==================== dmem_io
`src/rtl/dmem_io_pkg.sv`:
```
// Shared address map, STAT bit positions and the address decoder for the
// data-memory / IO block.
package dmem_io_pkg;

    localparam logic [15:0] ADDR_LED  = 16'hFF00;
    localparam logic [15:0] ADDR_SW   = 16'hFF01;
    localparam logic [15:0] ADDR_CNT  = 16'hFF02;
    localparam logic [15:0] ADDR_CMP  = 16'hFF03;
    localparam logic [15:0] ADDR_STAT = 16'hFF04;
    localparam logic [15:0] ADDR_FIFO = 16'hFF05;

    localparam int STAT_MATCH = 0;
    localparam int STAT_FULL  = 1;
    localparam int STAT_EMPTY = 2;
    localparam int STAT_OVF   = 3;

    typedef enum logic [2:0] {
        SEL_NONE,
        SEL_RAM,
        SEL_LED,
        SEL_SW,
        SEL_CNT,
        SEL_CMP,
        SEL_STAT,
        SEL_FIFO
    } sel_t;

    // RAM occupies the bottom 2^ram_aw words; everything else is a fixed register or unmapped.
    function automatic sel_t decode(input logic [15:0] addr, input int ram_aw);
        sel_t s;
        s = SEL_NONE;
        if ((addr >> ram_aw) == 16'd0) begin
            s = SEL_RAM;
        end else begin
            case (addr)
                ADDR_LED:  s = SEL_LED;
                ADDR_SW:   s = SEL_SW;
                ADDR_CNT:  s = SEL_CNT;
                ADDR_CMP:  s = SEL_CMP;
                ADDR_STAT: s = SEL_STAT;
                ADDR_FIFO: s = SEL_FIFO;
                default:   s = SEL_NONE;
            endcase
        end
        return s;
    endfunction

endpackage

```
`src/rtl/dmem_io_sync_fifo.sv`:
```
// Synchronous FIFO with wrap-bit pointers; head data reads 0 while empty and a
// push into an empty FIFO is not visible at the head until the next cycle.
module sync_fifo #(
    parameter int WIDTH = 16,
    parameter int DEPTH = 4
) (
    input  logic             clk,
    input  logic             reset,
    input  logic             push,
    input  logic [WIDTH-1:0] push_data,
    input  logic             pop,
    output logic [WIDTH-1:0] head_data,
    output logic             push_drop,
    output logic             full,
    output logic             empty
);

    localparam int PW = $clog2(DEPTH);
    localparam logic [PW:0] PTR_ONE = {{PW{1'b0}}, 1'b1};

    logic [PW:0]      wr_ptr_q, wr_ptr_d;
    logic [PW:0]      rd_ptr_q, rd_ptr_d;
    logic [WIDTH-1:0] mem_q [DEPTH];
    logic             do_push, do_pop;

    assign empty     = (wr_ptr_q == rd_ptr_q);
    assign full      = (wr_ptr_q[PW] != rd_ptr_q[PW]) &&
                       (wr_ptr_q[PW-1:0] == rd_ptr_q[PW-1:0]);
    assign do_pop    = pop && !empty;
    // A full FIFO still takes a push when the head leaves in the same cycle.
    assign do_push   = push && (!full || do_pop);
    assign push_drop = push && !do_push;
    assign head_data = empty ? '0 : mem_q[rd_ptr_q[PW-1:0]];

    always_comb begin
        wr_ptr_d = wr_ptr_q;
        rd_ptr_d = rd_ptr_q;
        if (do_push) wr_ptr_d = wr_ptr_q + PTR_ONE;
        if (do_pop)  rd_ptr_d = rd_ptr_q + PTR_ONE;
    end

    always_ff @(posedge clk) begin
        if (reset) begin
            wr_ptr_q <= '0;
            rd_ptr_q <= '0;
        end else begin
            wr_ptr_q <= wr_ptr_d;
            rd_ptr_q <= rd_ptr_d;
        end
    end

    always_ff @(posedge clk) begin
        if (do_push) mem_q[wr_ptr_q[PW-1:0]] <= push_data;
    end

endmodule

```
`src/rtl/dmem_io.sv`:
```
// Data memory plus memory-mapped IO: LED/switch ports, free-running counter
// with compare/match flag, and an output FIFO stream.
module dmem_io
    import dmem_io_pkg::*;
#(
    parameter int RAM_AW     = 8,
    parameter int FIFO_DEPTH = 4
) (
    input  logic        clk,
    input  logic        reset,
    input  logic [15:0] addr,
    input  logic [15:0] wdata,
    input  logic        we,
    output logic [15:0] memdout,
    input  logic [15:0] sw,
    output logic [15:0] led,
    output logic [15:0] out_data,
    output logic        out_valid,
    input  logic        out_ready
);

    sel_t        sel;
    logic [15:0] ram_mem [2**RAM_AW];
    logic [15:0] led_q, led_d;
    logic [15:0] cnt_q, cnt_d;
    logic [15:0] cmp_q, cmp_d;
    logic        match_q, match_d;
    logic        ovf_q, ovf_d;
    logic [15:0] sw_meta_q, sw_meta_d;
    logic [15:0] sw_sync_q, sw_sync_d;
    logic [15:0] stat;
    logic        fifo_push, fifo_pop, fifo_drop, fifo_full, fifo_empty;

    assign sel       = decode(addr, RAM_AW);
    assign fifo_push = we && (sel == SEL_FIFO);
    assign fifo_pop  = out_ready && out_valid;
    assign out_valid = !fifo_empty;
    assign led       = led_q;

    always_ff @(posedge clk) begin
        if (we && (sel == SEL_RAM)) ram_mem[addr[RAM_AW-1:0]] <= wdata;
    end

    always_comb begin
        led_d     = led_q;
        cmp_d     = cmp_q;
        match_d   = match_q;
        ovf_d     = ovf_q;
        sw_meta_d = sw;
        sw_sync_d = sw_meta_q;
        cnt_d     = (we && (sel == SEL_CNT)) ? 16'd0 : cnt_q + 16'd1;
        if (we && (sel == SEL_LED)) led_d = wdata;
        if (we && (sel == SEL_CMP)) cmp_d = wdata;
        if (we && (sel == SEL_STAT) && wdata[STAT_MATCH]) match_d = 1'b0;
        if (we && (sel == SEL_STAT) && wdata[STAT_OVF])   ovf_d   = 1'b0;
        // Setting wins over a coincident W1C so no event is lost.
        if (cnt_d == cmp_q) match_d = 1'b1;
        if (fifo_drop)      ovf_d   = 1'b1;
    end

    always_ff @(posedge clk) begin
        if (reset) begin
            led_q     <= '0;
            cnt_q     <= '0;
            cmp_q     <= '0;
            match_q   <= 1'b0;
            ovf_q     <= 1'b0;
            sw_meta_q <= '0;
            sw_sync_q <= '0;
        end else begin
            led_q     <= led_d;
            cnt_q     <= cnt_d;
            cmp_q     <= cmp_d;
            match_q   <= match_d;
            ovf_q     <= ovf_d;
            sw_meta_q <= sw_meta_d;
            sw_sync_q <= sw_sync_d;
        end
    end

    always_comb begin
        stat             = 16'd0;
        stat[STAT_MATCH] = match_q;
        stat[STAT_FULL]  = fifo_full;
        stat[STAT_EMPTY] = fifo_empty;
        stat[STAT_OVF]   = ovf_q;
    end

    always_comb begin
        memdout = 16'd0;
        case (sel)
            SEL_RAM:  memdout = ram_mem[addr[RAM_AW-1:0]];
            SEL_LED:  memdout = led_q;
            SEL_SW:   memdout = sw_sync_q;
            SEL_CNT:  memdout = cnt_q;
            SEL_CMP:  memdout = cmp_q;
            SEL_STAT: memdout = stat;
            default:  memdout = 16'd0;
        endcase
    end

    sync_fifo #(
        .WIDTH(16),
        .DEPTH(FIFO_DEPTH)
    ) u_fifo (
        .clk      (clk),
        .reset    (reset),
        .push     (fifo_push),
        .push_data(wdata),
        .pop      (fifo_pop),
        .head_data(out_data),
        .push_drop(fifo_drop),
        .full     (fifo_full),
        .empty    (fifo_empty)
    );

endmodule

```
`config.mk`:
```
export PLATFORM = sky130hd
export DESIGN_NAME = dmem_io
export DESIGN_NICKNAME = d
export VERILOG_FILES = /design/src/rtl/dmem_io_pkg.sv /design/src/rtl/dmem_io_sync_fifo.sv /design/src/rtl/dmem_io.sv
export SDC_FILE = /design/constraint.sdc
export NUM_CORES = 2
export LEC_CHECK = 0
export CAP_MARGIN = 20
export CORE_MARGIN = 2
export CORE_UTILIZATION = 60
export CTS_BUF_LIST = sky130_fd_sc_hd__clkbuf_4 sky130_fd_sc_hd__clkbuf_8 sky130_fd_sc_hd__clkbuf_16
export CTS_CLUSTER_SIZE = 10
export DETAILED_ROUTE_END_ITERATION = 10
export PLACE_DENSITY = 0.76
export SYNTH_ARGS = -nofsm -noshare
export SYNTH_HDL_FRONTEND = slang
export SYNTH_MEMORY_MAX_BITS = 65536
export SYNTH_SLANG_ARGS = --single-unit
```
`constraint.sdc`:
```
create_clock -name clk -period 4.5 [get_ports clk]
set_input_delay 0.675 -clock clk [delete_from_list [all_inputs] [get_ports clk]]
set_output_delay 0.675 -clock clk [all_outputs]
set_load 0.02 [all_outputs]
```
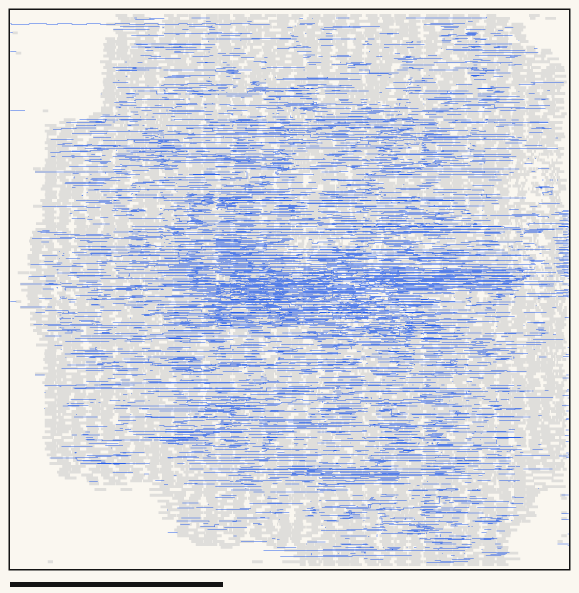
dmem_io: met3 routing
The bar under the picture is 200 um long.
The layer carries 72.3 mm of wire. 2,244 nets have wire on it. The layer holds 14% of the routed length. The wires run mostly horizontal.
drt total wl: 511,000 um
DR vias: 89,500

==> job_summary.md <==
### Yosys + OpenROAD results

| Metric | Value |
|---|---|
| Top cells by area | `edfxtp_1 (76%), mux4_2 (16%), mux2i_1 (1.4%)` |
| Worst-Margin Slew | `1.31 ns` |
| Setup violations, final | `11` |
| Non-clk invs | `11` |
| Worst path arrival time | `4.16 ns` |
| PnR worst setup slack | `-0.334 ns` |
| OpenROAD warnings | `88` |
| Ant. Diodes | `17` |
| Status | `finished with violations` |
| Failing checks | `negative setup slack` |
| Met1 Usage GRT | `46.5%` |
| Tap cells | `3,570` |
| Busiest grt layer | `met2` |
| Vias per cell | `7.26` |
| WHS | `0.224 ns` |
| Gr ovfl total | `0` |
| Floorplan Utilization | `60.3%` |
-- cell families (layout without fill, tap and decap cells) --
kind of cell	after synthesis	count (layout)	share of synthesized area, %
DFF	4250	4250	77.5
muxes	1404	1404	17.4
and+or+nand+nor	740	740	2.12
buffers and inverters	415	1988	1.32
AOI/OAI and AO/OA	327	327	1.42
xor gates and xnor gates	27	27	0.170
adders and majority gates	6	6	0.0459
other	0	17	0
-- cells in the final DEF (no fill, tap or decap), drive strengths merged, types with 21 or more instances in the layout --
master | synthesis | routed
o21ai | 21 | 21
o22ai | 38 | 38
nor2 | 349 | 349
clkbuf | 142 | 551
clkdlybuf4s50 | 0 | 61
clkinv | 0 | 23
buf | 262 | 1316
nor3 | 30 | 30
edfxtp | 4160 | 4160
nand3 | 42 | 42
inv | 11 | 22
dfxtp | 90 | 90
a22oi | 126 | 126
a21oi | 50 | 50
nor2b | 69 | 69
nand2 | 114 | 114
nand2b | 28 | 28
mux4 | 1156 | 1156
nand4 | 39 | 39
mux2i | 232 | 232

==================== arbitro_memoria
arbitro_memoria, a small window of the routed layout:
The bar under the picture is 10 um long. Window x 68 to 108, y 16 to 56 um. Cells in grey, sequential cells in the stronger grey; small squares are vias.
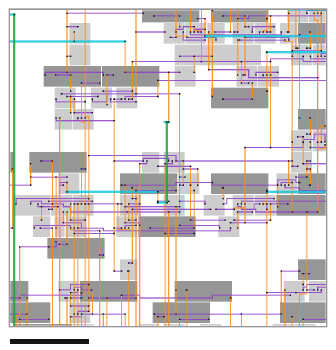
arbitro_memoria, M1 wires:
The bar under the picture is 20 um long. Supply wires on this layer in grey.
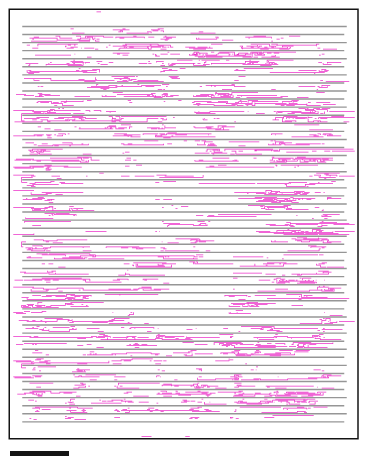
arbitro_memoria, congestion heat map:
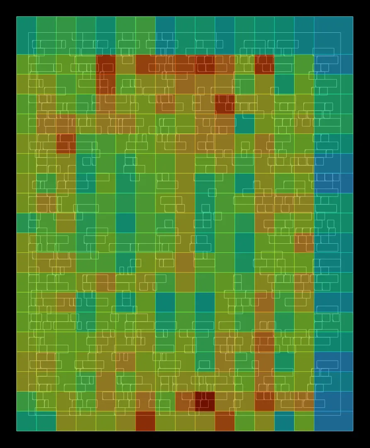
--- src/rtl/arbitro_memoria_pkg.sv ---
// Shared constants for the two-port memory arbiter.
//   arb_state_e    : FSM state encoding (IDLE = 0, ACCESS = 1, DONE = 2)
//   DimDefault     : default data memory depth in 32-bit words
//   addr_in_range  : true when a word address falls inside 0..dim-1
package arbitro_memoria_pkg;

  typedef enum logic [1:0] {
    StIdle   = 2'd0,
    StAccess = 2'd1,
    StDone   = 2'd2
  } arb_state_e;

  localparam int unsigned DimDefault = 1024;

  function automatic logic addr_in_range(input logic [31:0] addr, input int unsigned dim);
    return addr < dim;
  endfunction

endpackage

--- src/rtl/arbitro_memoria.sv ---
// Two-requester round-robin arbiter in front of a single-port data memory.
// One access every three cycles: IDLE samples requests, ACCESS drives the
// memory, DONE presents the registered response with a one-cycle ACK.
// Ports:
//   CLK, RST                    clock, synchronous active-high reset
//   REQn, WEn, ADDRn, WDATAn    request, write enable, word address, write data
//   ACKn, RDATAn, ERRn          completion pulse, read data, out-of-range flag
//   MEM_WE, MEM_ADDRESS,
//   MEM_DATA, MEM_Q             external memory interface (MEM_Q combinational)
module arbitro_memoria
  import arbitro_memoria_pkg::*;
#(
  parameter int unsigned DIM = DimDefault
) (
  input  logic        CLK,
  input  logic        RST,
  input  logic        REQ0,
  input  logic        REQ1,
  input  logic        WE0,
  input  logic        WE1,
  input  logic [31:0] ADDR0,
  input  logic [31:0] ADDR1,
  input  logic [31:0] WDATA0,
  input  logic [31:0] WDATA1,
  output logic        ACK0,
  output logic        ACK1,
  output logic [31:0] RDATA0,
  output logic [31:0] RDATA1,
  output logic        ERR0,
  output logic        ERR1,
  output logic        MEM_WE,
  output logic [31:0] MEM_ADDRESS,
  output logic [31:0] MEM_DATA,
  input  logic [31:0] MEM_Q
);

  arb_state_e  r_state;
  logic        r_last;   // port granted most recently
  logic        r_id;     // port being served
  logic        r_we;
  logic [31:0] r_addr;
  logic [31:0] r_wdata;
  logic        r_ack0;
  logic        r_ack1;
  logic [31:0] r_rdata0;
  logic [31:0] r_rdata1;
  logic        r_err0;
  logic        r_err1;

  logic        w_any_req;
  logic        w_winner;
  logic        w_in_range;
  logic [31:0] w_rsp_data;

  assign w_any_req = REQ0 | REQ1;
  // On a tie the port that did not win last time is served.
  assign w_winner  = (REQ0 & REQ1) ? ~r_last : REQ1;

  assign w_in_range = addr_in_range(r_addr, DIM);
  assign w_rsp_data = (!r_we && w_in_range) ? MEM_Q : 32'h0;

  always_ff @(posedge CLK) begin
    if (RST) begin
      r_state  <= StIdle;
      r_last   <= 1'b1;
      r_id     <= 1'b0;
      r_we     <= 1'b0;
      r_addr   <= 32'h0;
      r_wdata  <= 32'h0;
      r_ack0   <= 1'b0;
      r_ack1   <= 1'b0;
      r_rdata0 <= 32'h0;
      r_rdata1 <= 32'h0;
      r_err0   <= 1'b0;
      r_err1   <= 1'b0;
    end else begin
      case (r_state)
        StIdle: begin
          if (w_any_req) begin
            r_state <= StAccess;
            r_id    <= w_winner;
            r_last  <= w_winner;
            r_we    <= w_winner ? WE1 : WE0;
            r_addr  <= w_winner ? ADDR1 : ADDR0;
            r_wdata <= w_winner ? WDATA1 : WDATA0;
          end
        end
        StAccess: begin
          r_state <= StDone;
          r_ack0  <= ~r_id;
          r_ack1  <= r_id;
          if (r_id) begin
            r_rdata1 <= w_rsp_data;
            r_err1   <= ~w_in_range;
          end else begin
            r_rdata0 <= w_rsp_data;
            r_err0   <= ~w_in_range;
          end
        end
        StDone: begin
          r_state <= StIdle;
          r_ack0  <= 1'b0;
          r_ack1  <= 1'b0;
        end
        default: begin
          r_state <= StIdle;
          r_ack0  <= 1'b0;
          r_ack1  <= 1'b0;
        end
      endcase
    end
  end

  // RST gates the strobe so a reset landing mid-access cannot corrupt memory.
  assign MEM_WE      = (r_state == StAccess) & r_we & w_in_range & ~RST;
  assign MEM_ADDRESS = r_addr;
  assign MEM_DATA    = r_wdata;

  assign ACK0   = r_ack0;
  assign ACK1   = r_ack1;
  assign RDATA0 = r_rdata0;
  assign RDATA1 = r_rdata1;
  assign ERR0   = r_err0;
  assign ERR1   = r_err1;

endmodule

--- config.mk ---
export PLATFORM = sky130hd
export DESIGN_NAME = arbitro_memoria
export DESIGN_NICKNAME = d
export VERILOG_FILES = /design/src/rtl/arbitro_memoria_pkg.sv /design/src/rtl/arbitro_memoria.sv
export SDC_FILE = /design/constraint.sdc
export NUM_CORES = 1
export LEC_CHECK = 0
export CAP_MARGIN = 20
export CELL_PAD_IN_SITES_DETAIL_PLACEMENT = 0
export CELL_PAD_IN_SITES_GLOBAL_PLACEMENT = 1
export CORE_ASPECT_RATIO = 1.25
export CORE_MARGIN = 4
export CORE_UTILIZATION = 39
export CTS_BUF_LIST = sky130_fd_sc_hd__clkbuf_4
export CTS_CLUSTER_SIZE = 10
export DETAILED_ROUTE_END_ITERATION = 8
export DONT_BUFFER_PORTS = 1
export HOLD_SLACK_MARGIN = 0.08
export PLACE_DENSITY_LB_ADDON = 0.1
export SLEW_MARGIN = 20
export SYNTH_ARGS = -nofsm -noshare
export SYNTH_HDL_FRONTEND = slang
export SYNTH_SLANG_ARGS = --single-unit
--- constraint.sdc ---
create_clock -name CLK -period 2.15 [get_ports CLK]
set_clock_uncertainty 0.1 [all_clocks]
set_input_delay 0.645 -clock CLK [delete_from_list [all_inputs] [get_ports CLK]]
set_output_delay 0.645 -clock CLK [all_outputs]
set_load 0.005 [all_outputs]
==> job_summary.md <==
### Yosys + OpenROAD results

| Metric | Value |
|---|---|
| H-tree depth | `4` |
| Seq. pwr | `2.86 mW` |
| Async SR Flop Fraction | `0%` |
| Crit path launch type | `flop` |
| Met2 WL | `7800 um` |
| Placed cells | `719` |
| Flops after synth | `137` |
| Main power group | `sequential cells` |
| Hold-critical path depth | `2` |
| Clock power frac | `29.7%` |
| Vias in the first global route | `4,139` |
| Sequential power share | `57.1%` |
| Min cycle time layout | `2.43 ns` |
| Setup violations, final | `1` |
| Met3 usage | `8.20%` |
| Gr ovfl total | `0` |
| Internal Power | `3.60 mW` |
| Worst path arrival time | `1.69 ns` |
| PnR worst setup slack | `-0.283 ns` |
| Top delay family on crit path | `simple AND/OR/NAND/NOR gates` |
| DP Area | `5930 um2` |
| Mapped cell area | `5790 um2` |
| PortBufs | `0` |
| Failing checks | `negative setup slack` |
| Cell Rows | `49` |
| Final Hold Viols | `0` |
| Worst-Margin Slew | `0.497 ns` |
| Busiest grt layer | `met2` |
| Die width | `117 um` |
| Synth Instances | `586` |
| Worst IR drop on VDD | `0.000319 V` |
| OpenROAD warnings | `28` |
| Yosys cell types | `28` |
| Slew margin rel. | `66.9%` |
| Worst Setup SP | `MEM_ADDRESS[12]` |
| DR top layer | `met4` |
| Post-synth EDFFs | `0` |
| Max cap viols | `0` |
| Floorplan Utilization | `40.0%` |
| Slew Limit Fails | `0` |
| Logic pwr share | `13.2%` |
| Worst Setup EP | `MEM_WE` |
| Sink of the worst hold path | `r_last` |
| Clock slew at reported path FFs | `0.11 ns` |
| Vert. Die Dim | `144 um` |
| Wl on met1 | `5610 um` |
| Highest-count logic cell in the final layout | `dfxtp_1` |
| Status | `finished with violations` |
| CTS sink cnt | `137` |
| Post-route ant nets | `0` |
Notes on 'a small window of the routed layout' of arbitro_memoria above:
met2: marked orange. met4: marked green. met1: marked purple. met3: marked cyan.
63 logic cells have their middle in the window. Sequential cells in the window: 16. Netlist names of flops here include RDATA1 (8), RDATA0 (7). Most frequent: nand3b_1 (17), dfxtp_1 (16), o31ai_1 (16).

Notes on 'M1 wires' of arbitro_memoria above:
664 nets have wire on it. The longest straight run is 33.4 um. The wires run mostly horizontal. The layer carries 5,610 um of wire. The layer holds 36% of the routed length.
drt total wl: 15,400 um
met1 Usage GRT: 17.9%
DR vias: 4,249

Notes on 'congestion heat map' of arbitro_memoria above:
met2 usage: 29.2%
DR WL/cell: 20.5 um

synthesized netlist by cell type, types with 2 or more instances:
cell	n	share of area, %
buf_6	7	1.4
nor2_1	70	4.5
mux2i_1	67	12
buf_1	14	0.91
nor3_1	4	0.35
clkbuf_1	30	1.9
a211oi_1	66	8.6
nand2b_1	32	3.5
nand3b_1	65	8.4
buf_2	9	0.78
inv_1	2	0.13
dfxtp_1	137	47
nor4_1	6	0.65
o31ai_1	62	8.0
o31ai_2	2	0.43
cell type report:
class	instances	area, um2	area share (%)
Multi-Input combinational cell	386	2810	44.8
Sequential cell	137	2750	44.0
Timing Repair Buffer	18	233	3.72
Tap cell	178	223	3.56
Clock buffer	21	158	2.52
Clock inverter	10	80.1	1.28
Inverter	2	7.51	0.120
Antenna cell	1	2.50	0.0400
flip-flops by register name, summed over array words and instances (netlist names):
name,cells
r_we,1
MEM_DATA,32
RDATA0,32
ACK0,1
r_id,1
ERR1,1
ACK1,1
r_state,2
MEM_ADDRESS,32
RDATA1,32
ERR0,1
r_last,1
cell families after synthesis:
logic type             synth area share, %
DFF                                   47.3
and+or+nand+nor                       18.4
buffers and inverters                 5.25
AOI/OAI and AO/OA                     17.5
muxes                                 11.6

==================== sad_accum_pipe_flat
sad_accum_pipe_flat, M1 wires:
The bar under the picture is 20 um long. Supply wires on this layer in grey.
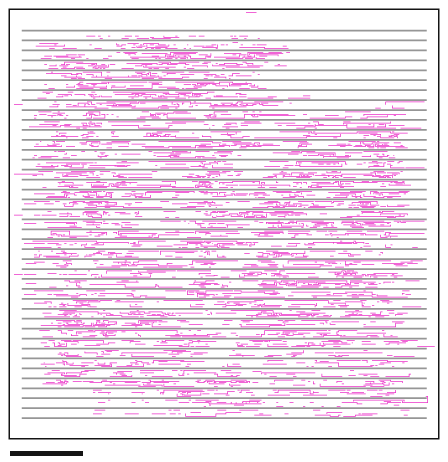
File: config.mk
export PLATFORM = sky130hd
export DESIGN_NAME = sad_accum_pipe_flat
export DESIGN_NICKNAME = d
export VERILOG_FILES = /design/src/rtl/sad_pkg.sv /design/src/rtl/sad_accum_pipe_if.sv /design/src/rtl/sad_lane.sv /design/src/rtl/sad_accum_pipe.sv /design/src/flat_wrapper.sv
export SDC_FILE = /design/constraint.sdc
export NUM_CORES = 1
export LEC_CHECK = 0
export ABC_CLOCK_PERIOD_IN_PS = 9300
export CAP_MARGIN = 20
export CORE_MARGIN = 3
export CORE_UTILIZATION = 62
export DETAILED_ROUTE_END_ITERATION = 8
export PLACE_DENSITY = 0.89
export SLEW_MARGIN = 10
export SYNTH_ARGS = -nofsm -noshare
export SYNTH_HDL_FRONTEND = slang
export SYNTH_SLANG_ARGS = --single-unit
File: constraint.sdc
create_clock -name clk -period 9.3 [get_ports clk]
set_clock_uncertainty 0.05 [all_clocks]
set_input_delay 1.86 -clock clk [delete_from_list [all_inputs] [get_ports clk]]
set_output_delay 1.86 -clock clk [all_outputs]
set_load 0.005 [all_outputs]
File: src/rtl/sad_pkg.sv
// Shared definitions for the multi-lane SAD / difference accumulator.
// Holds the mode encoding, a constant clog2 and the lane-sum width formula.
package sad_pkg;

   typedef enum logic {
      SAD_MODE_SUB = 1'b0,
      SAD_MODE_ABS = 1'b1
   } sad_mode_e;

   function automatic int sad_clog2(input int value);
      int result;
      int rem;
      result = 0;
      rem    = value - 1;
      while (rem > 0) begin
         result = result + 1;
         rem    = rem >> 1;
      end
      return result;
   endfunction

   // Signed width that holds the sum of LANES differences of WIDTH+1 bits each.
   function automatic int sad_sum_w(input int width, input int lanes);
      return width + sad_clog2(lanes) + 1;
   endfunction

endpackage

File: src/rtl/sad_accum_pipe_if.sv
// Beat input and block-result output bundle of sad_accum_pipe.
// A beat moves when in_valid && in_ready; a result moves when out_valid && out_ready.
interface sad_accum_pipe_if #(
   parameter int WIDTH = 8,
   parameter int LANES = 4,
   parameter int ACC_W = 16
);
   logic                     in_valid;
   logic                     in_ready;
   logic                     in_last;
   logic                     abs_en;
   logic [LANES*WIDTH-1:0]   op1;
   logic [LANES*WIDTH-1:0]   op2;
   logic                     out_valid;
   logic                     out_ready;
   logic [ACC_W-1:0]         res;
   logic                     ovf;

   modport slave (
      input  in_valid, in_last, abs_en, op1, op2, out_ready,
      output in_ready, out_valid, res, ovf
   );

   modport master (
      output in_valid, in_last, abs_en, op1, op2, out_ready,
      input  in_ready, out_valid, res, ovf
   );
endinterface

File: src/rtl/sad_lane.sv
// One lane: WIDTH-bit unsigned difference, or its magnitude in ABS mode.
// Result is WIDTH+1 bits signed so both -(2^WIDTH-1) and +(2^WIDTH-1) fit.
module sad_lane
   import sad_pkg::*;
#(
   parameter int WIDTH = 8
) (
   input  logic [WIDTH-1:0]    i_a,
   input  logic [WIDTH-1:0]    i_b,
   input  sad_mode_e           i_mode,
   output logic signed [WIDTH:0] o_diff
);

   logic signed [WIDTH:0] w_sub;

   always_comb begin
      w_sub  = $signed({1'b0, i_a}) - $signed({1'b0, i_b});
      o_diff = w_sub;
      if (i_mode == SAD_MODE_ABS && w_sub[WIDTH]) begin
         o_diff = -w_sub;
      end
   end

endmodule

File: src/rtl/sad_accum_pipe.sv
// Multi-lane diff / abs-diff, lane adder and per-block accumulator with a
// valid/ready result port. Define SAD_ACC_SATURATE_EN to clamp instead of wrap.
module sad_accum_pipe
   import sad_pkg::*;
#(
   parameter int WIDTH     = 8,
   parameter int LANES     = 4,
   parameter int ACC_W     = 16,
   parameter int BLOCK_LEN = 4
) (
   input logic             clk,
   input logic             rst,
   sad_accum_pipe_if.slave bus
);

   localparam int SUM_W = sad_sum_w(WIDTH, LANES);
   localparam int EXT_W = ((ACC_W > SUM_W) ? ACC_W : SUM_W) + 2;
   localparam int CNT_W = (BLOCK_LEN > 1) ? sad_clog2(BLOCK_LEN) : 1;

   logic                    w_adv;
   logic                    w_accept;
   logic                    w_close;
   sad_mode_e               w_in_mode;
   sad_mode_e               w_mode;
   logic signed [WIDTH:0]   w_diff [LANES];
   logic signed [SUM_W-1:0] w_sum;
   logic signed [EXT_W-1:0] w_acc_ext;
   logic signed [EXT_W-1:0] w_sum_ext;
   logic signed [EXT_W-1:0] w_tot;
   logic signed [EXT_W-1:0] w_hi;
   logic signed [EXT_W-1:0] w_lo;
   logic                    w_of;
   logic [ACC_W-1:0]        w_new;

   logic [CNT_W-1:0]        r_cnt;
   sad_mode_e               r_blk_mode;
   logic                    r_s1_valid;
   logic signed [WIDTH:0]   r_s1_diff [LANES];
   logic                    r_s1_close;
   sad_mode_e               r_s1_mode;
   logic                    r_s2_valid;
   logic signed [SUM_W-1:0] r_s2_sum;
   logic                    r_s2_close;
   sad_mode_e               r_s2_mode;
   logic [ACC_W-1:0]        r_acc;
   logic                    r_acc_ovf;
   logic                    r_s3_done;
   logic [ACC_W-1:0]        r_s3_res;
   logic                    r_s3_ovf;
   logic                    r_out_valid;
   logic [ACC_W-1:0]        r_res;
   logic                    r_ovf;

   // Every stage freezes while a finished result waits for its consumer.
   assign w_adv     = !(r_out_valid && !bus.out_ready);
   assign w_accept  = bus.in_valid && w_adv;
   assign w_in_mode = sad_mode_e'(bus.abs_en);
   assign w_mode    = (r_cnt == '0) ? w_in_mode : r_blk_mode;
   assign w_close   = bus.in_last || (r_cnt == CNT_W'(BLOCK_LEN - 1));

   assign bus.in_ready  = w_adv;
   assign bus.out_valid = r_out_valid;
   assign bus.res       = r_res;
   assign bus.ovf       = r_ovf;

   for (genvar g = 0; g < LANES; g++) begin : g_lane
      sad_lane #(.WIDTH(WIDTH)) u_lane (
         .i_a    (bus.op1[g*WIDTH +: WIDTH]),
         .i_b    (bus.op2[g*WIDTH +: WIDTH]),
         .i_mode (w_mode),
         .o_diff (w_diff[g])
      );
   end

   always_ff @(posedge clk or posedge rst) begin
      if (rst) begin
         r_cnt      <= '0;
         r_blk_mode <= SAD_MODE_SUB;
      end else if (w_accept) begin
         if (r_cnt == '0) begin
            r_blk_mode <= w_in_mode;
         end
         r_cnt <= w_close ? '0 : r_cnt + CNT_W'(1);
      end
   end

   always_ff @(posedge clk or posedge rst) begin
      if (rst) begin
         r_s1_valid <= 1'b0;
         r_s1_close <= 1'b0;
         r_s1_mode  <= SAD_MODE_SUB;
         for (int i = 0; i < LANES; i++) begin
            r_s1_diff[i] <= '0;
         end
      end else if (w_adv) begin
         r_s1_valid <= w_accept;
         if (w_accept) begin
            r_s1_diff  <= w_diff;
            r_s1_close <= w_close;
            r_s1_mode  <= w_mode;
         end
      end
   end

   always_comb begin
      w_sum = '0;
      for (int i = 0; i < LANES; i++) begin
         w_sum = w_sum + SUM_W'(r_s1_diff[i]);
      end
   end

   always_ff @(posedge clk or posedge rst) begin
      if (rst) begin
         r_s2_valid <= 1'b0;
         r_s2_sum   <= '0;
         r_s2_close <= 1'b0;
         r_s2_mode  <= SAD_MODE_SUB;
      end else if (w_adv) begin
         r_s2_valid <= r_s1_valid;
         if (r_s1_valid) begin
            r_s2_sum   <= w_sum;
            r_s2_close <= r_s1_close;
            r_s2_mode  <= r_s1_mode;
         end
      end
   end

   // Add in a width that cannot overflow, then judge the range for the block's mode.
   always_comb begin
      w_sum_ext = EXT_W'(r_s2_sum);
      if (r_s2_mode == SAD_MODE_ABS) begin
         w_acc_ext = $signed(EXT_W'(r_acc));
         w_hi      = $signed((EXT_W'(1) << ACC_W) - EXT_W'(1));
         w_lo      = '0;
      end else begin
         w_acc_ext = EXT_W'($signed(r_acc));
         w_hi      = $signed((EXT_W'(1) << (ACC_W - 1)) - EXT_W'(1));
         w_lo      = -$signed(EXT_W'(1) << (ACC_W - 1));
      end
      w_tot = w_acc_ext + w_sum_ext;
      w_of  = (w_tot > w_hi) || (w_tot < w_lo);
`ifdef SAD_ACC_SATURATE_EN
      if (w_tot > w_hi) begin
         w_new = w_hi[ACC_W-1:0];
      end else if (w_tot < w_lo) begin
         w_new = w_lo[ACC_W-1:0];
      end else begin
         w_new = w_tot[ACC_W-1:0];
      end
`else
      w_new = w_tot[ACC_W-1:0];
`endif
   end

   always_ff @(posedge clk or posedge rst) begin
      if (rst) begin
         r_acc     <= '0;
         r_acc_ovf <= 1'b0;
         r_s3_done <= 1'b0;
         r_s3_res  <= '0;
         r_s3_ovf  <= 1'b0;
      end else if (w_adv) begin
         r_s3_done <= r_s2_valid && r_s2_close;
         if (r_s2_valid) begin
            if (r_s2_close) begin
               r_acc     <= '0;
               r_acc_ovf <= 1'b0;
               r_s3_res  <= w_new;
               r_s3_ovf  <= r_acc_ovf || w_of;
            end else begin
               r_acc     <= w_new;
               r_acc_ovf <= r_acc_ovf || w_of;
            end
         end
      end
   end

   always_ff @(posedge clk or posedge rst) begin
      if (rst) begin
         r_out_valid <= 1'b0;
         r_res       <= '0;
         r_ovf       <= 1'b0;
      end else if (w_adv) begin
         r_out_valid <= r_s3_done;
         if (r_s3_done) begin
            r_res <= r_s3_res;
            r_ovf <= r_s3_ovf;
         end
      end
   end

endmodule

File: src/flat_wrapper.sv
// flat-port wrapper written by rule: the top's interface ports become plain ports
module sad_accum_pipe_flat import sad_pkg::*;
#(
   parameter int WIDTH     = 8,
   parameter int LANES     = 4,
   parameter int ACC_W     = 16,
   parameter int BLOCK_LEN = 4
)
  (clk, rst, bus_in_valid, bus_in_last, bus_abs_en, bus_op1, bus_op2, bus_out_ready, bus_in_ready, bus_out_valid, bus_res, bus_ovf);
  sad_accum_pipe_if #(.WIDTH(WIDTH), .LANES(LANES), .ACC_W(ACC_W)) bus_i ();
  input logic clk;
  input logic rst;
  input wire logic [$bits(bus_i.in_valid)-1:0] bus_in_valid;
  input wire logic [$bits(bus_i.in_last)-1:0] bus_in_last;
  input wire logic [$bits(bus_i.abs_en)-1:0] bus_abs_en;
  input wire logic [$bits(bus_i.op1)-1:0] bus_op1;
  input wire logic [$bits(bus_i.op2)-1:0] bus_op2;
  input wire logic [$bits(bus_i.out_ready)-1:0] bus_out_ready;
  output wire logic [$bits(bus_i.in_ready)-1:0] bus_in_ready;
  output wire logic [$bits(bus_i.out_valid)-1:0] bus_out_valid;
  output wire logic [$bits(bus_i.res)-1:0] bus_res;
  output wire logic [$bits(bus_i.ovf)-1:0] bus_ovf;
  assign bus_i.in_valid = bus_in_valid;
  assign bus_i.in_last = bus_in_last;
  assign bus_i.abs_en = bus_abs_en;
  assign bus_i.op1 = bus_op1;
  assign bus_i.op2 = bus_op2;
  assign bus_i.out_ready = bus_out_ready;
  assign bus_in_ready = bus_i.in_ready;
  assign bus_out_valid = bus_i.out_valid;
  assign bus_res = bus_i.res;
  assign bus_ovf = bus_i.ovf;
  sad_accum_pipe #(.WIDTH(WIDTH), .LANES(LANES), .ACC_W(ACC_W), .BLOCK_LEN(BLOCK_LEN)) u_core (.clk(clk), .rst(rst), .bus(bus_i));
endmodule
==> job_summary.md <==
### Yosys + OpenROAD results

| Metric | Value |
|---|---|
| Commonest flop | `dfrtp_1` |
| R2R cell count | `17` |
| Post-synth EDFFs | `0` |
| Non-clk invs | `68` |
| PostCTS Resize Cnt | `0` |
| Tap cells | `164` |
| Top cells by area | `dfrtp_1 (35%), ha_1 (11%), fa_1 (6.3%)` |
| DR WL/cell | `15.9 um` |
| Worst Setup EP | `bus_in_ready` |
| Core area | `11,800 um2` |
| Die ar. | `13,700 um2` |
| RSZ-0062 raised after global routing | `false` |
| Sink of the worst hold path | `u_core.r_s3_res[7]` |
| DP Wirelength | `12,900 um` |
| Avg Inst Size Synth | `9.57 um2` |
| Vias per cell | `5.81` |
| Crit-path max cell delay | `0.59 ns` |
| Net switching power | `1.66 mW` |
| Fraction of layout cells with a size suffix above 1 | `7.01%` |
| Yosys stat area | `7660 um2` |
| Seq. pwr | `0.881 mW` |
| Largest area contributor in the netlist | `dfrtp_1` |
| Flops after synth | `108` |
| Critical Path Slowest Stage Cell | `clkdlybuf4s50_1` |
| Die width | `117 um` |
| WP depth | `3` |
| Worst IR drop on VDD | `0.000205 V` |
| Crit path launch type | `input port` |
| Cts hold-fix bufs | `0` |
| Vias in the first global route | `6,222` |
| PortBufs | `88` |
| CP Class | `input port to primary output` |
| Clock buffer count | `11` |
| Max cap viols | `0` |
| First-pass GRT wire length | `27,700 um` |
| Area growth syn-to-layout | `16.7%` |
| Post-route ant nets | `0` |
| Clock network power | `0.356 mW` |
| Crit-path cells | `clkdlybuf4s50_1, nand2b_1, clkdlybuf4s50_1` |
| Hold-critical path depth | `2` |
| DR vias | `6,095` |
| CTS tree | `built` |
| Clock root buffer | `clkbuf_16` |
| Sw frac | `45.9%` |
| Status | `complete, no violations` |
| Total track usage | `25.1%` |
| CTS buffer count | `9` |
| Drt total wl | `16,700 um` |
| Registers | `108` |
| Setup violations, final | `0` |
## Picture notes: 'M1 wires' of sad_accum_pipe_flat
The layer carries 6,600 um of wire. The layer holds 40% of the routed length.

-- logic make-up (layout without fill, tap and decap cells) --
group,Yosys count,count (layout),synth area share [%]
AOI/OAI and AO/OA,208,208,17.7
and+or+nand+nor,202,202,12.2
DFF,108,108,35.3
adders and majority gates,93,93,17.5
buffers and inverters,88,173,4.53
xor gates and xnor gates,63,63,7.30
muxes,38,38,5.47
-- cells in the mapped netlist (all sizes together), types with 15 or more instances --
master  number
nand2       84
ha          69
xnor2       39
nor2        46
xor2        24
o21ai       95
dfrtp      108
mux2        31
nor2b       21
clkbuf      15
a21oi       31
inv         68
fa          24
-- registers in the layout, summed over array words and instances (netlist names), 2 cells and up --
register and count:
u_core.r_acc 16, u_core.r_s3_res 16, u_core.r_s2_sum 11, u_core.r_s1_diff 36, u_core.r_cnt 2, u_core.bus.res 16
-- per-stage QoR --
stage | hold slack (ns) | cells | area [um2] | worst slack, ns
finish | 0.431 | 1049 | 8940 | 4.14
global route | 0.459 | 1049 | 8940 | 4.05
CTS | 0.436 | 1049 | 8940 | 4.13
detailed placement | 0.427 | 1034 | 8670 | 4.14
global placement | 0.398 | 1034 | 8670 | 4.17
floorplan | 0.386 | 800 | 7660 | 4.54

==================== axi4_burst_master
axi4_burst_master, met3 routing:
The bar under the picture is 20 um long.
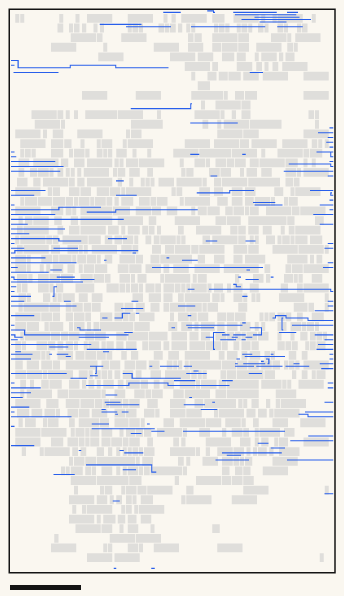
axi4_burst_master, M1 wires:
The bar under the picture is 20 um long. Supply wires on this layer in grey.
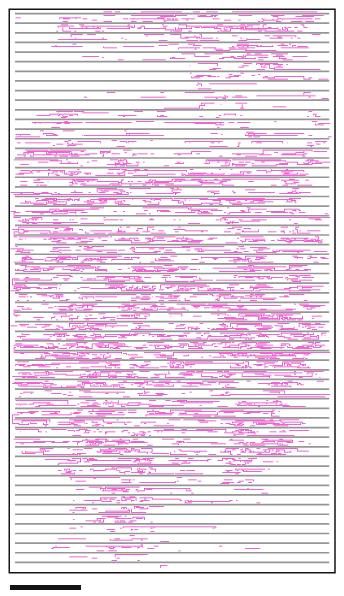
axi4_burst_master, congestion heat map:
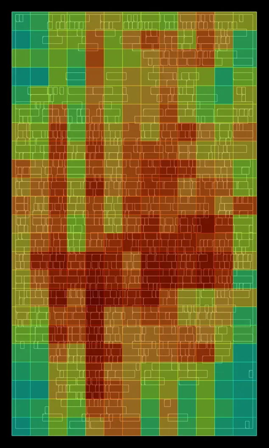
===== src/rtl/axi4_burst_master.sv =====
// -----------------------------------------------------------------------------
// axi4_burst_master
//
// Single-outstanding AXI4 burst master. It accepts one command at a time,
// checks it for alignment and 4 KB crossing, then either writes an
// incrementing data pattern (cmd_seed + beat) or reads a burst back and
// compares every beat against the same pattern.
//
// Ports
//   ACLK, ARESET          clock and synchronous active-high reset
//   cmd_valid/cmd_ready   command handshake (ready only while idle)
//   cmd_write             1 = write burst, 0 = read burst
//   cmd_addr              start byte address, must be word aligned
//   cmd_len               AXI LEN (beats minus one)
//   cmd_seed              data pattern base; beat i carries cmd_seed + i
//   done/status           one-cycle completion pulse with its status
//                         (00 okay, 01 protocol, 10 slave error, 11 illegal)
//   mismatch_cnt          read-compare mismatches of the last command
//   AW*/W*/B*             AXI4 write address, data and response channels
//   AR*/R*                AXI4 read address and data channels
//
// The 4 KB check uses cmd_addr[11:2], so ADDR_WIDTH must be at least 12.
// All outputs come straight from flops; each flop is loaded from a _d value
// derived from the next state, so outputs line up with the state they
// belong to.
// -----------------------------------------------------------------------------
module axi4_burst_master #(
  parameter int DATA_WIDTH = 32,
  parameter int ADDR_WIDTH = 16
) (
  input  logic                  ACLK,
  input  logic                  ARESET,
  // command interface
  input  logic                  cmd_valid,
  output logic                  cmd_ready,
  input  logic                  cmd_write,
  input  logic [ADDR_WIDTH-1:0] cmd_addr,
  input  logic [7:0]            cmd_len,
  input  logic [DATA_WIDTH-1:0] cmd_seed,
  output logic                  done,
  output logic [1:0]            status,
  output logic [7:0]            mismatch_cnt,
  // write address channel
  output logic [ADDR_WIDTH-1:0] AWADDR,
  output logic [7:0]            AWLEN,
  output logic [2:0]            AWSIZE,
  output logic                  AWVALID,
  input  logic                  AWREADY,
  // write data channel
  output logic [DATA_WIDTH-1:0] WDATA,
  output logic                  WLAST,
  output logic                  WVALID,
  input  logic                  WREADY,
  // write response channel
  input  logic [1:0]            BRESP,
  input  logic                  BVALID,
  output logic                  BREADY,
  // read address channel
  output logic [ADDR_WIDTH-1:0] ARADDR,
  output logic [7:0]            ARLEN,
  output logic [2:0]            ARSIZE,
  output logic                  ARVALID,
  input  logic                  ARREADY,
  // read data channel
  input  logic [DATA_WIDTH-1:0] RDATA,
  input  logic [1:0]            RRESP,
  input  logic                  RLAST,
  input  logic                  RVALID,
  output logic                  RREADY
);

  typedef enum logic [2:0] {
    IDLE,
    CHECK,
    WR_ADDR,
    WR_DATA,
    WR_RESP,
    RD_ADDR,
    RD_DATA,
    DONE
  } state_e;

  localparam logic [1:0] ST_OKAY    = 2'b00;
  localparam logic [1:0] ST_PROTO   = 2'b01;
  localparam logic [1:0] ST_SLVERR  = 2'b10;
  localparam logic [1:0] ST_ILLEGAL = 2'b11;

  // 4-byte beats, INCR bursts only
  localparam logic [2:0] BEAT_SIZE = 3'b010;

  // FSM and latched command
  state_e                  state_q, state_d;
  logic                    write_q, write_d;
  logic [ADDR_WIDTH-1:0]   addr_q, addr_d;
  logic [7:0]              len_q, len_d;
  logic [DATA_WIDTH-1:0]   seed_q, seed_d;
  logic [7:0]              beat_q, beat_d;
  logic                    slverr_q, slverr_d;

  // registered outputs
  logic                    cmd_ready_q, cmd_ready_d;
  logic                    done_q, done_d;
  logic [1:0]              status_q, status_d;
  logic [7:0]              mism_q, mism_d;
  logic                    awvalid_q, awvalid_d;
  logic                    wvalid_q, wvalid_d;
  logic                    wlast_q, wlast_d;
  logic [DATA_WIDTH-1:0]   wdata_q, wdata_d;
  logic                    bready_q, bready_d;
  logic                    arvalid_q, arvalid_d;
  logic                    rready_q, rready_d;

  // helpers
  logic [DATA_WIDTH-1:0]   exp_data;   // pattern expected on the current read beat
  logic [10:0]             span;       // last word index inside the 4 KB page
  logic                    illegal;
  logic                    beat_last;
  logic                    slv_now;

  assign exp_data  = seed_q + DATA_WIDTH'(beat_q);
  // Bit 10 set means the last word index passed 1023: the burst leaves the page.
  assign span      = {1'b0, addr_q[11:2]} + {3'b000, len_q};
  assign illegal   = (addr_q[1:0] != 2'b00) || span[10];
  assign beat_last = (beat_q == len_q);
  // Includes the beat being accepted now so an error on the final beat counts.
  assign slv_now   = slverr_q || (RRESP != 2'b00);

  always_comb begin
    // NOTE: every variable gets a default first so no latch is inferred.
    state_d  = state_q;
    write_d  = write_q;
    addr_d   = addr_q;
    len_d    = len_q;
    seed_d   = seed_q;
    beat_d   = beat_q;
    slverr_d = slverr_q;
    mism_d   = mism_q;
    status_d = ST_OKAY;   // status is only meaningful alongside done

    unique case (state_q)
      IDLE: begin
        if (cmd_valid && cmd_ready_q) begin
          write_d  = cmd_write;
          addr_d   = cmd_addr;
          len_d    = cmd_len;
          seed_d   = cmd_seed;
          beat_d   = 8'd0;
          slverr_d = 1'b0;
          mism_d   = 8'd0;
          state_d  = CHECK;
        end
      end

      CHECK: begin
        if (illegal) begin
          status_d = ST_ILLEGAL;
          state_d  = DONE;
        end else if (write_q) begin
          state_d = WR_ADDR;
        end else begin
          state_d = RD_ADDR;
        end
      end

      // AWVALID is high for the whole state, so AWREADY alone is the handshake.
      WR_ADDR: begin
        if (AWREADY) state_d = WR_DATA;
      end

      WR_DATA: begin
        if (WREADY) begin
          if (beat_last) state_d = WR_RESP;
          else           beat_d  = beat_q + 8'd1;
        end
      end

      WR_RESP: begin
        if (BVALID) begin
          status_d = (BRESP == 2'b00) ? ST_OKAY : ST_SLVERR;
          state_d  = DONE;
        end
      end

      RD_ADDR: begin
        if (ARREADY) state_d = RD_DATA;
      end

      RD_DATA: begin
        if (RVALID) begin
          if ((RDATA != exp_data) && (mism_q != 8'hFF)) mism_d = mism_q + 8'd1;
          slverr_d = slv_now;
          // RLAST in the wrong place on either side is a protocol error,
          // which outranks any slave error seen so far.
          if (RLAST != beat_last) begin
            status_d = ST_PROTO;
            state_d  = DONE;
          end else if (beat_last) begin
            status_d = slv_now ? ST_SLVERR : ST_OKAY;
            state_d  = DONE;
          end else begin
            beat_d = beat_q + 8'd1;
          end
        end
      end

      DONE: begin
        state_d = IDLE;
      end

      default: begin
        state_d = IDLE;
      end
    endcase

    // Outputs follow the state being entered, so they are valid from the
    // first cycle of that state and need no decode after the flops.
    cmd_ready_d = (state_d == IDLE);
    done_d      = (state_d == DONE);
    awvalid_d   = (state_d == WR_ADDR);
    wvalid_d    = (state_d == WR_DATA);
    wdata_d     = seed_d + DATA_WIDTH'(beat_d);
    wlast_d     = (state_d == WR_DATA) && (beat_d == len_d);
    bready_d    = (state_d == WR_RESP);
    arvalid_d   = (state_d == RD_ADDR);
    rready_d    = (state_d == RD_DATA);
  end

  always_ff @(posedge ACLK) begin
    // NOTE: non-blocking assignments so every flop samples the old values.
    if (ARESET) begin
      state_q     <= IDLE;
      write_q     <= 1'b0;
      addr_q      <= '0;
      len_q       <= 8'd0;
      seed_q      <= '0;
      beat_q      <= 8'd0;
      slverr_q    <= 1'b0;
      cmd_ready_q <= 1'b0;
      done_q      <= 1'b0;
      status_q    <= ST_OKAY;
      mism_q      <= 8'd0;
      awvalid_q   <= 1'b0;
      wvalid_q    <= 1'b0;
      wlast_q     <= 1'b0;
      wdata_q     <= '0;
      bready_q    <= 1'b0;
      arvalid_q   <= 1'b0;
      rready_q    <= 1'b0;
    end else begin
      state_q     <= state_d;
      write_q     <= write_d;
      addr_q      <= addr_d;
      len_q       <= len_d;
      seed_q      <= seed_d;
      beat_q      <= beat_d;
      slverr_q    <= slverr_d;
      cmd_ready_q <= cmd_ready_d;
      done_q      <= done_d;
      status_q    <= status_d;
      mism_q      <= mism_d;
      awvalid_q   <= awvalid_d;
      wvalid_q    <= wvalid_d;
      wlast_q     <= wlast_d;
      wdata_q     <= wdata_d;
      bready_q    <= bready_d;
      arvalid_q   <= arvalid_d;
      rready_q    <= rready_d;
    end
  end

  assign cmd_ready    = cmd_ready_q;
  assign done         = done_q;
  assign status       = status_q;
  assign mismatch_cnt = mism_q;

  // Address and length come from the latched command, so they stay stable
  // for as long as the matching VALID is waiting for READY.
  assign AWADDR  = addr_q;
  assign AWLEN   = len_q;
  assign AWSIZE  = BEAT_SIZE;
  assign AWVALID = awvalid_q;

  assign WDATA   = wdata_q;
  assign WLAST   = wlast_q;
  assign WVALID  = wvalid_q;
  assign BREADY  = bready_q;

  assign ARADDR  = addr_q;
  assign ARLEN   = len_q;
  assign ARSIZE  = BEAT_SIZE;
  assign ARVALID = arvalid_q;
  assign RREADY  = rready_q;

endmodule


===== config.mk =====
export PLATFORM = sky130hd
export DESIGN_NAME = axi4_burst_master
export DESIGN_NICKNAME = d
export VERILOG_FILES = /design/src/rtl/axi4_burst_master.sv
export SDC_FILE = /design/constraint.sdc
export NUM_CORES = 1
export LEC_CHECK = 0
export CORE_ASPECT_RATIO = 1.75
export CORE_UTILIZATION = 55
export DETAILED_ROUTE_END_ITERATION = 8
export DONT_BUFFER_PORTS = 1
export PLACE_DENSITY = 0.84
export REMOVE_ABC_BUFFERS = 1
export SLEW_MARGIN = 40
export SYNTH_ARGS = -nofsm -noshare
export SYNTH_HDL_FRONTEND = slang
export SYNTH_SLANG_ARGS = --single-unit

===== constraint.sdc =====
create_clock -name ACLK -period 4.71 [get_ports ACLK]
set_clock_uncertainty 0.1 [all_clocks]
set_input_delay 1.1775 -clock ACLK [delete_from_list [all_inputs] [get_ports ACLK]]
set_output_delay 1.1775 -clock ACLK [all_outputs]
set_load 0.01 [all_outputs]

==> job_summary.md <==
### Yosys + OpenROAD results

| Metric | Value |
|---|---|
| Worst min path class | `flop to flop` |
| FILL cells | `1,202` |
| Simple share | `23.0%` |
| Area growth syn-to-layout | `7.19%` |
| Floorplan Utilization | `56.1%` |
| Met2 WL | `11,700 um` |
| WP depth | `14` |
| Setup slack, reg-to-reg | `0.30 ns` |
| Yosys cell count | `933` |
| Crit-path max cell delay | `0.70 ns` |
| Largest area contributor in the netlist | `dfxtp_1` |
| Crit-path cells | `xor2_1, or4_4, o21ai_2, and2_4, a31oi_1, o31ai_1, o41ai_2, ha_1, inv_1, o21ai_0, or4b_1, nor4_2, xor2_1, nor2_1` |
| R2R cell count | `14` |
| PostCTS Resize Cnt | `0` |
| Seq. pwr | `1.22 mW` |
| Placed cells | `1,060` |
| Async SR Flop Fraction | `0%` |
| Drt total wl | `21,600 um` |
| Logic area | `4800 um2` |
| Complex Gates by Area | `18.3%` |
| Final setup TNS | `0 ns` |
| DR top layer | `met4` |
| PnR worst setup slack | `0.304 ns` |
| Commonest flop | `dfxtp_1` |
| Sequential power share | `37.4%` |
| Yosys stat area | `7720 um2` |
| Worst-Margin Slew | `0.726 ns` |
| Worst IR drop on VDD | `0.000248 V` |
| Final Hold Viols | `0` |
| DR DRC count | `0` |
| Pwr/cell area | `394 nW/um2` |
| Status | `complete, no violations` |
| Count leader, synth | `dfxtp_1` |
| Initial DRT Pass Iterations | `6` |
| CP bufs+invs | `1` |
Notes on 'met3 routing' of axi4_burst_master above:
166 nets have wire on it. The wires run mostly horizontal. The longest straight run is 34.7 um.

Notes on 'M1 wires' of axi4_burst_master above:
953 nets have wire on it. The layer holds 34% of the routed length. The wires run mostly horizontal. The longest straight run is 44.2 um. The layer carries 7,310 um of wire.

Notes on 'congestion heat map' of axi4_burst_master above:
DR WL/cell: 19.8 um
met3 usage: 7.61%
busiest grt layer: met2

[state kept, by name (all words and copies together) (netlist names), 2 cells and up]
signal and count:
ARLEN 8, WDATA 32, state_q 3, ARADDR 16, status 2, seed_q 32
mismatch_cnt 8, beat_q 8
[final cells by class]
class | instances | area share [%]
Clock buffer | 18 | 5.18
Clock inverter | 14 | 1.99
Inverter | 23 | 1.04
Multi-Input combinational cell | 717 | 58.0
Sequential cell | 119 | 28.8
Tap cell | 177 | 2.67
Timing Repair Buffer | 24 | 2.33
[how the worst min path moves through the flow]
stage | cells after the start | start | end
3_5_place_dp | 2 | slverr_q | slverr_q
5_1_grt | 2 | slverr_q | slverr_q
2_1_floorplan | 2 | slverr_q | slverr_q
6_report | 2 | slverr_q | slverr_q
3_3_place_gp | 2 | slverr_q | slverr_q
4_1_cts | 2 | slverr_q | slverr_q
[worst register-to-register path: cells and delay by family, from the launching register on]
family,cells,cell delay [ns]
xor+xnor,2,0.36
compound gates,5,1.06
flops,1,0.53
fa+ha+maj,1,0.35
simple gates,5,1.84
buf+inv,1,0.08

==================== frog_hop_ctrl
frog_hop_ctrl, floorplan with the power grid:
Pins as bars on the die edge.
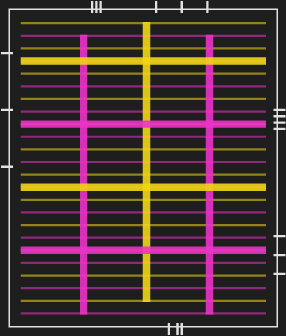
frog_hop_ctrl, congestion heat map:
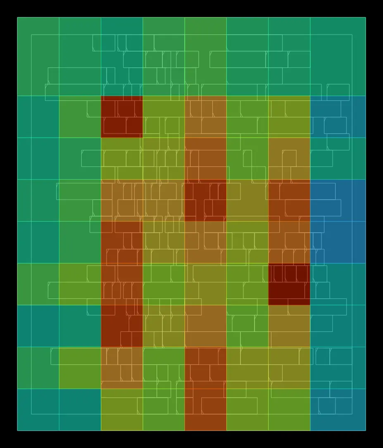
==> src/rtl/frog_hop_ctrl.sv <==
`default_nettype none
// ============================================================================
// Module      : frog_hop_ctrl
// Description : Turns direction key presses into timed hops and owns the
//               life/round state (hit, death hold, game over, restart).
// Revision    : 1.0
// ============================================================================
module frog_hop_ctrl #(
    parameter int HOP_TICKS        = 8,
    parameter int COOLDOWN_TICKS   = 4,
    parameter int DEATH_HOLD_TICKS = 30,
    parameter int LIVES            = 3
) (
    input  logic       CLK,
    input  logic       RESETn,
    input  logic       timer_done,
    input  logic       key_up,
    input  logic       key_down,
    input  logic       key_left,
    input  logic       key_right,
    input  logic       hit,
    input  logic       game_start,
    output logic       up,
    output logic       down,
    output logic       left,
    output logic       right,
    output logic       reset_position,
    output logic [2:0] lives,
    output logic       game_over,
    output logic       busy
);

    localparam logic [2:0] c_idle = 3'd0;
    localparam logic [2:0] c_hop  = 3'd1;
    localparam logic [2:0] c_cool = 3'd2;
    localparam logic [2:0] c_dead = 3'd3;
    localparam logic [2:0] c_over = 3'd4;

    localparam logic [7:0] c_hop_ticks   = 8'(HOP_TICKS);
    localparam logic [7:0] c_cool_ticks  = 8'(COOLDOWN_TICKS);
    localparam logic [7:0] c_death_ticks = 8'(DEATH_HOLD_TICKS);
    localparam logic [2:0] c_lives       = 3'(LIVES);

    // Move vectors are ordered {up, down, left, right}
    logic [2:0] r_state;
    logic [7:0] r_cnt;
    logic [3:0] r_key_prev;
    logic [3:0] r_dir;
    logic [3:0] r_move;
    logic       r_reset_position;
    logic [2:0] r_lives;
    logic       r_game_over;
    logic       r_busy;

    logic [2:0] w_state_nxt;
    logic [7:0] w_cnt_nxt;
    logic [3:0] w_dir_nxt;
    logic [3:0] w_move_nxt;
    logic       w_reset_position_nxt;
    logic [2:0] w_lives_nxt;
    logic       w_game_over_nxt;
    logic       w_busy_nxt;

    logic [3:0] w_keys;
    logic [3:0] w_new;
    logic [3:0] w_pick;
    logic       w_hit_live;

    assign w_keys = {key_up, key_down, key_left, key_right};
    assign w_new  = w_keys & ~r_key_prev;

    // Fixed priority: up > down > left > right
    always_comb begin
        w_pick = 4'b0000;
        if (w_new[3])      w_pick = 4'b1000;
        else if (w_new[2]) w_pick = 4'b0100;
        else if (w_new[1]) w_pick = 4'b0010;
        else if (w_new[0]) w_pick = 4'b0001;
    end

    // A hit only counts while the frog is alive and controllable
    assign w_hit_live = hit && ((r_state == c_idle) || (r_state == c_hop) ||
                                (r_state == c_cool));

    // ------------------------------------------------------------------
    // State and output register
    // ------------------------------------------------------------------
    always_ff @(posedge CLK or negedge RESETn) begin
        if (!RESETn) begin
            r_state          <= c_idle;
            r_cnt            <= 8'd0;
            r_key_prev       <= 4'b1111;
            r_dir            <= 4'b0000;
            r_move           <= 4'b0000;
            r_reset_position <= 1'b0;
            r_lives          <= c_lives;
            r_game_over      <= 1'b0;
            r_busy           <= 1'b0;
        end else begin
            r_state          <= w_state_nxt;
            r_cnt            <= w_cnt_nxt;
            r_key_prev       <= w_keys;
            r_dir            <= w_dir_nxt;
            r_move           <= w_move_nxt;
            r_reset_position <= w_reset_position_nxt;
            r_lives          <= w_lives_nxt;
            r_game_over      <= w_game_over_nxt;
            r_busy           <= w_busy_nxt;
        end
    end

    // ------------------------------------------------------------------
    // Next-state logic
    // ------------------------------------------------------------------
    always_comb begin
        w_state_nxt = r_state;
        w_cnt_nxt   = r_cnt;
        w_dir_nxt   = r_dir;
        if (game_start) begin
            w_state_nxt = c_idle;
            w_cnt_nxt   = 8'd0;
            w_dir_nxt   = 4'b0000;
        end else if (w_hit_live) begin
            w_dir_nxt = 4'b0000;
            if (r_lives <= 3'd1) begin
                w_state_nxt = c_over;
                w_cnt_nxt   = 8'd0;
            end else begin
                w_state_nxt = c_dead;
                w_cnt_nxt   = c_death_ticks;
            end
        end else begin
            case (r_state)
                c_idle: begin
                    if (|w_new) begin
                        w_state_nxt = c_hop;
                        w_cnt_nxt   = c_hop_ticks;
                        w_dir_nxt   = w_pick;
                    end
                end
                c_hop: begin
                    if (timer_done) begin
                        w_cnt_nxt = r_cnt - 8'd1;
                        if (r_cnt == 8'd1) begin
                            w_dir_nxt = 4'b0000;
                            if (c_cool_ticks == 8'd0) begin
                                w_state_nxt = c_idle;
                            end else begin
                                w_state_nxt = c_cool;
                                w_cnt_nxt   = c_cool_ticks;
                            end
                        end
                    end
                end
                c_cool, c_dead: begin
                    if (timer_done) begin
                        w_cnt_nxt = r_cnt - 8'd1;
                        if (r_cnt == 8'd1) w_state_nxt = c_idle;
                    end
                end
                c_over: begin
                    w_state_nxt = c_over;
                end
                default: begin
                    w_state_nxt = c_idle;
                    w_cnt_nxt   = 8'd0;
                    w_dir_nxt   = 4'b0000;
                end
            endcase
        end
    end

    // ------------------------------------------------------------------
    // Output logic (values registered above)
    // ------------------------------------------------------------------
    always_comb begin
        w_move_nxt           = 4'b0000;
        w_reset_position_nxt = 1'b0;
        w_lives_nxt          = r_lives;
        w_game_over_nxt      = (w_state_nxt == c_over);
        w_busy_nxt           = (w_state_nxt != c_idle);
        if (w_state_nxt == c_hop) w_move_nxt = w_dir_nxt;
        if (game_start) begin
            w_reset_position_nxt = 1'b1;
            w_lives_nxt          = c_lives;
        end else if (w_hit_live) begin
            w_reset_position_nxt = 1'b1;
            if (r_lives != 3'd0) w_lives_nxt = r_lives - 3'd1;
        end
    end

    assign up             = r_move[3];
    assign down           = r_move[2];
    assign left           = r_move[1];
    assign right          = r_move[0];
    assign reset_position = r_reset_position;
    assign lives          = r_lives;
    assign game_over      = r_game_over;
    assign busy           = r_busy;

endmodule
`default_nettype wire

==> config.mk <==
export PLATFORM = sky130hd
export DESIGN_NAME = frog_hop_ctrl
export DESIGN_NICKNAME = d
export VERILOG_FILES = /design/src/rtl/frog_hop_ctrl.sv
export SDC_FILE = /design/constraint.sdc
export NUM_CORES = 1
export LEC_CHECK = 0
export CELL_PAD_IN_SITES_DETAIL_PLACEMENT = 0
export CELL_PAD_IN_SITES_GLOBAL_PLACEMENT = 1
export CORE_ASPECT_RATIO = 1.2
export CORE_MARGIN = 2
export CORE_UTILIZATION = 46
export CTS_CLUSTER_SIZE = 14
export DETAILED_ROUTE_END_ITERATION = 8
export GPL_ROUTABILITY_DRIVEN = 0
export PLACE_DENSITY = 0.92
export SLEW_MARGIN = 20
export SYNTH_ARGS = -nofsm -noshare
export SYNTH_HDL_FRONTEND = slang
export SYNTH_SLANG_ARGS = --single-unit
==> constraint.sdc <==
create_clock -name CLK -period 3.2 [get_ports CLK]
set_clock_uncertainty 0.1 [all_clocks]
set_input_delay 0.64 -clock CLK [delete_from_list [all_inputs] [get_ports CLK]]
set_output_delay 0.64 -clock CLK [all_outputs]
set_load 0.03 [all_outputs]
==> job_summary.md <==
### Yosys + OpenROAD results

| Metric | Value |
|---|---|
| Status | `complete, no violations` |
| Die ar. | `3910 um2` |
| Crit path launch type | `input port` |
| Worst min path class | `flop to flop` |
| Cell Rows | `23` |
| Initial antenna violation count | `0` |
| Wl on met1 | `1350 um` |
| Vias in the first global route | `1,247` |
| Min cycle time layout | `2.40 ns` |
| Crit-path max cell delay | `0.48 ns` |
| Fin nets | `194` |
| Top cells by area | `dfrtp_1 (37%), dfstp_2 (10%), ha_1 (4.0%)` |
| Clock Tree Buf Depth | `2` |
| P_comb | `0.398 mW` |
| Hold-critical path depth | `1` |
| Dpl ws | `0.525 ns` |
| Vias per cell | `5.91` |
| Count leader, synth | `dfrtp_1` |
| Top delay family on crit path | `simple AND/OR/NAND/NOR gates` |
| Area growth syn-to-layout | `19.8%` |
| Die width | `57.4 um` |
| Largest net degree at the start of global routing | `30` |
| Crit-path cells | `clkdlybuf4s50_1, nand2b_1, a41oi_4, nor3_1, buf_4, or4_1, a21oi_1` |
| Initial DRC Count | `56` |
| Hold_sp | `r_dir[0]` |
| Yosys cell count | `158` |
| Largest area contributor in the netlist | `dfrtp_1` |
| Commonest cells in the netlist | `dfrtp_1 (23), nor2_1 (14), a21oi_1 (10), nand2b_1 (10), nand2_1 (9)` |
| DR vias | `1,289` |
| Clock power frac | `27.4%` |
| Final setup TNS | `0 ns` |
| Worst IR drop on VDD | `0.000353 V` |
| Busiest grt layer | `met2` |
| Post-route cell area | `1890 um2` |
| Syn_nets | `172` |
| Clock network power | `0.334 mW` |
| PostCTS Resize Cnt | `0` |
| Syn. warnings | `0` |
| Worst Setup SP | `key_right` |
| Worst Setup End Kind | `flop` |
| Insertion Delay late pin | `0.28 ns` |
About 'floorplan with the power grid' of frog_hop_ctrl:
VDD: marked yellow. VSS: marked magenta.
24 met1 rails follow the rows. 3 straps on met4. 19 signal pins sit on the boundary. 4 straps on met5.

About 'congestion heat map' of frog_hop_ctrl:
total track usage: 19.5%
met1 Usage GRT: 20.6%
met2 usage: 33.9%

==> cell usage in the layout, fill, tap and decap left out, types with 7 or more instances in the layout <==
| cell | netlist | routed |
|---|---|---|
| nand2b_1 | 10 | 10 |
| dfrtp_1 | 23 | 23 |
| a21oi_1 | 10 | 10 |
| clkbuf_8 | 0 | 7 |
| clkdlybuf4s50_1 | 0 | 18 |
| nor2_1 | 14 | 14 |
| nand2_1 | 9 | 9 |
| nor3_1 | 8 | 8 |
| nor2b_1 | 7 | 7 |
==> sequential cells by signal, summed over array words and instances (netlist names) <==
| register | cells |
|---|---|
| game_over | 1 |
| lives | 3 |
| r_move | 4 |
| reset_position | 1 |
| busy | 1 |
| r_state | 3 |
| r_key_prev | 4 |
| r_cnt | 8 |
| r_dir | 4 |
==> cell type report <==
type	instances	area (um2)	area share, %
Timing Repair Buffer	20	195	10.3
Clock inverter	1	5.00	0.265
Sequential cell	29	733	38.8
Clock buffer	7	96.3	5.10
Multi-Input combinational cell	118	791	41.9
Tap cell	37	46.3	2.45
Inverter	6	22.5	1.19
==> stage by stage <==
stage,util [%],power [mW]
CTS,57.1,1.23
global placement,54.0,0.872
global route,57.1,1.31
detailed placement,54.0,0.889
finish,57.1,1.22
floorplan,-,0.774

==================== fwd_hazard_unit
[config.mk]
export PLATFORM = sky130hd
export DESIGN_NAME = fwd_hazard_unit
export DESIGN_NICKNAME = d
export VERILOG_FILES = /design/src/rtl/fwd_hazard_unit.sv
export SDC_FILE = /design/constraint.sdc
export NUM_CORES = 1
export LEC_CHECK = 0
export ABC_CLOCK_PERIOD_IN_PS = 2900
export CAP_MARGIN = 20
export CORE_UTILIZATION = 42
export DETAILED_ROUTE_END_ITERATION = 8
export HOLD_SLACK_MARGIN = 0.02
export PLACE_DENSITY_LB_ADDON = 0.12
export SLEW_MARGIN = 30
export SYNTH_ARGS = -nofsm -noshare
export SYNTH_HDL_FRONTEND = slang
export SYNTH_SLANG_ARGS = --single-unit
export TNS_END_PERCENT = 10
[constraint.sdc]
create_clock -name clk -period 2.9 [get_ports clk]
set_input_delay 0.435 -clock clk [delete_from_list [all_inputs] [get_ports clk]]
set_output_delay 0.435 -clock clk [all_outputs]
set_load 0.1 [all_outputs]
[src/rtl/fwd_hazard_unit.sv]
// Operand forwarding and load-use hazard detection between ID and EX, backed by a
// DEPTH-entry writeback history. Define FWD_STALL_CNT_EN to add stall/hit event counters.
module fwd_hazard_unit #(
  parameter int unsigned XLEN    = 32,
  parameter int unsigned RA_W    = 5,
  parameter int unsigned NUM_SRC = 3,
  parameter int unsigned DEPTH   = 3
) (
  input  logic                    clk,
  input  logic                    rst_n,
  input  logic                    flush,
  input  logic                    adv,
  input  logic                    ex_valid,
  input  logic [RA_W-1:0]         ex_rd,
  input  logic                    ex_is_load,
  input  logic [XLEN-1:0]         ex_res,
  input  logic                    ld_done,
  input  logic [XLEN-1:0]         ld_data,
  input  logic [NUM_SRC-1:0]      src_used,
  input  logic [NUM_SRC*RA_W-1:0] src_addr,
  input  logic [NUM_SRC*XLEN-1:0] src_id_val,
  output logic [NUM_SRC*XLEN-1:0] src_fwd_val,
  output logic [NUM_SRC-1:0]      src_fwd_hit,
  output logic                    stall
`ifdef FWD_STALL_CNT_EN
  ,
  output logic [31:0]             stall_cnt,
  output logic [31:0]             hit_cnt
`endif
);

  // History entries: index 0 is MEM, index k is k+1 stages past EX.
  logic            e_v_q    [DEPTH];
  logic [RA_W-1:0] e_rd_q   [DEPTH];
  logic            e_ld_q   [DEPTH];
  logic            e_rdy_q  [DEPTH];
  logic [XLEN-1:0] e_data_q [DEPTH];

  logic            e_v_d    [DEPTH];
  logic [RA_W-1:0] e_rd_d   [DEPTH];
  logic            e_ld_d   [DEPTH];
  logic            e_rdy_d  [DEPTH];
  logic [XLEN-1:0] e_data_d [DEPTH];

  logic            ld_cmp;
  logic            rdy0_eff;
  logic [XLEN-1:0] data0_eff;

  logic [NUM_SRC-1:0] src_haz;
  logic [RA_W-1:0]    cur_addr;
  logic               matched;

  // Load data is only ever accepted by a valid, still-pending load sitting in MEM.
  assign ld_cmp    = ld_done && e_v_q[0] && e_ld_q[0] && !e_rdy_q[0];
  assign rdy0_eff  = e_rdy_q[0] | ld_cmp;
  assign data0_eff = ld_cmp ? ld_data : e_data_q[0];

  always_comb begin
    for (int unsigned k = 0; k < DEPTH; k++) begin
      e_v_d[k]    = e_v_q[k];
      e_rd_d[k]   = e_rd_q[k];
      e_ld_d[k]   = e_ld_q[k];
      e_rdy_d[k]  = e_rdy_q[k];
      e_data_d[k] = e_data_q[k];
    end
    e_rdy_d[0]  = rdy0_eff;
    e_data_d[0] = data0_eff;

    if (adv) begin
      e_v_d[0]    = ex_valid && (ex_rd != '0);
      e_rd_d[0]   = ex_rd;
      e_ld_d[0]   = ex_is_load;
      e_rdy_d[0]  = !ex_is_load;
      e_data_d[0] = ex_res;
      for (int unsigned k = 1; k < DEPTH; k++) begin
        e_v_d[k]  = e_v_q[k-1];
        e_rd_d[k] = e_rd_q[k-1];
        e_ld_d[k] = e_ld_q[k-1];
        // A load completing while MEM moves on carries its data with it.
        e_rdy_d[k]  = (k == 1) ? rdy0_eff : e_rdy_q[k-1];
        e_data_d[k] = (k == 1) ? data0_eff : e_data_q[k-1];
      end
    end

    if (flush) begin
      for (int unsigned k = 0; k < DEPTH; k++) begin
        e_v_d[k] = 1'b0;
      end
    end
  end

  always_ff @(posedge clk or negedge rst_n) begin
    if (!rst_n) begin
      for (int unsigned k = 0; k < DEPTH; k++) begin
        e_v_q[k]    <= 1'b0;
        e_rd_q[k]   <= '0;
        e_ld_q[k]   <= 1'b0;
        e_rdy_q[k]  <= 1'b0;
        e_data_q[k] <= '0;
      end
    end else begin
      for (int unsigned k = 0; k < DEPTH; k++) begin
        e_v_q[k]    <= e_v_d[k];
        e_rd_q[k]   <= e_rd_d[k];
        e_ld_q[k]   <= e_ld_d[k];
        e_rdy_q[k]  <= e_rdy_d[k];
        e_data_q[k] <= e_data_d[k];
      end
    end
  end

  // Per-source select: EX first, then history youngest-first. The first match decides,
  // so a pending producer masks any older ready one.
  always_comb begin
    src_fwd_val = src_id_val;
    src_fwd_hit = '0;
    src_haz     = '0;
    cur_addr    = '0;
    matched     = 1'b0;
    for (int unsigned i = 0; i < NUM_SRC; i++) begin
      cur_addr = src_addr[i*RA_W +: RA_W];
      matched  = 1'b0;
      if (src_used[i] && (cur_addr != '0)) begin
        if (ex_valid && (ex_rd == cur_addr)) begin
          matched = 1'b1;
          if (ex_is_load) begin
            src_haz[i] = 1'b1;
          end else begin
            src_fwd_hit[i]                = 1'b1;
            src_fwd_val[i*XLEN +: XLEN]   = ex_res;
          end
        end
        for (int unsigned k = 0; k < DEPTH; k++) begin
          if (!matched && e_v_q[k] && (e_rd_q[k] == cur_addr)) begin
            matched = 1'b1;
            if (e_rdy_q[k]) begin
              src_fwd_hit[i]              = 1'b1;
              src_fwd_val[i*XLEN +: XLEN] = e_data_q[k];
            end else if ((k == 0) && ld_cmp) begin
              src_fwd_hit[i]              = 1'b1;
              src_fwd_val[i*XLEN +: XLEN] = ld_data;
            end else begin
              src_haz[i] = 1'b1;
            end
          end
        end
      end
    end
  end

  assign stall = |src_haz;

`ifdef FWD_STALL_CNT_EN
  logic [31:0] stall_cnt_q;
  logic [31:0] hit_cnt_q;

  always_ff @(posedge clk or negedge rst_n) begin
    if (!rst_n) begin
      stall_cnt_q <= '0;
      hit_cnt_q   <= '0;
    end else begin
      if (stall && (stall_cnt_q != '1)) begin
        stall_cnt_q <= stall_cnt_q + 32'd1;
      end
      if ((|src_fwd_hit) && (hit_cnt_q != '1)) begin
        hit_cnt_q <= hit_cnt_q + 32'd1;
      end
    end
  end

  assign stall_cnt = stall_cnt_q;
  assign hit_cnt   = hit_cnt_q;
`endif

endmodule

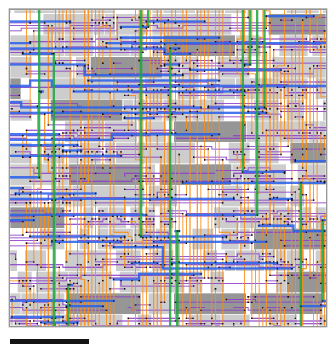
fwd_hazard_unit: a small window of the routed layout
The bar under the picture is 10 um long. Window x 109 to 149, y 23 to 63 um. Cells in grey, sequential cells in the stronger grey; small squares are vias.
met2: marked orange. met3: marked blue. met1: marked purple. met4: marked green.
Netlist names of flops here include e_data_q (13). Most frequent: nand2_1 (22), dfrtp_1 (13), buf_4 (13). Sequential cells in the window: 13. 132 logic cells have their middle in the window.

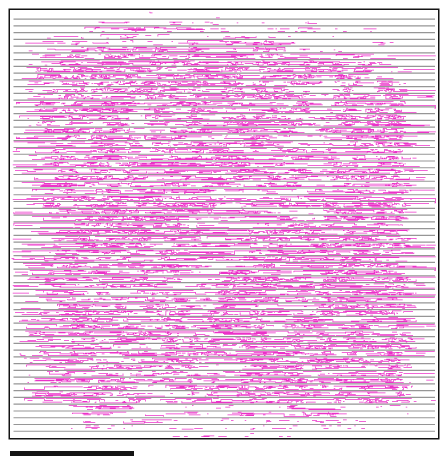
fwd_hazard_unit: M1 wires
The bar under the picture is 50 um long. Supply wires on this layer in grey.
The layer carries 22.4 mm of wire. 1,917 nets have wire on it. The layer holds 36% of the routed length. The longest straight run is 53.8 um.
met1 Usage GRT: 49.0%
DR vias: 15,900

==> job_summary.md <==
### Yosys + OpenROAD results

| Metric | Value |
|---|---|
| Initial DRC Count | `2,008` |
| Slew Limit Fails | `0` |
| Failing checks | `negative setup slack` |
| Met2 WL | `27,700 um` |
| First-pass GRT wire length | `89,100 um` |
| Worst IR drop on VDD | `0.000326 V` |
| Status | `finished with violations` |
| PostCTS Resize Cnt | `112` |
| CP max FO | `7` |
| Drt total wl | `61,800 um` |
| Top cells by area | `dfrtp_1 (24%), mux2_2 (8.5%), mux2i_1 (8.3%)` |
| Complex Gates by Area | `26.7%` |
| Mapped cell area | `12,200 um2` |
| Setup violations, final | `100` |
| Clock root buffer | `clkbuf_16` |
| CP Class | `flop to primary output` |
| PnR worst setup slack | `-0.421 ns` |
| Fraction of layout cells with a size suffix above 1 | `37.7%` |
| DP Wirelength | `40,800 um` |
| Yosys cell count | `1,574` |
| Standby leakage power | `8.61 nW` |
| Final Hold Viols | `0` |
| Top Layout Cells | `nand2_1 (197), buf_4 (196), clkdlybuf4s50_1 (165)` |
==> cells in the mapped netlist, types with 4 or more instances <==
cell,n
a21boi_0,4
mux2i_1,101
o21a_1,9
o221ai_1,57
dfrtp_1,118
o21ai_0,13
buf_6,15
o31ai_1,7
nand3_1,25
buf_2,48
and2_1,4
nor2_1,130
nand2_1,232
clkbuf_1,78
mux2_1,11
buf_1,5
o22ai_1,25
o2111ai_1,5
inv_1,11
a31oi_1,43
xor2_1,33
o21ai_1,9
and3_1,16
o32ai_1,23
buf_4,14
nor3_2,4
nand2b_1,10
mux2_2,92
a22oi_1,84
nor3_1,64
o221a_1,4
xnor2_1,27
o211ai_1,8
a21oi_1,178
nand4_1,5
nand3b_1,20
==> through the flow <==
stage          instances  hold WS (ns)  setup slack [ns]  TNS [ns]  cell area [um2]
2_1_floorplan       1574         0.139            -0.250    -10.99            12500
3_3_place_gp        2310         0.520            -0.558    -43.90            18300
3_5_place_dp        2310         0.531            -0.549    -46.26            18300
4_1_cts             2369        0.0934            -0.366    -28.09            19700
5_1_grt             2383         0.125            -0.499    -40.15            20500
6_report            2385        0.0841            -0.421    -32.50            20500

==================== id_ex_stage_flat
$ cat config.mk
export PLATFORM = sky130hd
export DESIGN_NAME = id_ex_stage_flat
export DESIGN_NICKNAME = d
export VERILOG_FILES = /design/src/rtl/id_ex_stage_if.sv /design/src/rtl/id_ex_stage.sv /design/src/flat_wrapper.sv
export SDC_FILE = /design/constraint.sdc
export NUM_CORES = 1
export LEC_CHECK = 0
export CAP_MARGIN = 25
export CELL_PAD_IN_SITES_DETAIL_PLACEMENT = 2
export CELL_PAD_IN_SITES_GLOBAL_PLACEMENT = 2
export CORE_AREA = 10 10 182 184
export CTS_CLUSTER_SIZE = 14
export DETAILED_ROUTE_END_ITERATION = 6
export DIE_AREA = 0 0 192 194
export GPL_TIMING_DRIVEN = 0
export PLACE_DENSITY = 0.8
export SLEW_MARGIN = 10
export SYNTH_ARGS = -nofsm -noshare
export SYNTH_HDL_FRONTEND = slang
export SYNTH_SLANG_ARGS = --single-unit
$ cat constraint.sdc
create_clock -name clk -period 2.2 [get_ports clk]
set_input_delay 0.55 -clock clk [delete_from_list [all_inputs] [get_ports clk]]
set_output_delay 0.55 -clock clk [all_outputs]
set_load 0.05 [all_outputs]
$ cat src/rtl/id_ex_stage_if.sv
// ID/EX stage bus: decoded ID fields and pipeline control in, registered EX fields,
// stall request and performance counters out.
interface id_ex_stage_if #(
  parameter int DATA_WIDTH = 32,
  parameter int CNT_WIDTH  = 16
);
  typedef logic [4:0] regName_t;

  logic                  id_valid;
  regName_t              id_rs1;
  regName_t              id_rs2;
  regName_t              id_rd;
  logic                  id_use_rs1;
  logic                  id_use_rs2;
  logic                  id_regWrite;
  logic                  id_memRead;
  logic                  id_memWrite;
  logic [DATA_WIDTH-1:0] id_pc;
  logic [DATA_WIDTH-1:0] id_rs1_data;
  logic [DATA_WIDTH-1:0] id_rs2_data;
  logic [DATA_WIDTH-1:0] id_imm;

  logic                  ex_flush;
  logic                  mem_hold;
  logic                  stall_id;

  logic                  ex_valid;
  logic                  ex_regWrite;
  logic                  ex_memRead;
  logic                  ex_memWrite;
  regName_t              ex_rs1;
  regName_t              ex_rs2;
  regName_t              ex_rd;
  logic [DATA_WIDTH-1:0] ex_pc;
  logic [DATA_WIDTH-1:0] ex_rs1_data;
  logic [DATA_WIDTH-1:0] ex_rs2_data;
  logic [DATA_WIDTH-1:0] ex_imm;

  logic [CNT_WIDTH-1:0]  stall_cnt;
  logic [CNT_WIDTH-1:0]  bubble_cnt;

  modport master (
    output id_valid, id_rs1, id_rs2, id_rd, id_use_rs1, id_use_rs2,
           id_regWrite, id_memRead, id_memWrite,
           id_pc, id_rs1_data, id_rs2_data, id_imm,
           ex_flush, mem_hold,
    input  stall_id, ex_valid, ex_regWrite, ex_memRead, ex_memWrite,
           ex_rs1, ex_rs2, ex_rd, ex_pc, ex_rs1_data, ex_rs2_data, ex_imm,
           stall_cnt, bubble_cnt
  );

  modport slave (
    input  id_valid, id_rs1, id_rs2, id_rd, id_use_rs1, id_use_rs2,
           id_regWrite, id_memRead, id_memWrite,
           id_pc, id_rs1_data, id_rs2_data, id_imm,
           ex_flush, mem_hold,
    output stall_id, ex_valid, ex_regWrite, ex_memRead, ex_memWrite,
           ex_rs1, ex_rs2, ex_rd, ex_pc, ex_rs1_data, ex_rs2_data, ex_imm,
           stall_cnt, bubble_cnt
  );
endinterface

$ cat src/rtl/id_ex_stage.sv
// ID/EX pipeline register with load-use bubble insertion, flush and memory hold.
// Define ID_EX_PERF_CNT_EN to build the saturating stall/bubble counters.
module id_ex_stage #(
  parameter int DATA_WIDTH = 32,
  parameter int CNT_WIDTH  = 16
) (
  input  logic         clk,
  input  logic         rst,
  id_ex_stage_if.slave bus
);

  typedef struct packed {
    logic                  valid;
    logic                  reg_write;
    logic                  mem_read;
    logic                  mem_write;
    logic [4:0]            rs1;
    logic [4:0]            rs2;
    logic [4:0]            rd;
    logic [DATA_WIDTH-1:0] pc;
    logic [DATA_WIDTH-1:0] rs1_data;
    logic [DATA_WIDTH-1:0] rs2_data;
    logic [DATA_WIDTH-1:0] imm;
  } ex_bank_t;

  ex_bank_t ex_bank_q;
  ex_bank_t ex_bank_d;
  logic     load_use;
  logic     stall_id;
  logic     bubble;

  // A load still in EX cannot forward to its consumer in ID; a load to x0 never matters.
  always_comb begin
    load_use = ex_bank_q.valid && ex_bank_q.mem_read && (ex_bank_q.rd != 5'd0) &&
               bus.id_valid &&
               ((bus.id_use_rs1 && (bus.id_rs1 == ex_bank_q.rd)) ||
                (bus.id_use_rs2 && (bus.id_rs2 == ex_bank_q.rd)));
    stall_id = (load_use || bus.mem_hold) && !bus.ex_flush;
  end

  always_comb begin
    ex_bank_d = ex_bank_q;
    bubble    = 1'b0;
    if (bus.ex_flush) begin
      ex_bank_d = '0;
      bubble    = 1'b1;
    end else if (bus.mem_hold) begin
      ex_bank_d = ex_bank_q;
    end else if (load_use) begin
      ex_bank_d = '0;
      bubble    = 1'b1;
    end else begin
      ex_bank_d.valid     = bus.id_valid;
      ex_bank_d.reg_write = bus.id_regWrite && bus.id_valid;
      ex_bank_d.mem_read  = bus.id_memRead && bus.id_valid;
      ex_bank_d.mem_write = bus.id_memWrite && bus.id_valid;
      ex_bank_d.rs1       = bus.id_rs1;
      ex_bank_d.rs2       = bus.id_rs2;
      ex_bank_d.rd        = bus.id_rd;
      ex_bank_d.pc        = bus.id_pc;
      ex_bank_d.rs1_data  = bus.id_rs1_data;
      ex_bank_d.rs2_data  = bus.id_rs2_data;
      ex_bank_d.imm       = bus.id_imm;
    end
  end

  always_ff @(posedge clk) begin
    if (rst) begin
      ex_bank_q <= '0;
    end else begin
      ex_bank_q <= ex_bank_d;
    end
  end

`ifdef ID_EX_PERF_CNT_EN
  localparam logic [CNT_WIDTH-1:0] CNT_ONE = {{(CNT_WIDTH-1){1'b0}}, 1'b1};

  logic [CNT_WIDTH-1:0] stall_cnt_q;
  logic [CNT_WIDTH-1:0] stall_cnt_d;
  logic [CNT_WIDTH-1:0] bubble_cnt_q;
  logic [CNT_WIDTH-1:0] bubble_cnt_d;

  // Counters stick at all-ones rather than wrapping.
  always_comb begin
    stall_cnt_d  = stall_cnt_q;
    bubble_cnt_d = bubble_cnt_q;
    if (stall_id && (stall_cnt_q != '1)) begin
      stall_cnt_d = stall_cnt_q + CNT_ONE;
    end
    if (bubble && (bubble_cnt_q != '1)) begin
      bubble_cnt_d = bubble_cnt_q + CNT_ONE;
    end
  end

  always_ff @(posedge clk) begin
    if (rst) begin
      stall_cnt_q  <= '0;
      bubble_cnt_q <= '0;
    end else begin
      stall_cnt_q  <= stall_cnt_d;
      bubble_cnt_q <= bubble_cnt_d;
    end
  end

  assign bus.stall_cnt  = stall_cnt_q;
  assign bus.bubble_cnt = bubble_cnt_q;
`else
  logic unused_bubble;
  assign unused_bubble  = bubble;
  assign bus.stall_cnt  = '0;
  assign bus.bubble_cnt = '0;
`endif

  assign bus.stall_id    = stall_id;
  assign bus.ex_valid    = ex_bank_q.valid;
  assign bus.ex_regWrite = ex_bank_q.reg_write;
  assign bus.ex_memRead  = ex_bank_q.mem_read;
  assign bus.ex_memWrite = ex_bank_q.mem_write;
  assign bus.ex_rs1      = ex_bank_q.rs1;
  assign bus.ex_rs2      = ex_bank_q.rs2;
  assign bus.ex_rd       = ex_bank_q.rd;
  assign bus.ex_pc       = ex_bank_q.pc;
  assign bus.ex_rs1_data = ex_bank_q.rs1_data;
  assign bus.ex_rs2_data = ex_bank_q.rs2_data;
  assign bus.ex_imm      = ex_bank_q.imm;

endmodule

$ cat src/flat_wrapper.sv
// flat-port wrapper written by rule: the top's interface ports become plain ports
module id_ex_stage_flat 
#(
  parameter int DATA_WIDTH = 32,
  parameter int CNT_WIDTH  = 16
)
  (clk, rst, bus_id_valid, bus_id_rs1, bus_id_rs2, bus_id_rd, bus_id_use_rs1, bus_id_use_rs2, bus_id_regWrite, bus_id_memRead, bus_id_memWrite, bus_id_pc, bus_id_rs1_data, bus_id_rs2_data, bus_id_imm, bus_ex_flush, bus_mem_hold, bus_stall_id, bus_ex_valid, bus_ex_regWrite, bus_ex_memRead, bus_ex_memWrite, bus_ex_rs1, bus_ex_rs2, bus_ex_rd, bus_ex_pc, bus_ex_rs1_data, bus_ex_rs2_data, bus_ex_imm, bus_stall_cnt, bus_bubble_cnt);
  id_ex_stage_if #(.DATA_WIDTH(DATA_WIDTH), .CNT_WIDTH(CNT_WIDTH)) bus_i ();
  input  logic clk;
  input  logic rst;
  input wire logic [$bits(bus_i.id_valid)-1:0] bus_id_valid;
  input wire logic [$bits(bus_i.id_rs1)-1:0] bus_id_rs1;
  input wire logic [$bits(bus_i.id_rs2)-1:0] bus_id_rs2;
  input wire logic [$bits(bus_i.id_rd)-1:0] bus_id_rd;
  input wire logic [$bits(bus_i.id_use_rs1)-1:0] bus_id_use_rs1;
  input wire logic [$bits(bus_i.id_use_rs2)-1:0] bus_id_use_rs2;
  input wire logic [$bits(bus_i.id_regWrite)-1:0] bus_id_regWrite;
  input wire logic [$bits(bus_i.id_memRead)-1:0] bus_id_memRead;
  input wire logic [$bits(bus_i.id_memWrite)-1:0] bus_id_memWrite;
  input wire logic [$bits(bus_i.id_pc)-1:0] bus_id_pc;
  input wire logic [$bits(bus_i.id_rs1_data)-1:0] bus_id_rs1_data;
  input wire logic [$bits(bus_i.id_rs2_data)-1:0] bus_id_rs2_data;
  input wire logic [$bits(bus_i.id_imm)-1:0] bus_id_imm;
  input wire logic [$bits(bus_i.ex_flush)-1:0] bus_ex_flush;
  input wire logic [$bits(bus_i.mem_hold)-1:0] bus_mem_hold;
  output wire logic [$bits(bus_i.stall_id)-1:0] bus_stall_id;
  output wire logic [$bits(bus_i.ex_valid)-1:0] bus_ex_valid;
  output wire logic [$bits(bus_i.ex_regWrite)-1:0] bus_ex_regWrite;
  output wire logic [$bits(bus_i.ex_memRead)-1:0] bus_ex_memRead;
  output wire logic [$bits(bus_i.ex_memWrite)-1:0] bus_ex_memWrite;
  output wire logic [$bits(bus_i.ex_rs1)-1:0] bus_ex_rs1;
  output wire logic [$bits(bus_i.ex_rs2)-1:0] bus_ex_rs2;
  output wire logic [$bits(bus_i.ex_rd)-1:0] bus_ex_rd;
  output wire logic [$bits(bus_i.ex_pc)-1:0] bus_ex_pc;
  output wire logic [$bits(bus_i.ex_rs1_data)-1:0] bus_ex_rs1_data;
  output wire logic [$bits(bus_i.ex_rs2_data)-1:0] bus_ex_rs2_data;
  output wire logic [$bits(bus_i.ex_imm)-1:0] bus_ex_imm;
  output wire logic [$bits(bus_i.stall_cnt)-1:0] bus_stall_cnt;
  output wire logic [$bits(bus_i.bubble_cnt)-1:0] bus_bubble_cnt;
  assign bus_i.id_valid = bus_id_valid;
  assign bus_i.id_rs1 = bus_id_rs1;
  assign bus_i.id_rs2 = bus_id_rs2;
  assign bus_i.id_rd = bus_id_rd;
  assign bus_i.id_use_rs1 = bus_id_use_rs1;
  assign bus_i.id_use_rs2 = bus_id_use_rs2;
  assign bus_i.id_regWrite = bus_id_regWrite;
  assign bus_i.id_memRead = bus_id_memRead;
  assign bus_i.id_memWrite = bus_id_memWrite;
  assign bus_i.id_pc = bus_id_pc;
  assign bus_i.id_rs1_data = bus_id_rs1_data;
  assign bus_i.id_rs2_data = bus_id_rs2_data;
  assign bus_i.id_imm = bus_id_imm;
  assign bus_i.ex_flush = bus_ex_flush;
  assign bus_i.mem_hold = bus_mem_hold;
  assign bus_stall_id = bus_i.stall_id;
  assign bus_ex_valid = bus_i.ex_valid;
  assign bus_ex_regWrite = bus_i.ex_regWrite;
  assign bus_ex_memRead = bus_i.ex_memRead;
  assign bus_ex_memWrite = bus_i.ex_memWrite;
  assign bus_ex_rs1 = bus_i.ex_rs1;
  assign bus_ex_rs2 = bus_i.ex_rs2;
  assign bus_ex_rd = bus_i.ex_rd;
  assign bus_ex_pc = bus_i.ex_pc;
  assign bus_ex_rs1_data = bus_i.ex_rs1_data;
  assign bus_ex_rs2_data = bus_i.ex_rs2_data;
  assign bus_ex_imm = bus_i.ex_imm;
  assign bus_stall_cnt = bus_i.stall_cnt;
  assign bus_bubble_cnt = bus_i.bubble_cnt;
  id_ex_stage #(.DATA_WIDTH(DATA_WIDTH), .CNT_WIDTH(CNT_WIDTH)) u_core (.clk(clk), .rst(rst), .bus(bus_i));
endmodule
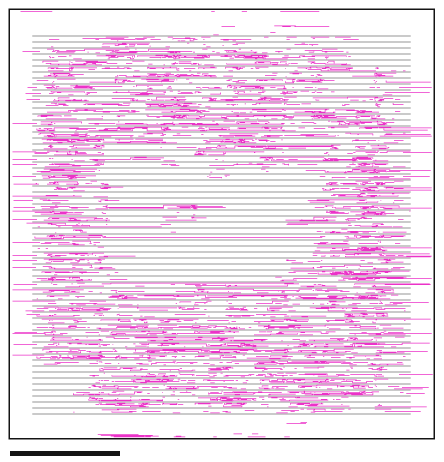
id_ex_stage_flat: M1 wires
The bar under the picture is 50 um long. Supply wires on this layer in grey.
The layer holds 41% of the routed length. The longest straight run is 99.4 um. 1,107 nets have wire on it.

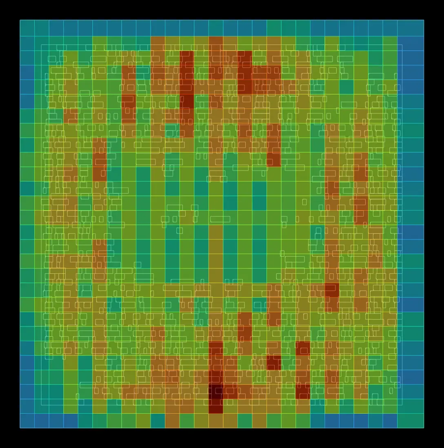
id_ex_stage_flat: congestion heat map
met3 usage: 5.92%
DR WL/cell: 22.3 um

==> job_summary.md <==
### Yosys + OpenROAD results

| Metric | Value |
|---|---|
| Clock root buffer | `clkbuf_16` |
| Floorplan Utilization | `21.6%` |
| RSZ-0062 raised after global routing | `true` |
| Initial antenna violation count | `2` |
| Crit-path cells | `or4_4, o2111ai_4, buf_8, o31ai_4, buf_6` |
| Top Layout Cells | `clkdlybuf4s50_1 (234), nand2_1 (146), a32oi_1 (144)` |
| Flops after synth | `147` |
| Final setup TNS | `-0.276 ns` |
| Initial DRT Pass Iterations | `4` |
| Count leader, synth | `dfxtp_1` |
| Complex Gates by Area | `32.6%` |
| DR top layer | `met5` |
| Vert. Die Dim | `194 um` |
| Drt total wl | `33,100 um` |
| Logic share of the area | `27.1%` |
| Cts hold-fix bufs | `0` |
| CTS tree | `built` |
| Skew final | `0.0132 ns` |
| Cell Rows | `63` |
| Reg area | `2960 um2` |
| Simple share | `9.51%` |
| PortBufs | `300` |
| Dpl ws | `-1.27 ns` |
| Gr ovfl total | `0` |
| Setup violations, final | `1` |
| Failing checks | `negative setup slack` |
| CP Class | `flop to primary output` |
| Syn. warnings | `0` |
| Post-route ant nets | `0` |
| Met2 WL | `16,400 um` |
| Max cap viols | `0` |
| Status | `finished with violations` |
| Core area | `29,400 um2` |
| Crit path launch type | `flop` |
| Largest net degree at the start of global routing | `17` |
| PnR worst setup slack | `-0.276 ns` |
| Worst-Margin Slew | `0.583 ns` |
| Slew Limit Fails | `0` |
| Commonest flop | `dfxtp_1` |
| FILL cells | `3,280` |
| Clock buffer count | `20` |
| Logic area | `2940 um2` |
| Insertion Delay late pin | `0.43 ns` |
| Die ar. | `37,200 um2` |
| Met2 usage | `28.9%` |
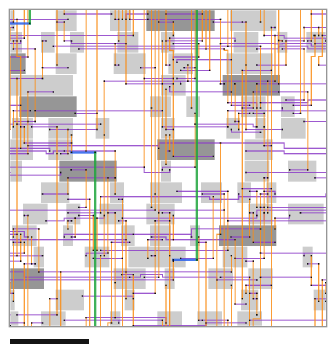
id_ex_stage_flat: a small window of the routed layout
The bar under the picture is 10 um long. Window x 124 to 164, y 28 to 68 um. Cells in grey, sequential cells in the stronger grey; small squares are vias.
met3: marked blue. met4: marked green. met1: marked purple. met2: marked orange.
Sequential cells in the window: 7. 77 logic cells have their middle in the window. Netlist names of flops here include u_core.bus.ex_rd (2), u_core.bus.ex_rs1 (2). Most frequent: nand2_1 (9).

-- critical path, delay by kind of cell, from the launching register on --
kind | cells | cell delay (ns)
buffers and inverters | 2 | 0.30
DFF | 1 | 0.37
AOI/OAI and AO/OA | 2 | 0.28
and+or+nand+nor | 1 | 0.56
-- power breakdown --
part	leakage, nW	switching [mW]	total (mW)	internal, mW
logic	3.13	1.17	1.85	0.686
registers	1.21	0.101	2.93	2.83
clock network	0.282	1.33	3.08	1.76
-- per-stage QoR --
stage / utilization [%] / hold slack [ns]
after detailed placement: 34.0 / 0.462
after global routing: 36.9 / 0.499
after CTS: 36.3 / 0.479
after floorplan: - / 0.675
after global placement: 34.0 / 0.446
final: 36.9 / 0.468
-- worst paths after layout --
check	start	end	slack [ns]	depth (start not counted)
setup reg to reg	u_core.bus.ex_rd[4]	u_core.bus.ex_imm[5]	0.07	7
hold reg to reg	u_core.bus.ex_imm[12]	u_core.bus.ex_imm[12]	0.47	2
setup / recovery	u_core.bus.ex_rd[3]	bus_stall_id	-0.28	5
hold / removal	u_core.bus.ex_imm[12]	u_core.bus.ex_imm[12]	0.47	2

==================== ara_inval_broadcaster
ara_inval_broadcaster, congestion heat map:
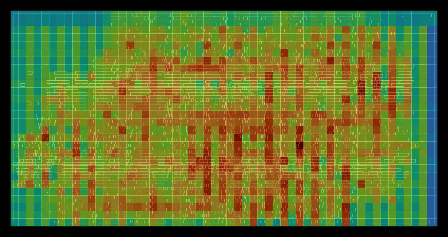
===== src/rtl/ara_inval_broadcaster.sv =====
// Fans vector-unit AXI write bursts out as per-line L1 invalidations to scalar harts.
// Requests queue as (first,last) line pairs; the FSM then walks each line and broadcasts it to the enabled harts.

module ara_inval_lane (
  input  logic clk_i,
  input  logic rst_ni,
  input  logic load_i,
  input  logic en_i,
  input  logic bcast_i,
  input  logic ready_i,
  output logic pend_o,
  output logic valid_o
);
  logic pend_q;

  always_ff @(posedge clk_i) begin
    if (!rst_ni)                pend_q <= 1'b0;
    else if (load_i)            pend_q <= en_i;
    else if (bcast_i && ready_i) pend_q <= 1'b0;
  end

  assign pend_o  = pend_q;
  assign valid_o = bcast_i & pend_q;
endmodule

module ara_inval_broadcaster #(
  parameter int unsigned NrHarts   = 2,
  parameter int unsigned AddrWidth = 64,
  parameter int unsigned LineBytes = 16,
  parameter int unsigned Depth     = 4,
  parameter int unsigned Coalesce  = 1
) (
  input  logic                 clk_i,
  input  logic                 rst_ni,
  input  logic                 wr_valid_i,
  output logic                 wr_ready_o,
  input  logic [AddrWidth-1:0] wr_addr_i,
  input  logic [7:0]           wr_len_i,
  input  logic [2:0]           wr_size_i,
  input  logic [NrHarts-1:0]   en_i,
  output logic [NrHarts-1:0]   inval_valid_o,
  input  logic [NrHarts-1:0]   inval_ready_i,
  output logic [AddrWidth-1:0] inval_addr_o,
  output logic                 busy_o
);
  localparam int unsigned Off   = $clog2(LineBytes);
  localparam int unsigned LineW = AddrWidth - Off;
  localparam int unsigned PtrW  = $clog2(Depth);
  localparam logic [PtrW:0] DepthC = (PtrW+1)'(Depth);

  typedef struct packed {
    logic [LineW-1:0] first;
    logic [LineW-1:0] last;
  } req_t;

  typedef enum logic [1:0] {Idle, Bcast, Next} state_e;

  state_e state_q, state_d;

  req_t            mem_q [Depth];
  logic [PtrW-1:0] wptr_q, rptr_q;
  logic [PtrW:0]   cnt_q;
  req_t            push_req, head;
  logic            full, empty, push, pop;

  logic [15:0]          nbytes;
  logic [AddrWidth-1:0] end_addr;

  logic [LineW-1:0]   cur_q, end_q, last_q;
  logic               last_vld_q;
  logic [NrHarts-1:0] pend;
  logic               load, bcast, adv, record, skip, at_end, pend_clr;

  // Burst byte count tops out at 256 beats * 128 B, so 16 bits suffice.
  assign nbytes   = (16'(wr_len_i) + 16'd1) << wr_size_i;
  assign end_addr = wr_addr_i + AddrWidth'(nbytes) - AddrWidth'(1);

  assign push_req.first = LineW'(wr_addr_i >> Off);
  assign push_req.last  = LineW'(end_addr >> Off);

  assign full       = (cnt_q == DepthC);
  assign empty      = (cnt_q == '0);
  assign wr_ready_o = rst_ni & ~full;
  assign push       = wr_valid_i & wr_ready_o;
  assign head       = mem_q[rptr_q];

  always_ff @(posedge clk_i) begin
    if (!rst_ni) begin
      wptr_q <= '0;
      rptr_q <= '0;
      cnt_q  <= '0;
    end else begin
      if (push) wptr_q <= wptr_q + PtrW'(1);
      if (pop)  rptr_q <= rptr_q + PtrW'(1);
      cnt_q <= cnt_q + {{PtrW{1'b0}}, push} - {{PtrW{1'b0}}, pop};
    end
  end

  always_ff @(posedge clk_i) begin
    if (push) mem_q[wptr_q] <= push_req;
  end

  assign at_end   = (cur_q == end_q);
  assign skip     = (en_i == '0) ||
                    ((Coalesce != 0) && last_vld_q && (cur_q == last_q));
  assign pend_clr = ((pend & ~inval_ready_i) == '0);

  always_ff @(posedge clk_i) begin
    if (!rst_ni) state_q <= Idle;
    else         state_q <= state_d;
  end

  always_comb begin
    state_d = state_q;
    case (state_q)
      Idle:    if (!empty) state_d = Next;
      Next:    if (!skip) state_d = Bcast;
               else if (at_end) state_d = Idle;
      Bcast:   if (pend_clr) state_d = at_end ? Idle : Next;
      default: state_d = Idle;
    endcase
  end

  always_comb begin
    pop    = 1'b0;
    load   = 1'b0;
    bcast  = 1'b0;
    adv    = 1'b0;
    record = 1'b0;
    case (state_q)
      Idle:  pop = ~empty;
      Next: begin
        load = 1'b1;
        adv  = skip & ~at_end;
      end
      Bcast: begin
        bcast  = rst_ni;
        record = pend_clr;
        adv    = pend_clr & ~at_end;
      end
      default: ;
    endcase
  end

  always_ff @(posedge clk_i) begin
    if (!rst_ni) begin
      cur_q      <= '0;
      end_q      <= '0;
      last_q     <= '0;
      last_vld_q <= 1'b0;
    end else begin
      if (pop) begin
        cur_q <= head.first;
        end_q <= head.last;
      end else if (adv) begin
        cur_q <= cur_q + LineW'(1);
      end
      if (record) begin
        last_q     <= cur_q;
        last_vld_q <= 1'b1;
      end
    end
  end

  // en_i is latched once per line on entry to Bcast, so later en_i changes only hit later lines.
  for (genvar h = 0; h < NrHarts; h++) begin : g_lane
    ara_inval_lane u_lane (
      .clk_i   (clk_i),
      .rst_ni  (rst_ni),
      .load_i  (load),
      .en_i    (en_i[h]),
      .bcast_i (bcast),
      .ready_i (inval_ready_i[h]),
      .pend_o  (pend[h]),
      .valid_o (inval_valid_o[h])
    );
  end

  assign inval_addr_o = bcast ? {cur_q, {Off{1'b0}}} : '0;
  assign busy_o       = rst_ni & (~empty | (state_q != Idle));
endmodule


===== config.mk =====
export PLATFORM = sky130hd
export DESIGN_NAME = ara_inval_broadcaster
export DESIGN_NICKNAME = d
export VERILOG_FILES = /design/src/rtl/ara_inval_broadcaster.sv
export SDC_FILE = /design/constraint.sdc
export NUM_CORES = 1
export LEC_CHECK = 0
export CAP_MARGIN = 20
export CORE_ASPECT_RATIO = 0.5
export CORE_MARGIN = 2
export CORE_UTILIZATION = 45
export CTS_CLUSTER_DIAMETER = 100
export DETAILED_ROUTE_END_ITERATION = 12
export SLEW_MARGIN = 10
export SYNTH_ARGS = -nofsm -noshare
export SYNTH_HDL_FRONTEND = slang
export SYNTH_SLANG_ARGS = --single-unit

===== constraint.sdc =====
create_clock -name clk_i -period 14.9 [get_ports clk_i]
set_input_delay 2.98 -clock clk_i [delete_from_list [all_inputs] [get_ports clk_i]]
set_output_delay 2.98 -clock clk_i [all_outputs]
set_load 0.01 [all_outputs]

==> job_summary.md <==
### Yosys + OpenROAD results

| Metric | Value |
|---|---|
| CP bufs+invs | `5` |
| Yosys cell count | `2,674` |
| WP depth | `6` |
| Placer Congestion | `0.880` |
| Main power group | `sequential cells` |
| Status | `complete, no violations` |
| Worst Setup EP | `wr_ready_o` |
| Yosys cell types | `94` |
| Sink of the worst hold path | `last_q[5]` |
| Area leader share | `44.9%` |
| FILL cells | `6,289` |
| Total track usage | `22.2%` |
| RSZ-0062 raised after global routing | `false` |
| Initial DRT Pass Iterations | `5` |
| Seq. pwr | `2.57 mW` |
| Syn. warnings | `0` |
| DR vias | `21,000` |
| Standby leakage power | `12.2 nW` |
| F_max | `119 MHz` |
| Final Hold Viols | `0` |
| Reg area | `18,300 um2` |
| Pwr Total | `5.92 mW` |
| Worst reg2reg path endpoint | `cur_q[28]` |
| Wl on met1 | `38,500 um` |
About 'congestion heat map' of ara_inval_broadcaster:
met2 usage: 34.2%
DR WL/cell: 22.2 um
fin util: 51.1%
busiest grt layer: met2

routing by layer:
metal	vias to the layer above	global-route usage (%)
met1	10500	32.8
met2	557	34.2
met4	4	5.25
met5	-	0
met3	94	3.88
li1	9810	-
logic make-up after synthesis:
kind of cell	count (synthesis)	share of synthesized area [%]
muxes	129	8.70
and+or+nand+nor	718	10.6
xor gates and xnor gates	231	6.30
DFF	674	56.9
buffers and inverters	345	4.91
AOI/OAI and AO/OA	487	9.09
adders and majority gates	89	3.49
other	1	0.0117
metrics by stage:
| stage | cell area [um2] | hold WS, ns | util [%] |
|---|---|---|---|
| floorplan | 32100 | 0.432 | - |
| global placement | 34000 | 0.442 | 48.0 |
| detailed placement | 34000 | 0.448 | 48.0 |
| CTS | 36200 | 0.457 | 51.1 |
| global route | 36200 | 0.474 | 51.1 |
| finish | 36200 | 0.455 | 51.1 |
cell type report:
cell class	count	area share, %
Tap cell	958	3.31
Inverter	144	1.50
Clock inverter	45	1.52
Multi-Input combinational cell	1658	34.0
Sequential cell	674	50.6
Clock buffer	69	4.54
Timing Repair Buffer	169	4.50
Antenna cell	1	0.00692


==> layout pictures side by side <==
A small window of the routed layout.
image #1
The bar under the picture is 10 um long. Window x 375 to 415, y 112 to 152 um. Cells in grey, sequential cells in the stronger grey; small squares are vias.
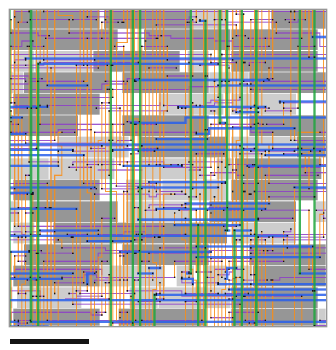
image #2
The bar under the picture is 10 um long. Window x 49 to 89, y 20 to 60 um. Cells in grey, sequential cells in the stronger grey; small squares are vias.
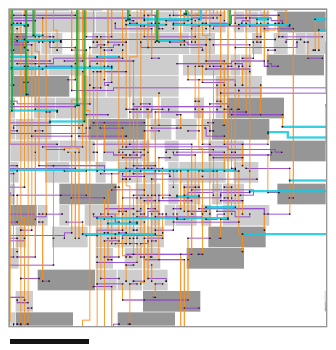
image #3
The bar under the picture is 10 um long. Window x 68 to 108, y 9 to 49 um. Cells in grey, sequential cells in the stronger grey; small squares are vias.
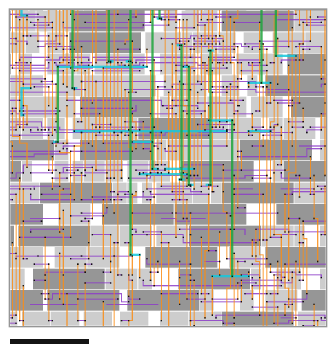
image #4
The bar under the picture is 10 um long. Window x 266 to 306, y 28 to 68 um. Cells in grey, sequential cells in the stronger grey; small squares are vias.
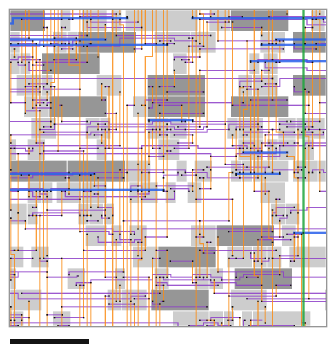
- largest die: image #1
image #4: ara_inval_broadcaster
image #2: axi4_burst_master
image #1: dmem_io
image #3: sad_accum_pipe_flat


==> notes/layouts.md <==
Pictures saved along the way, in no particular order.

Met3 routing.
picture 1
The bar under the picture is 50 um long.
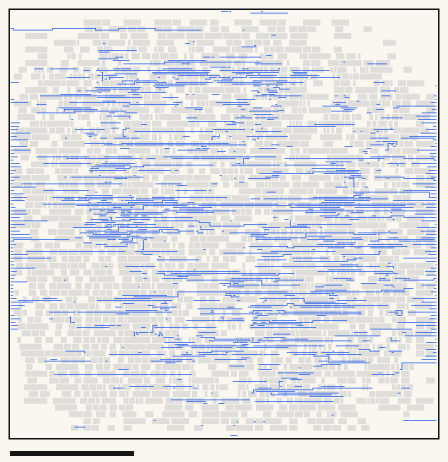
picture 2
The bar under the picture is 20 um long.
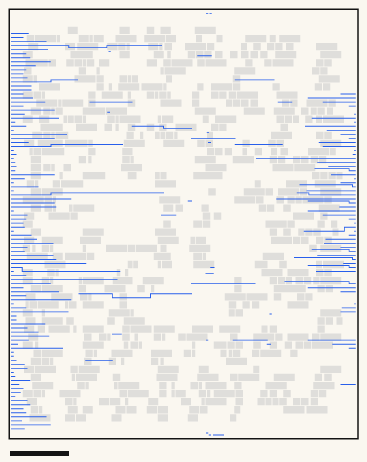
picture 3
The bar under the picture is 20 um long.
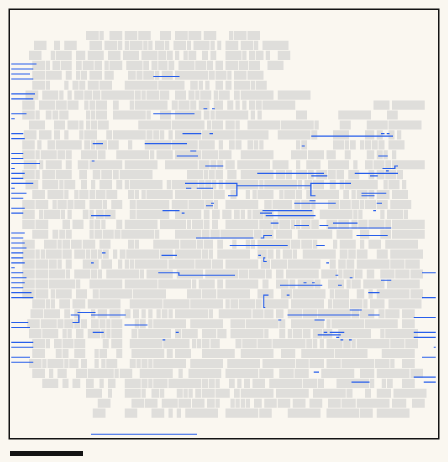
picture 4
The bar under the picture is 50 um long.
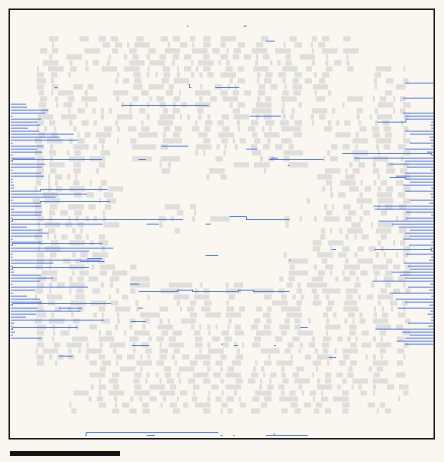
picture 5
The bar under the picture is 20 um long.
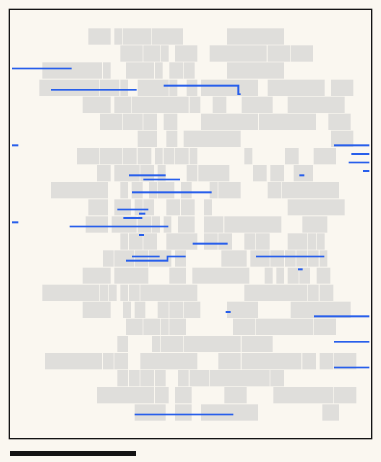
picture 6
The bar under the picture is 100 um long.
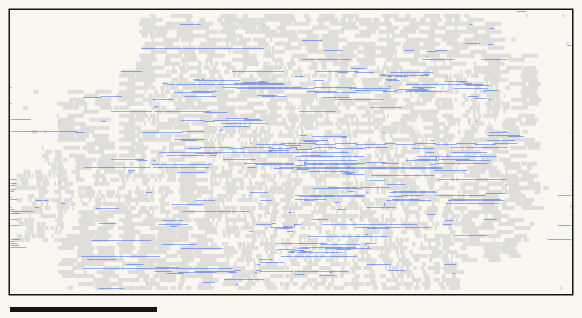
ara_inval_broadcaster -> picture 6
sad_accum_pipe_flat -> picture 3
arbitro_memoria -> picture 2
id_ex_stage_flat -> picture 4
fwd_hazard_unit -> picture 1
frog_hop_ctrl -> picture 5
- smallest die: picture 5
- largest die: picture 6

Key to picture 3:
105 nets have wire on it. The layer holds 4.0% of the routed length.

Power and IR drop assume default switching activity.
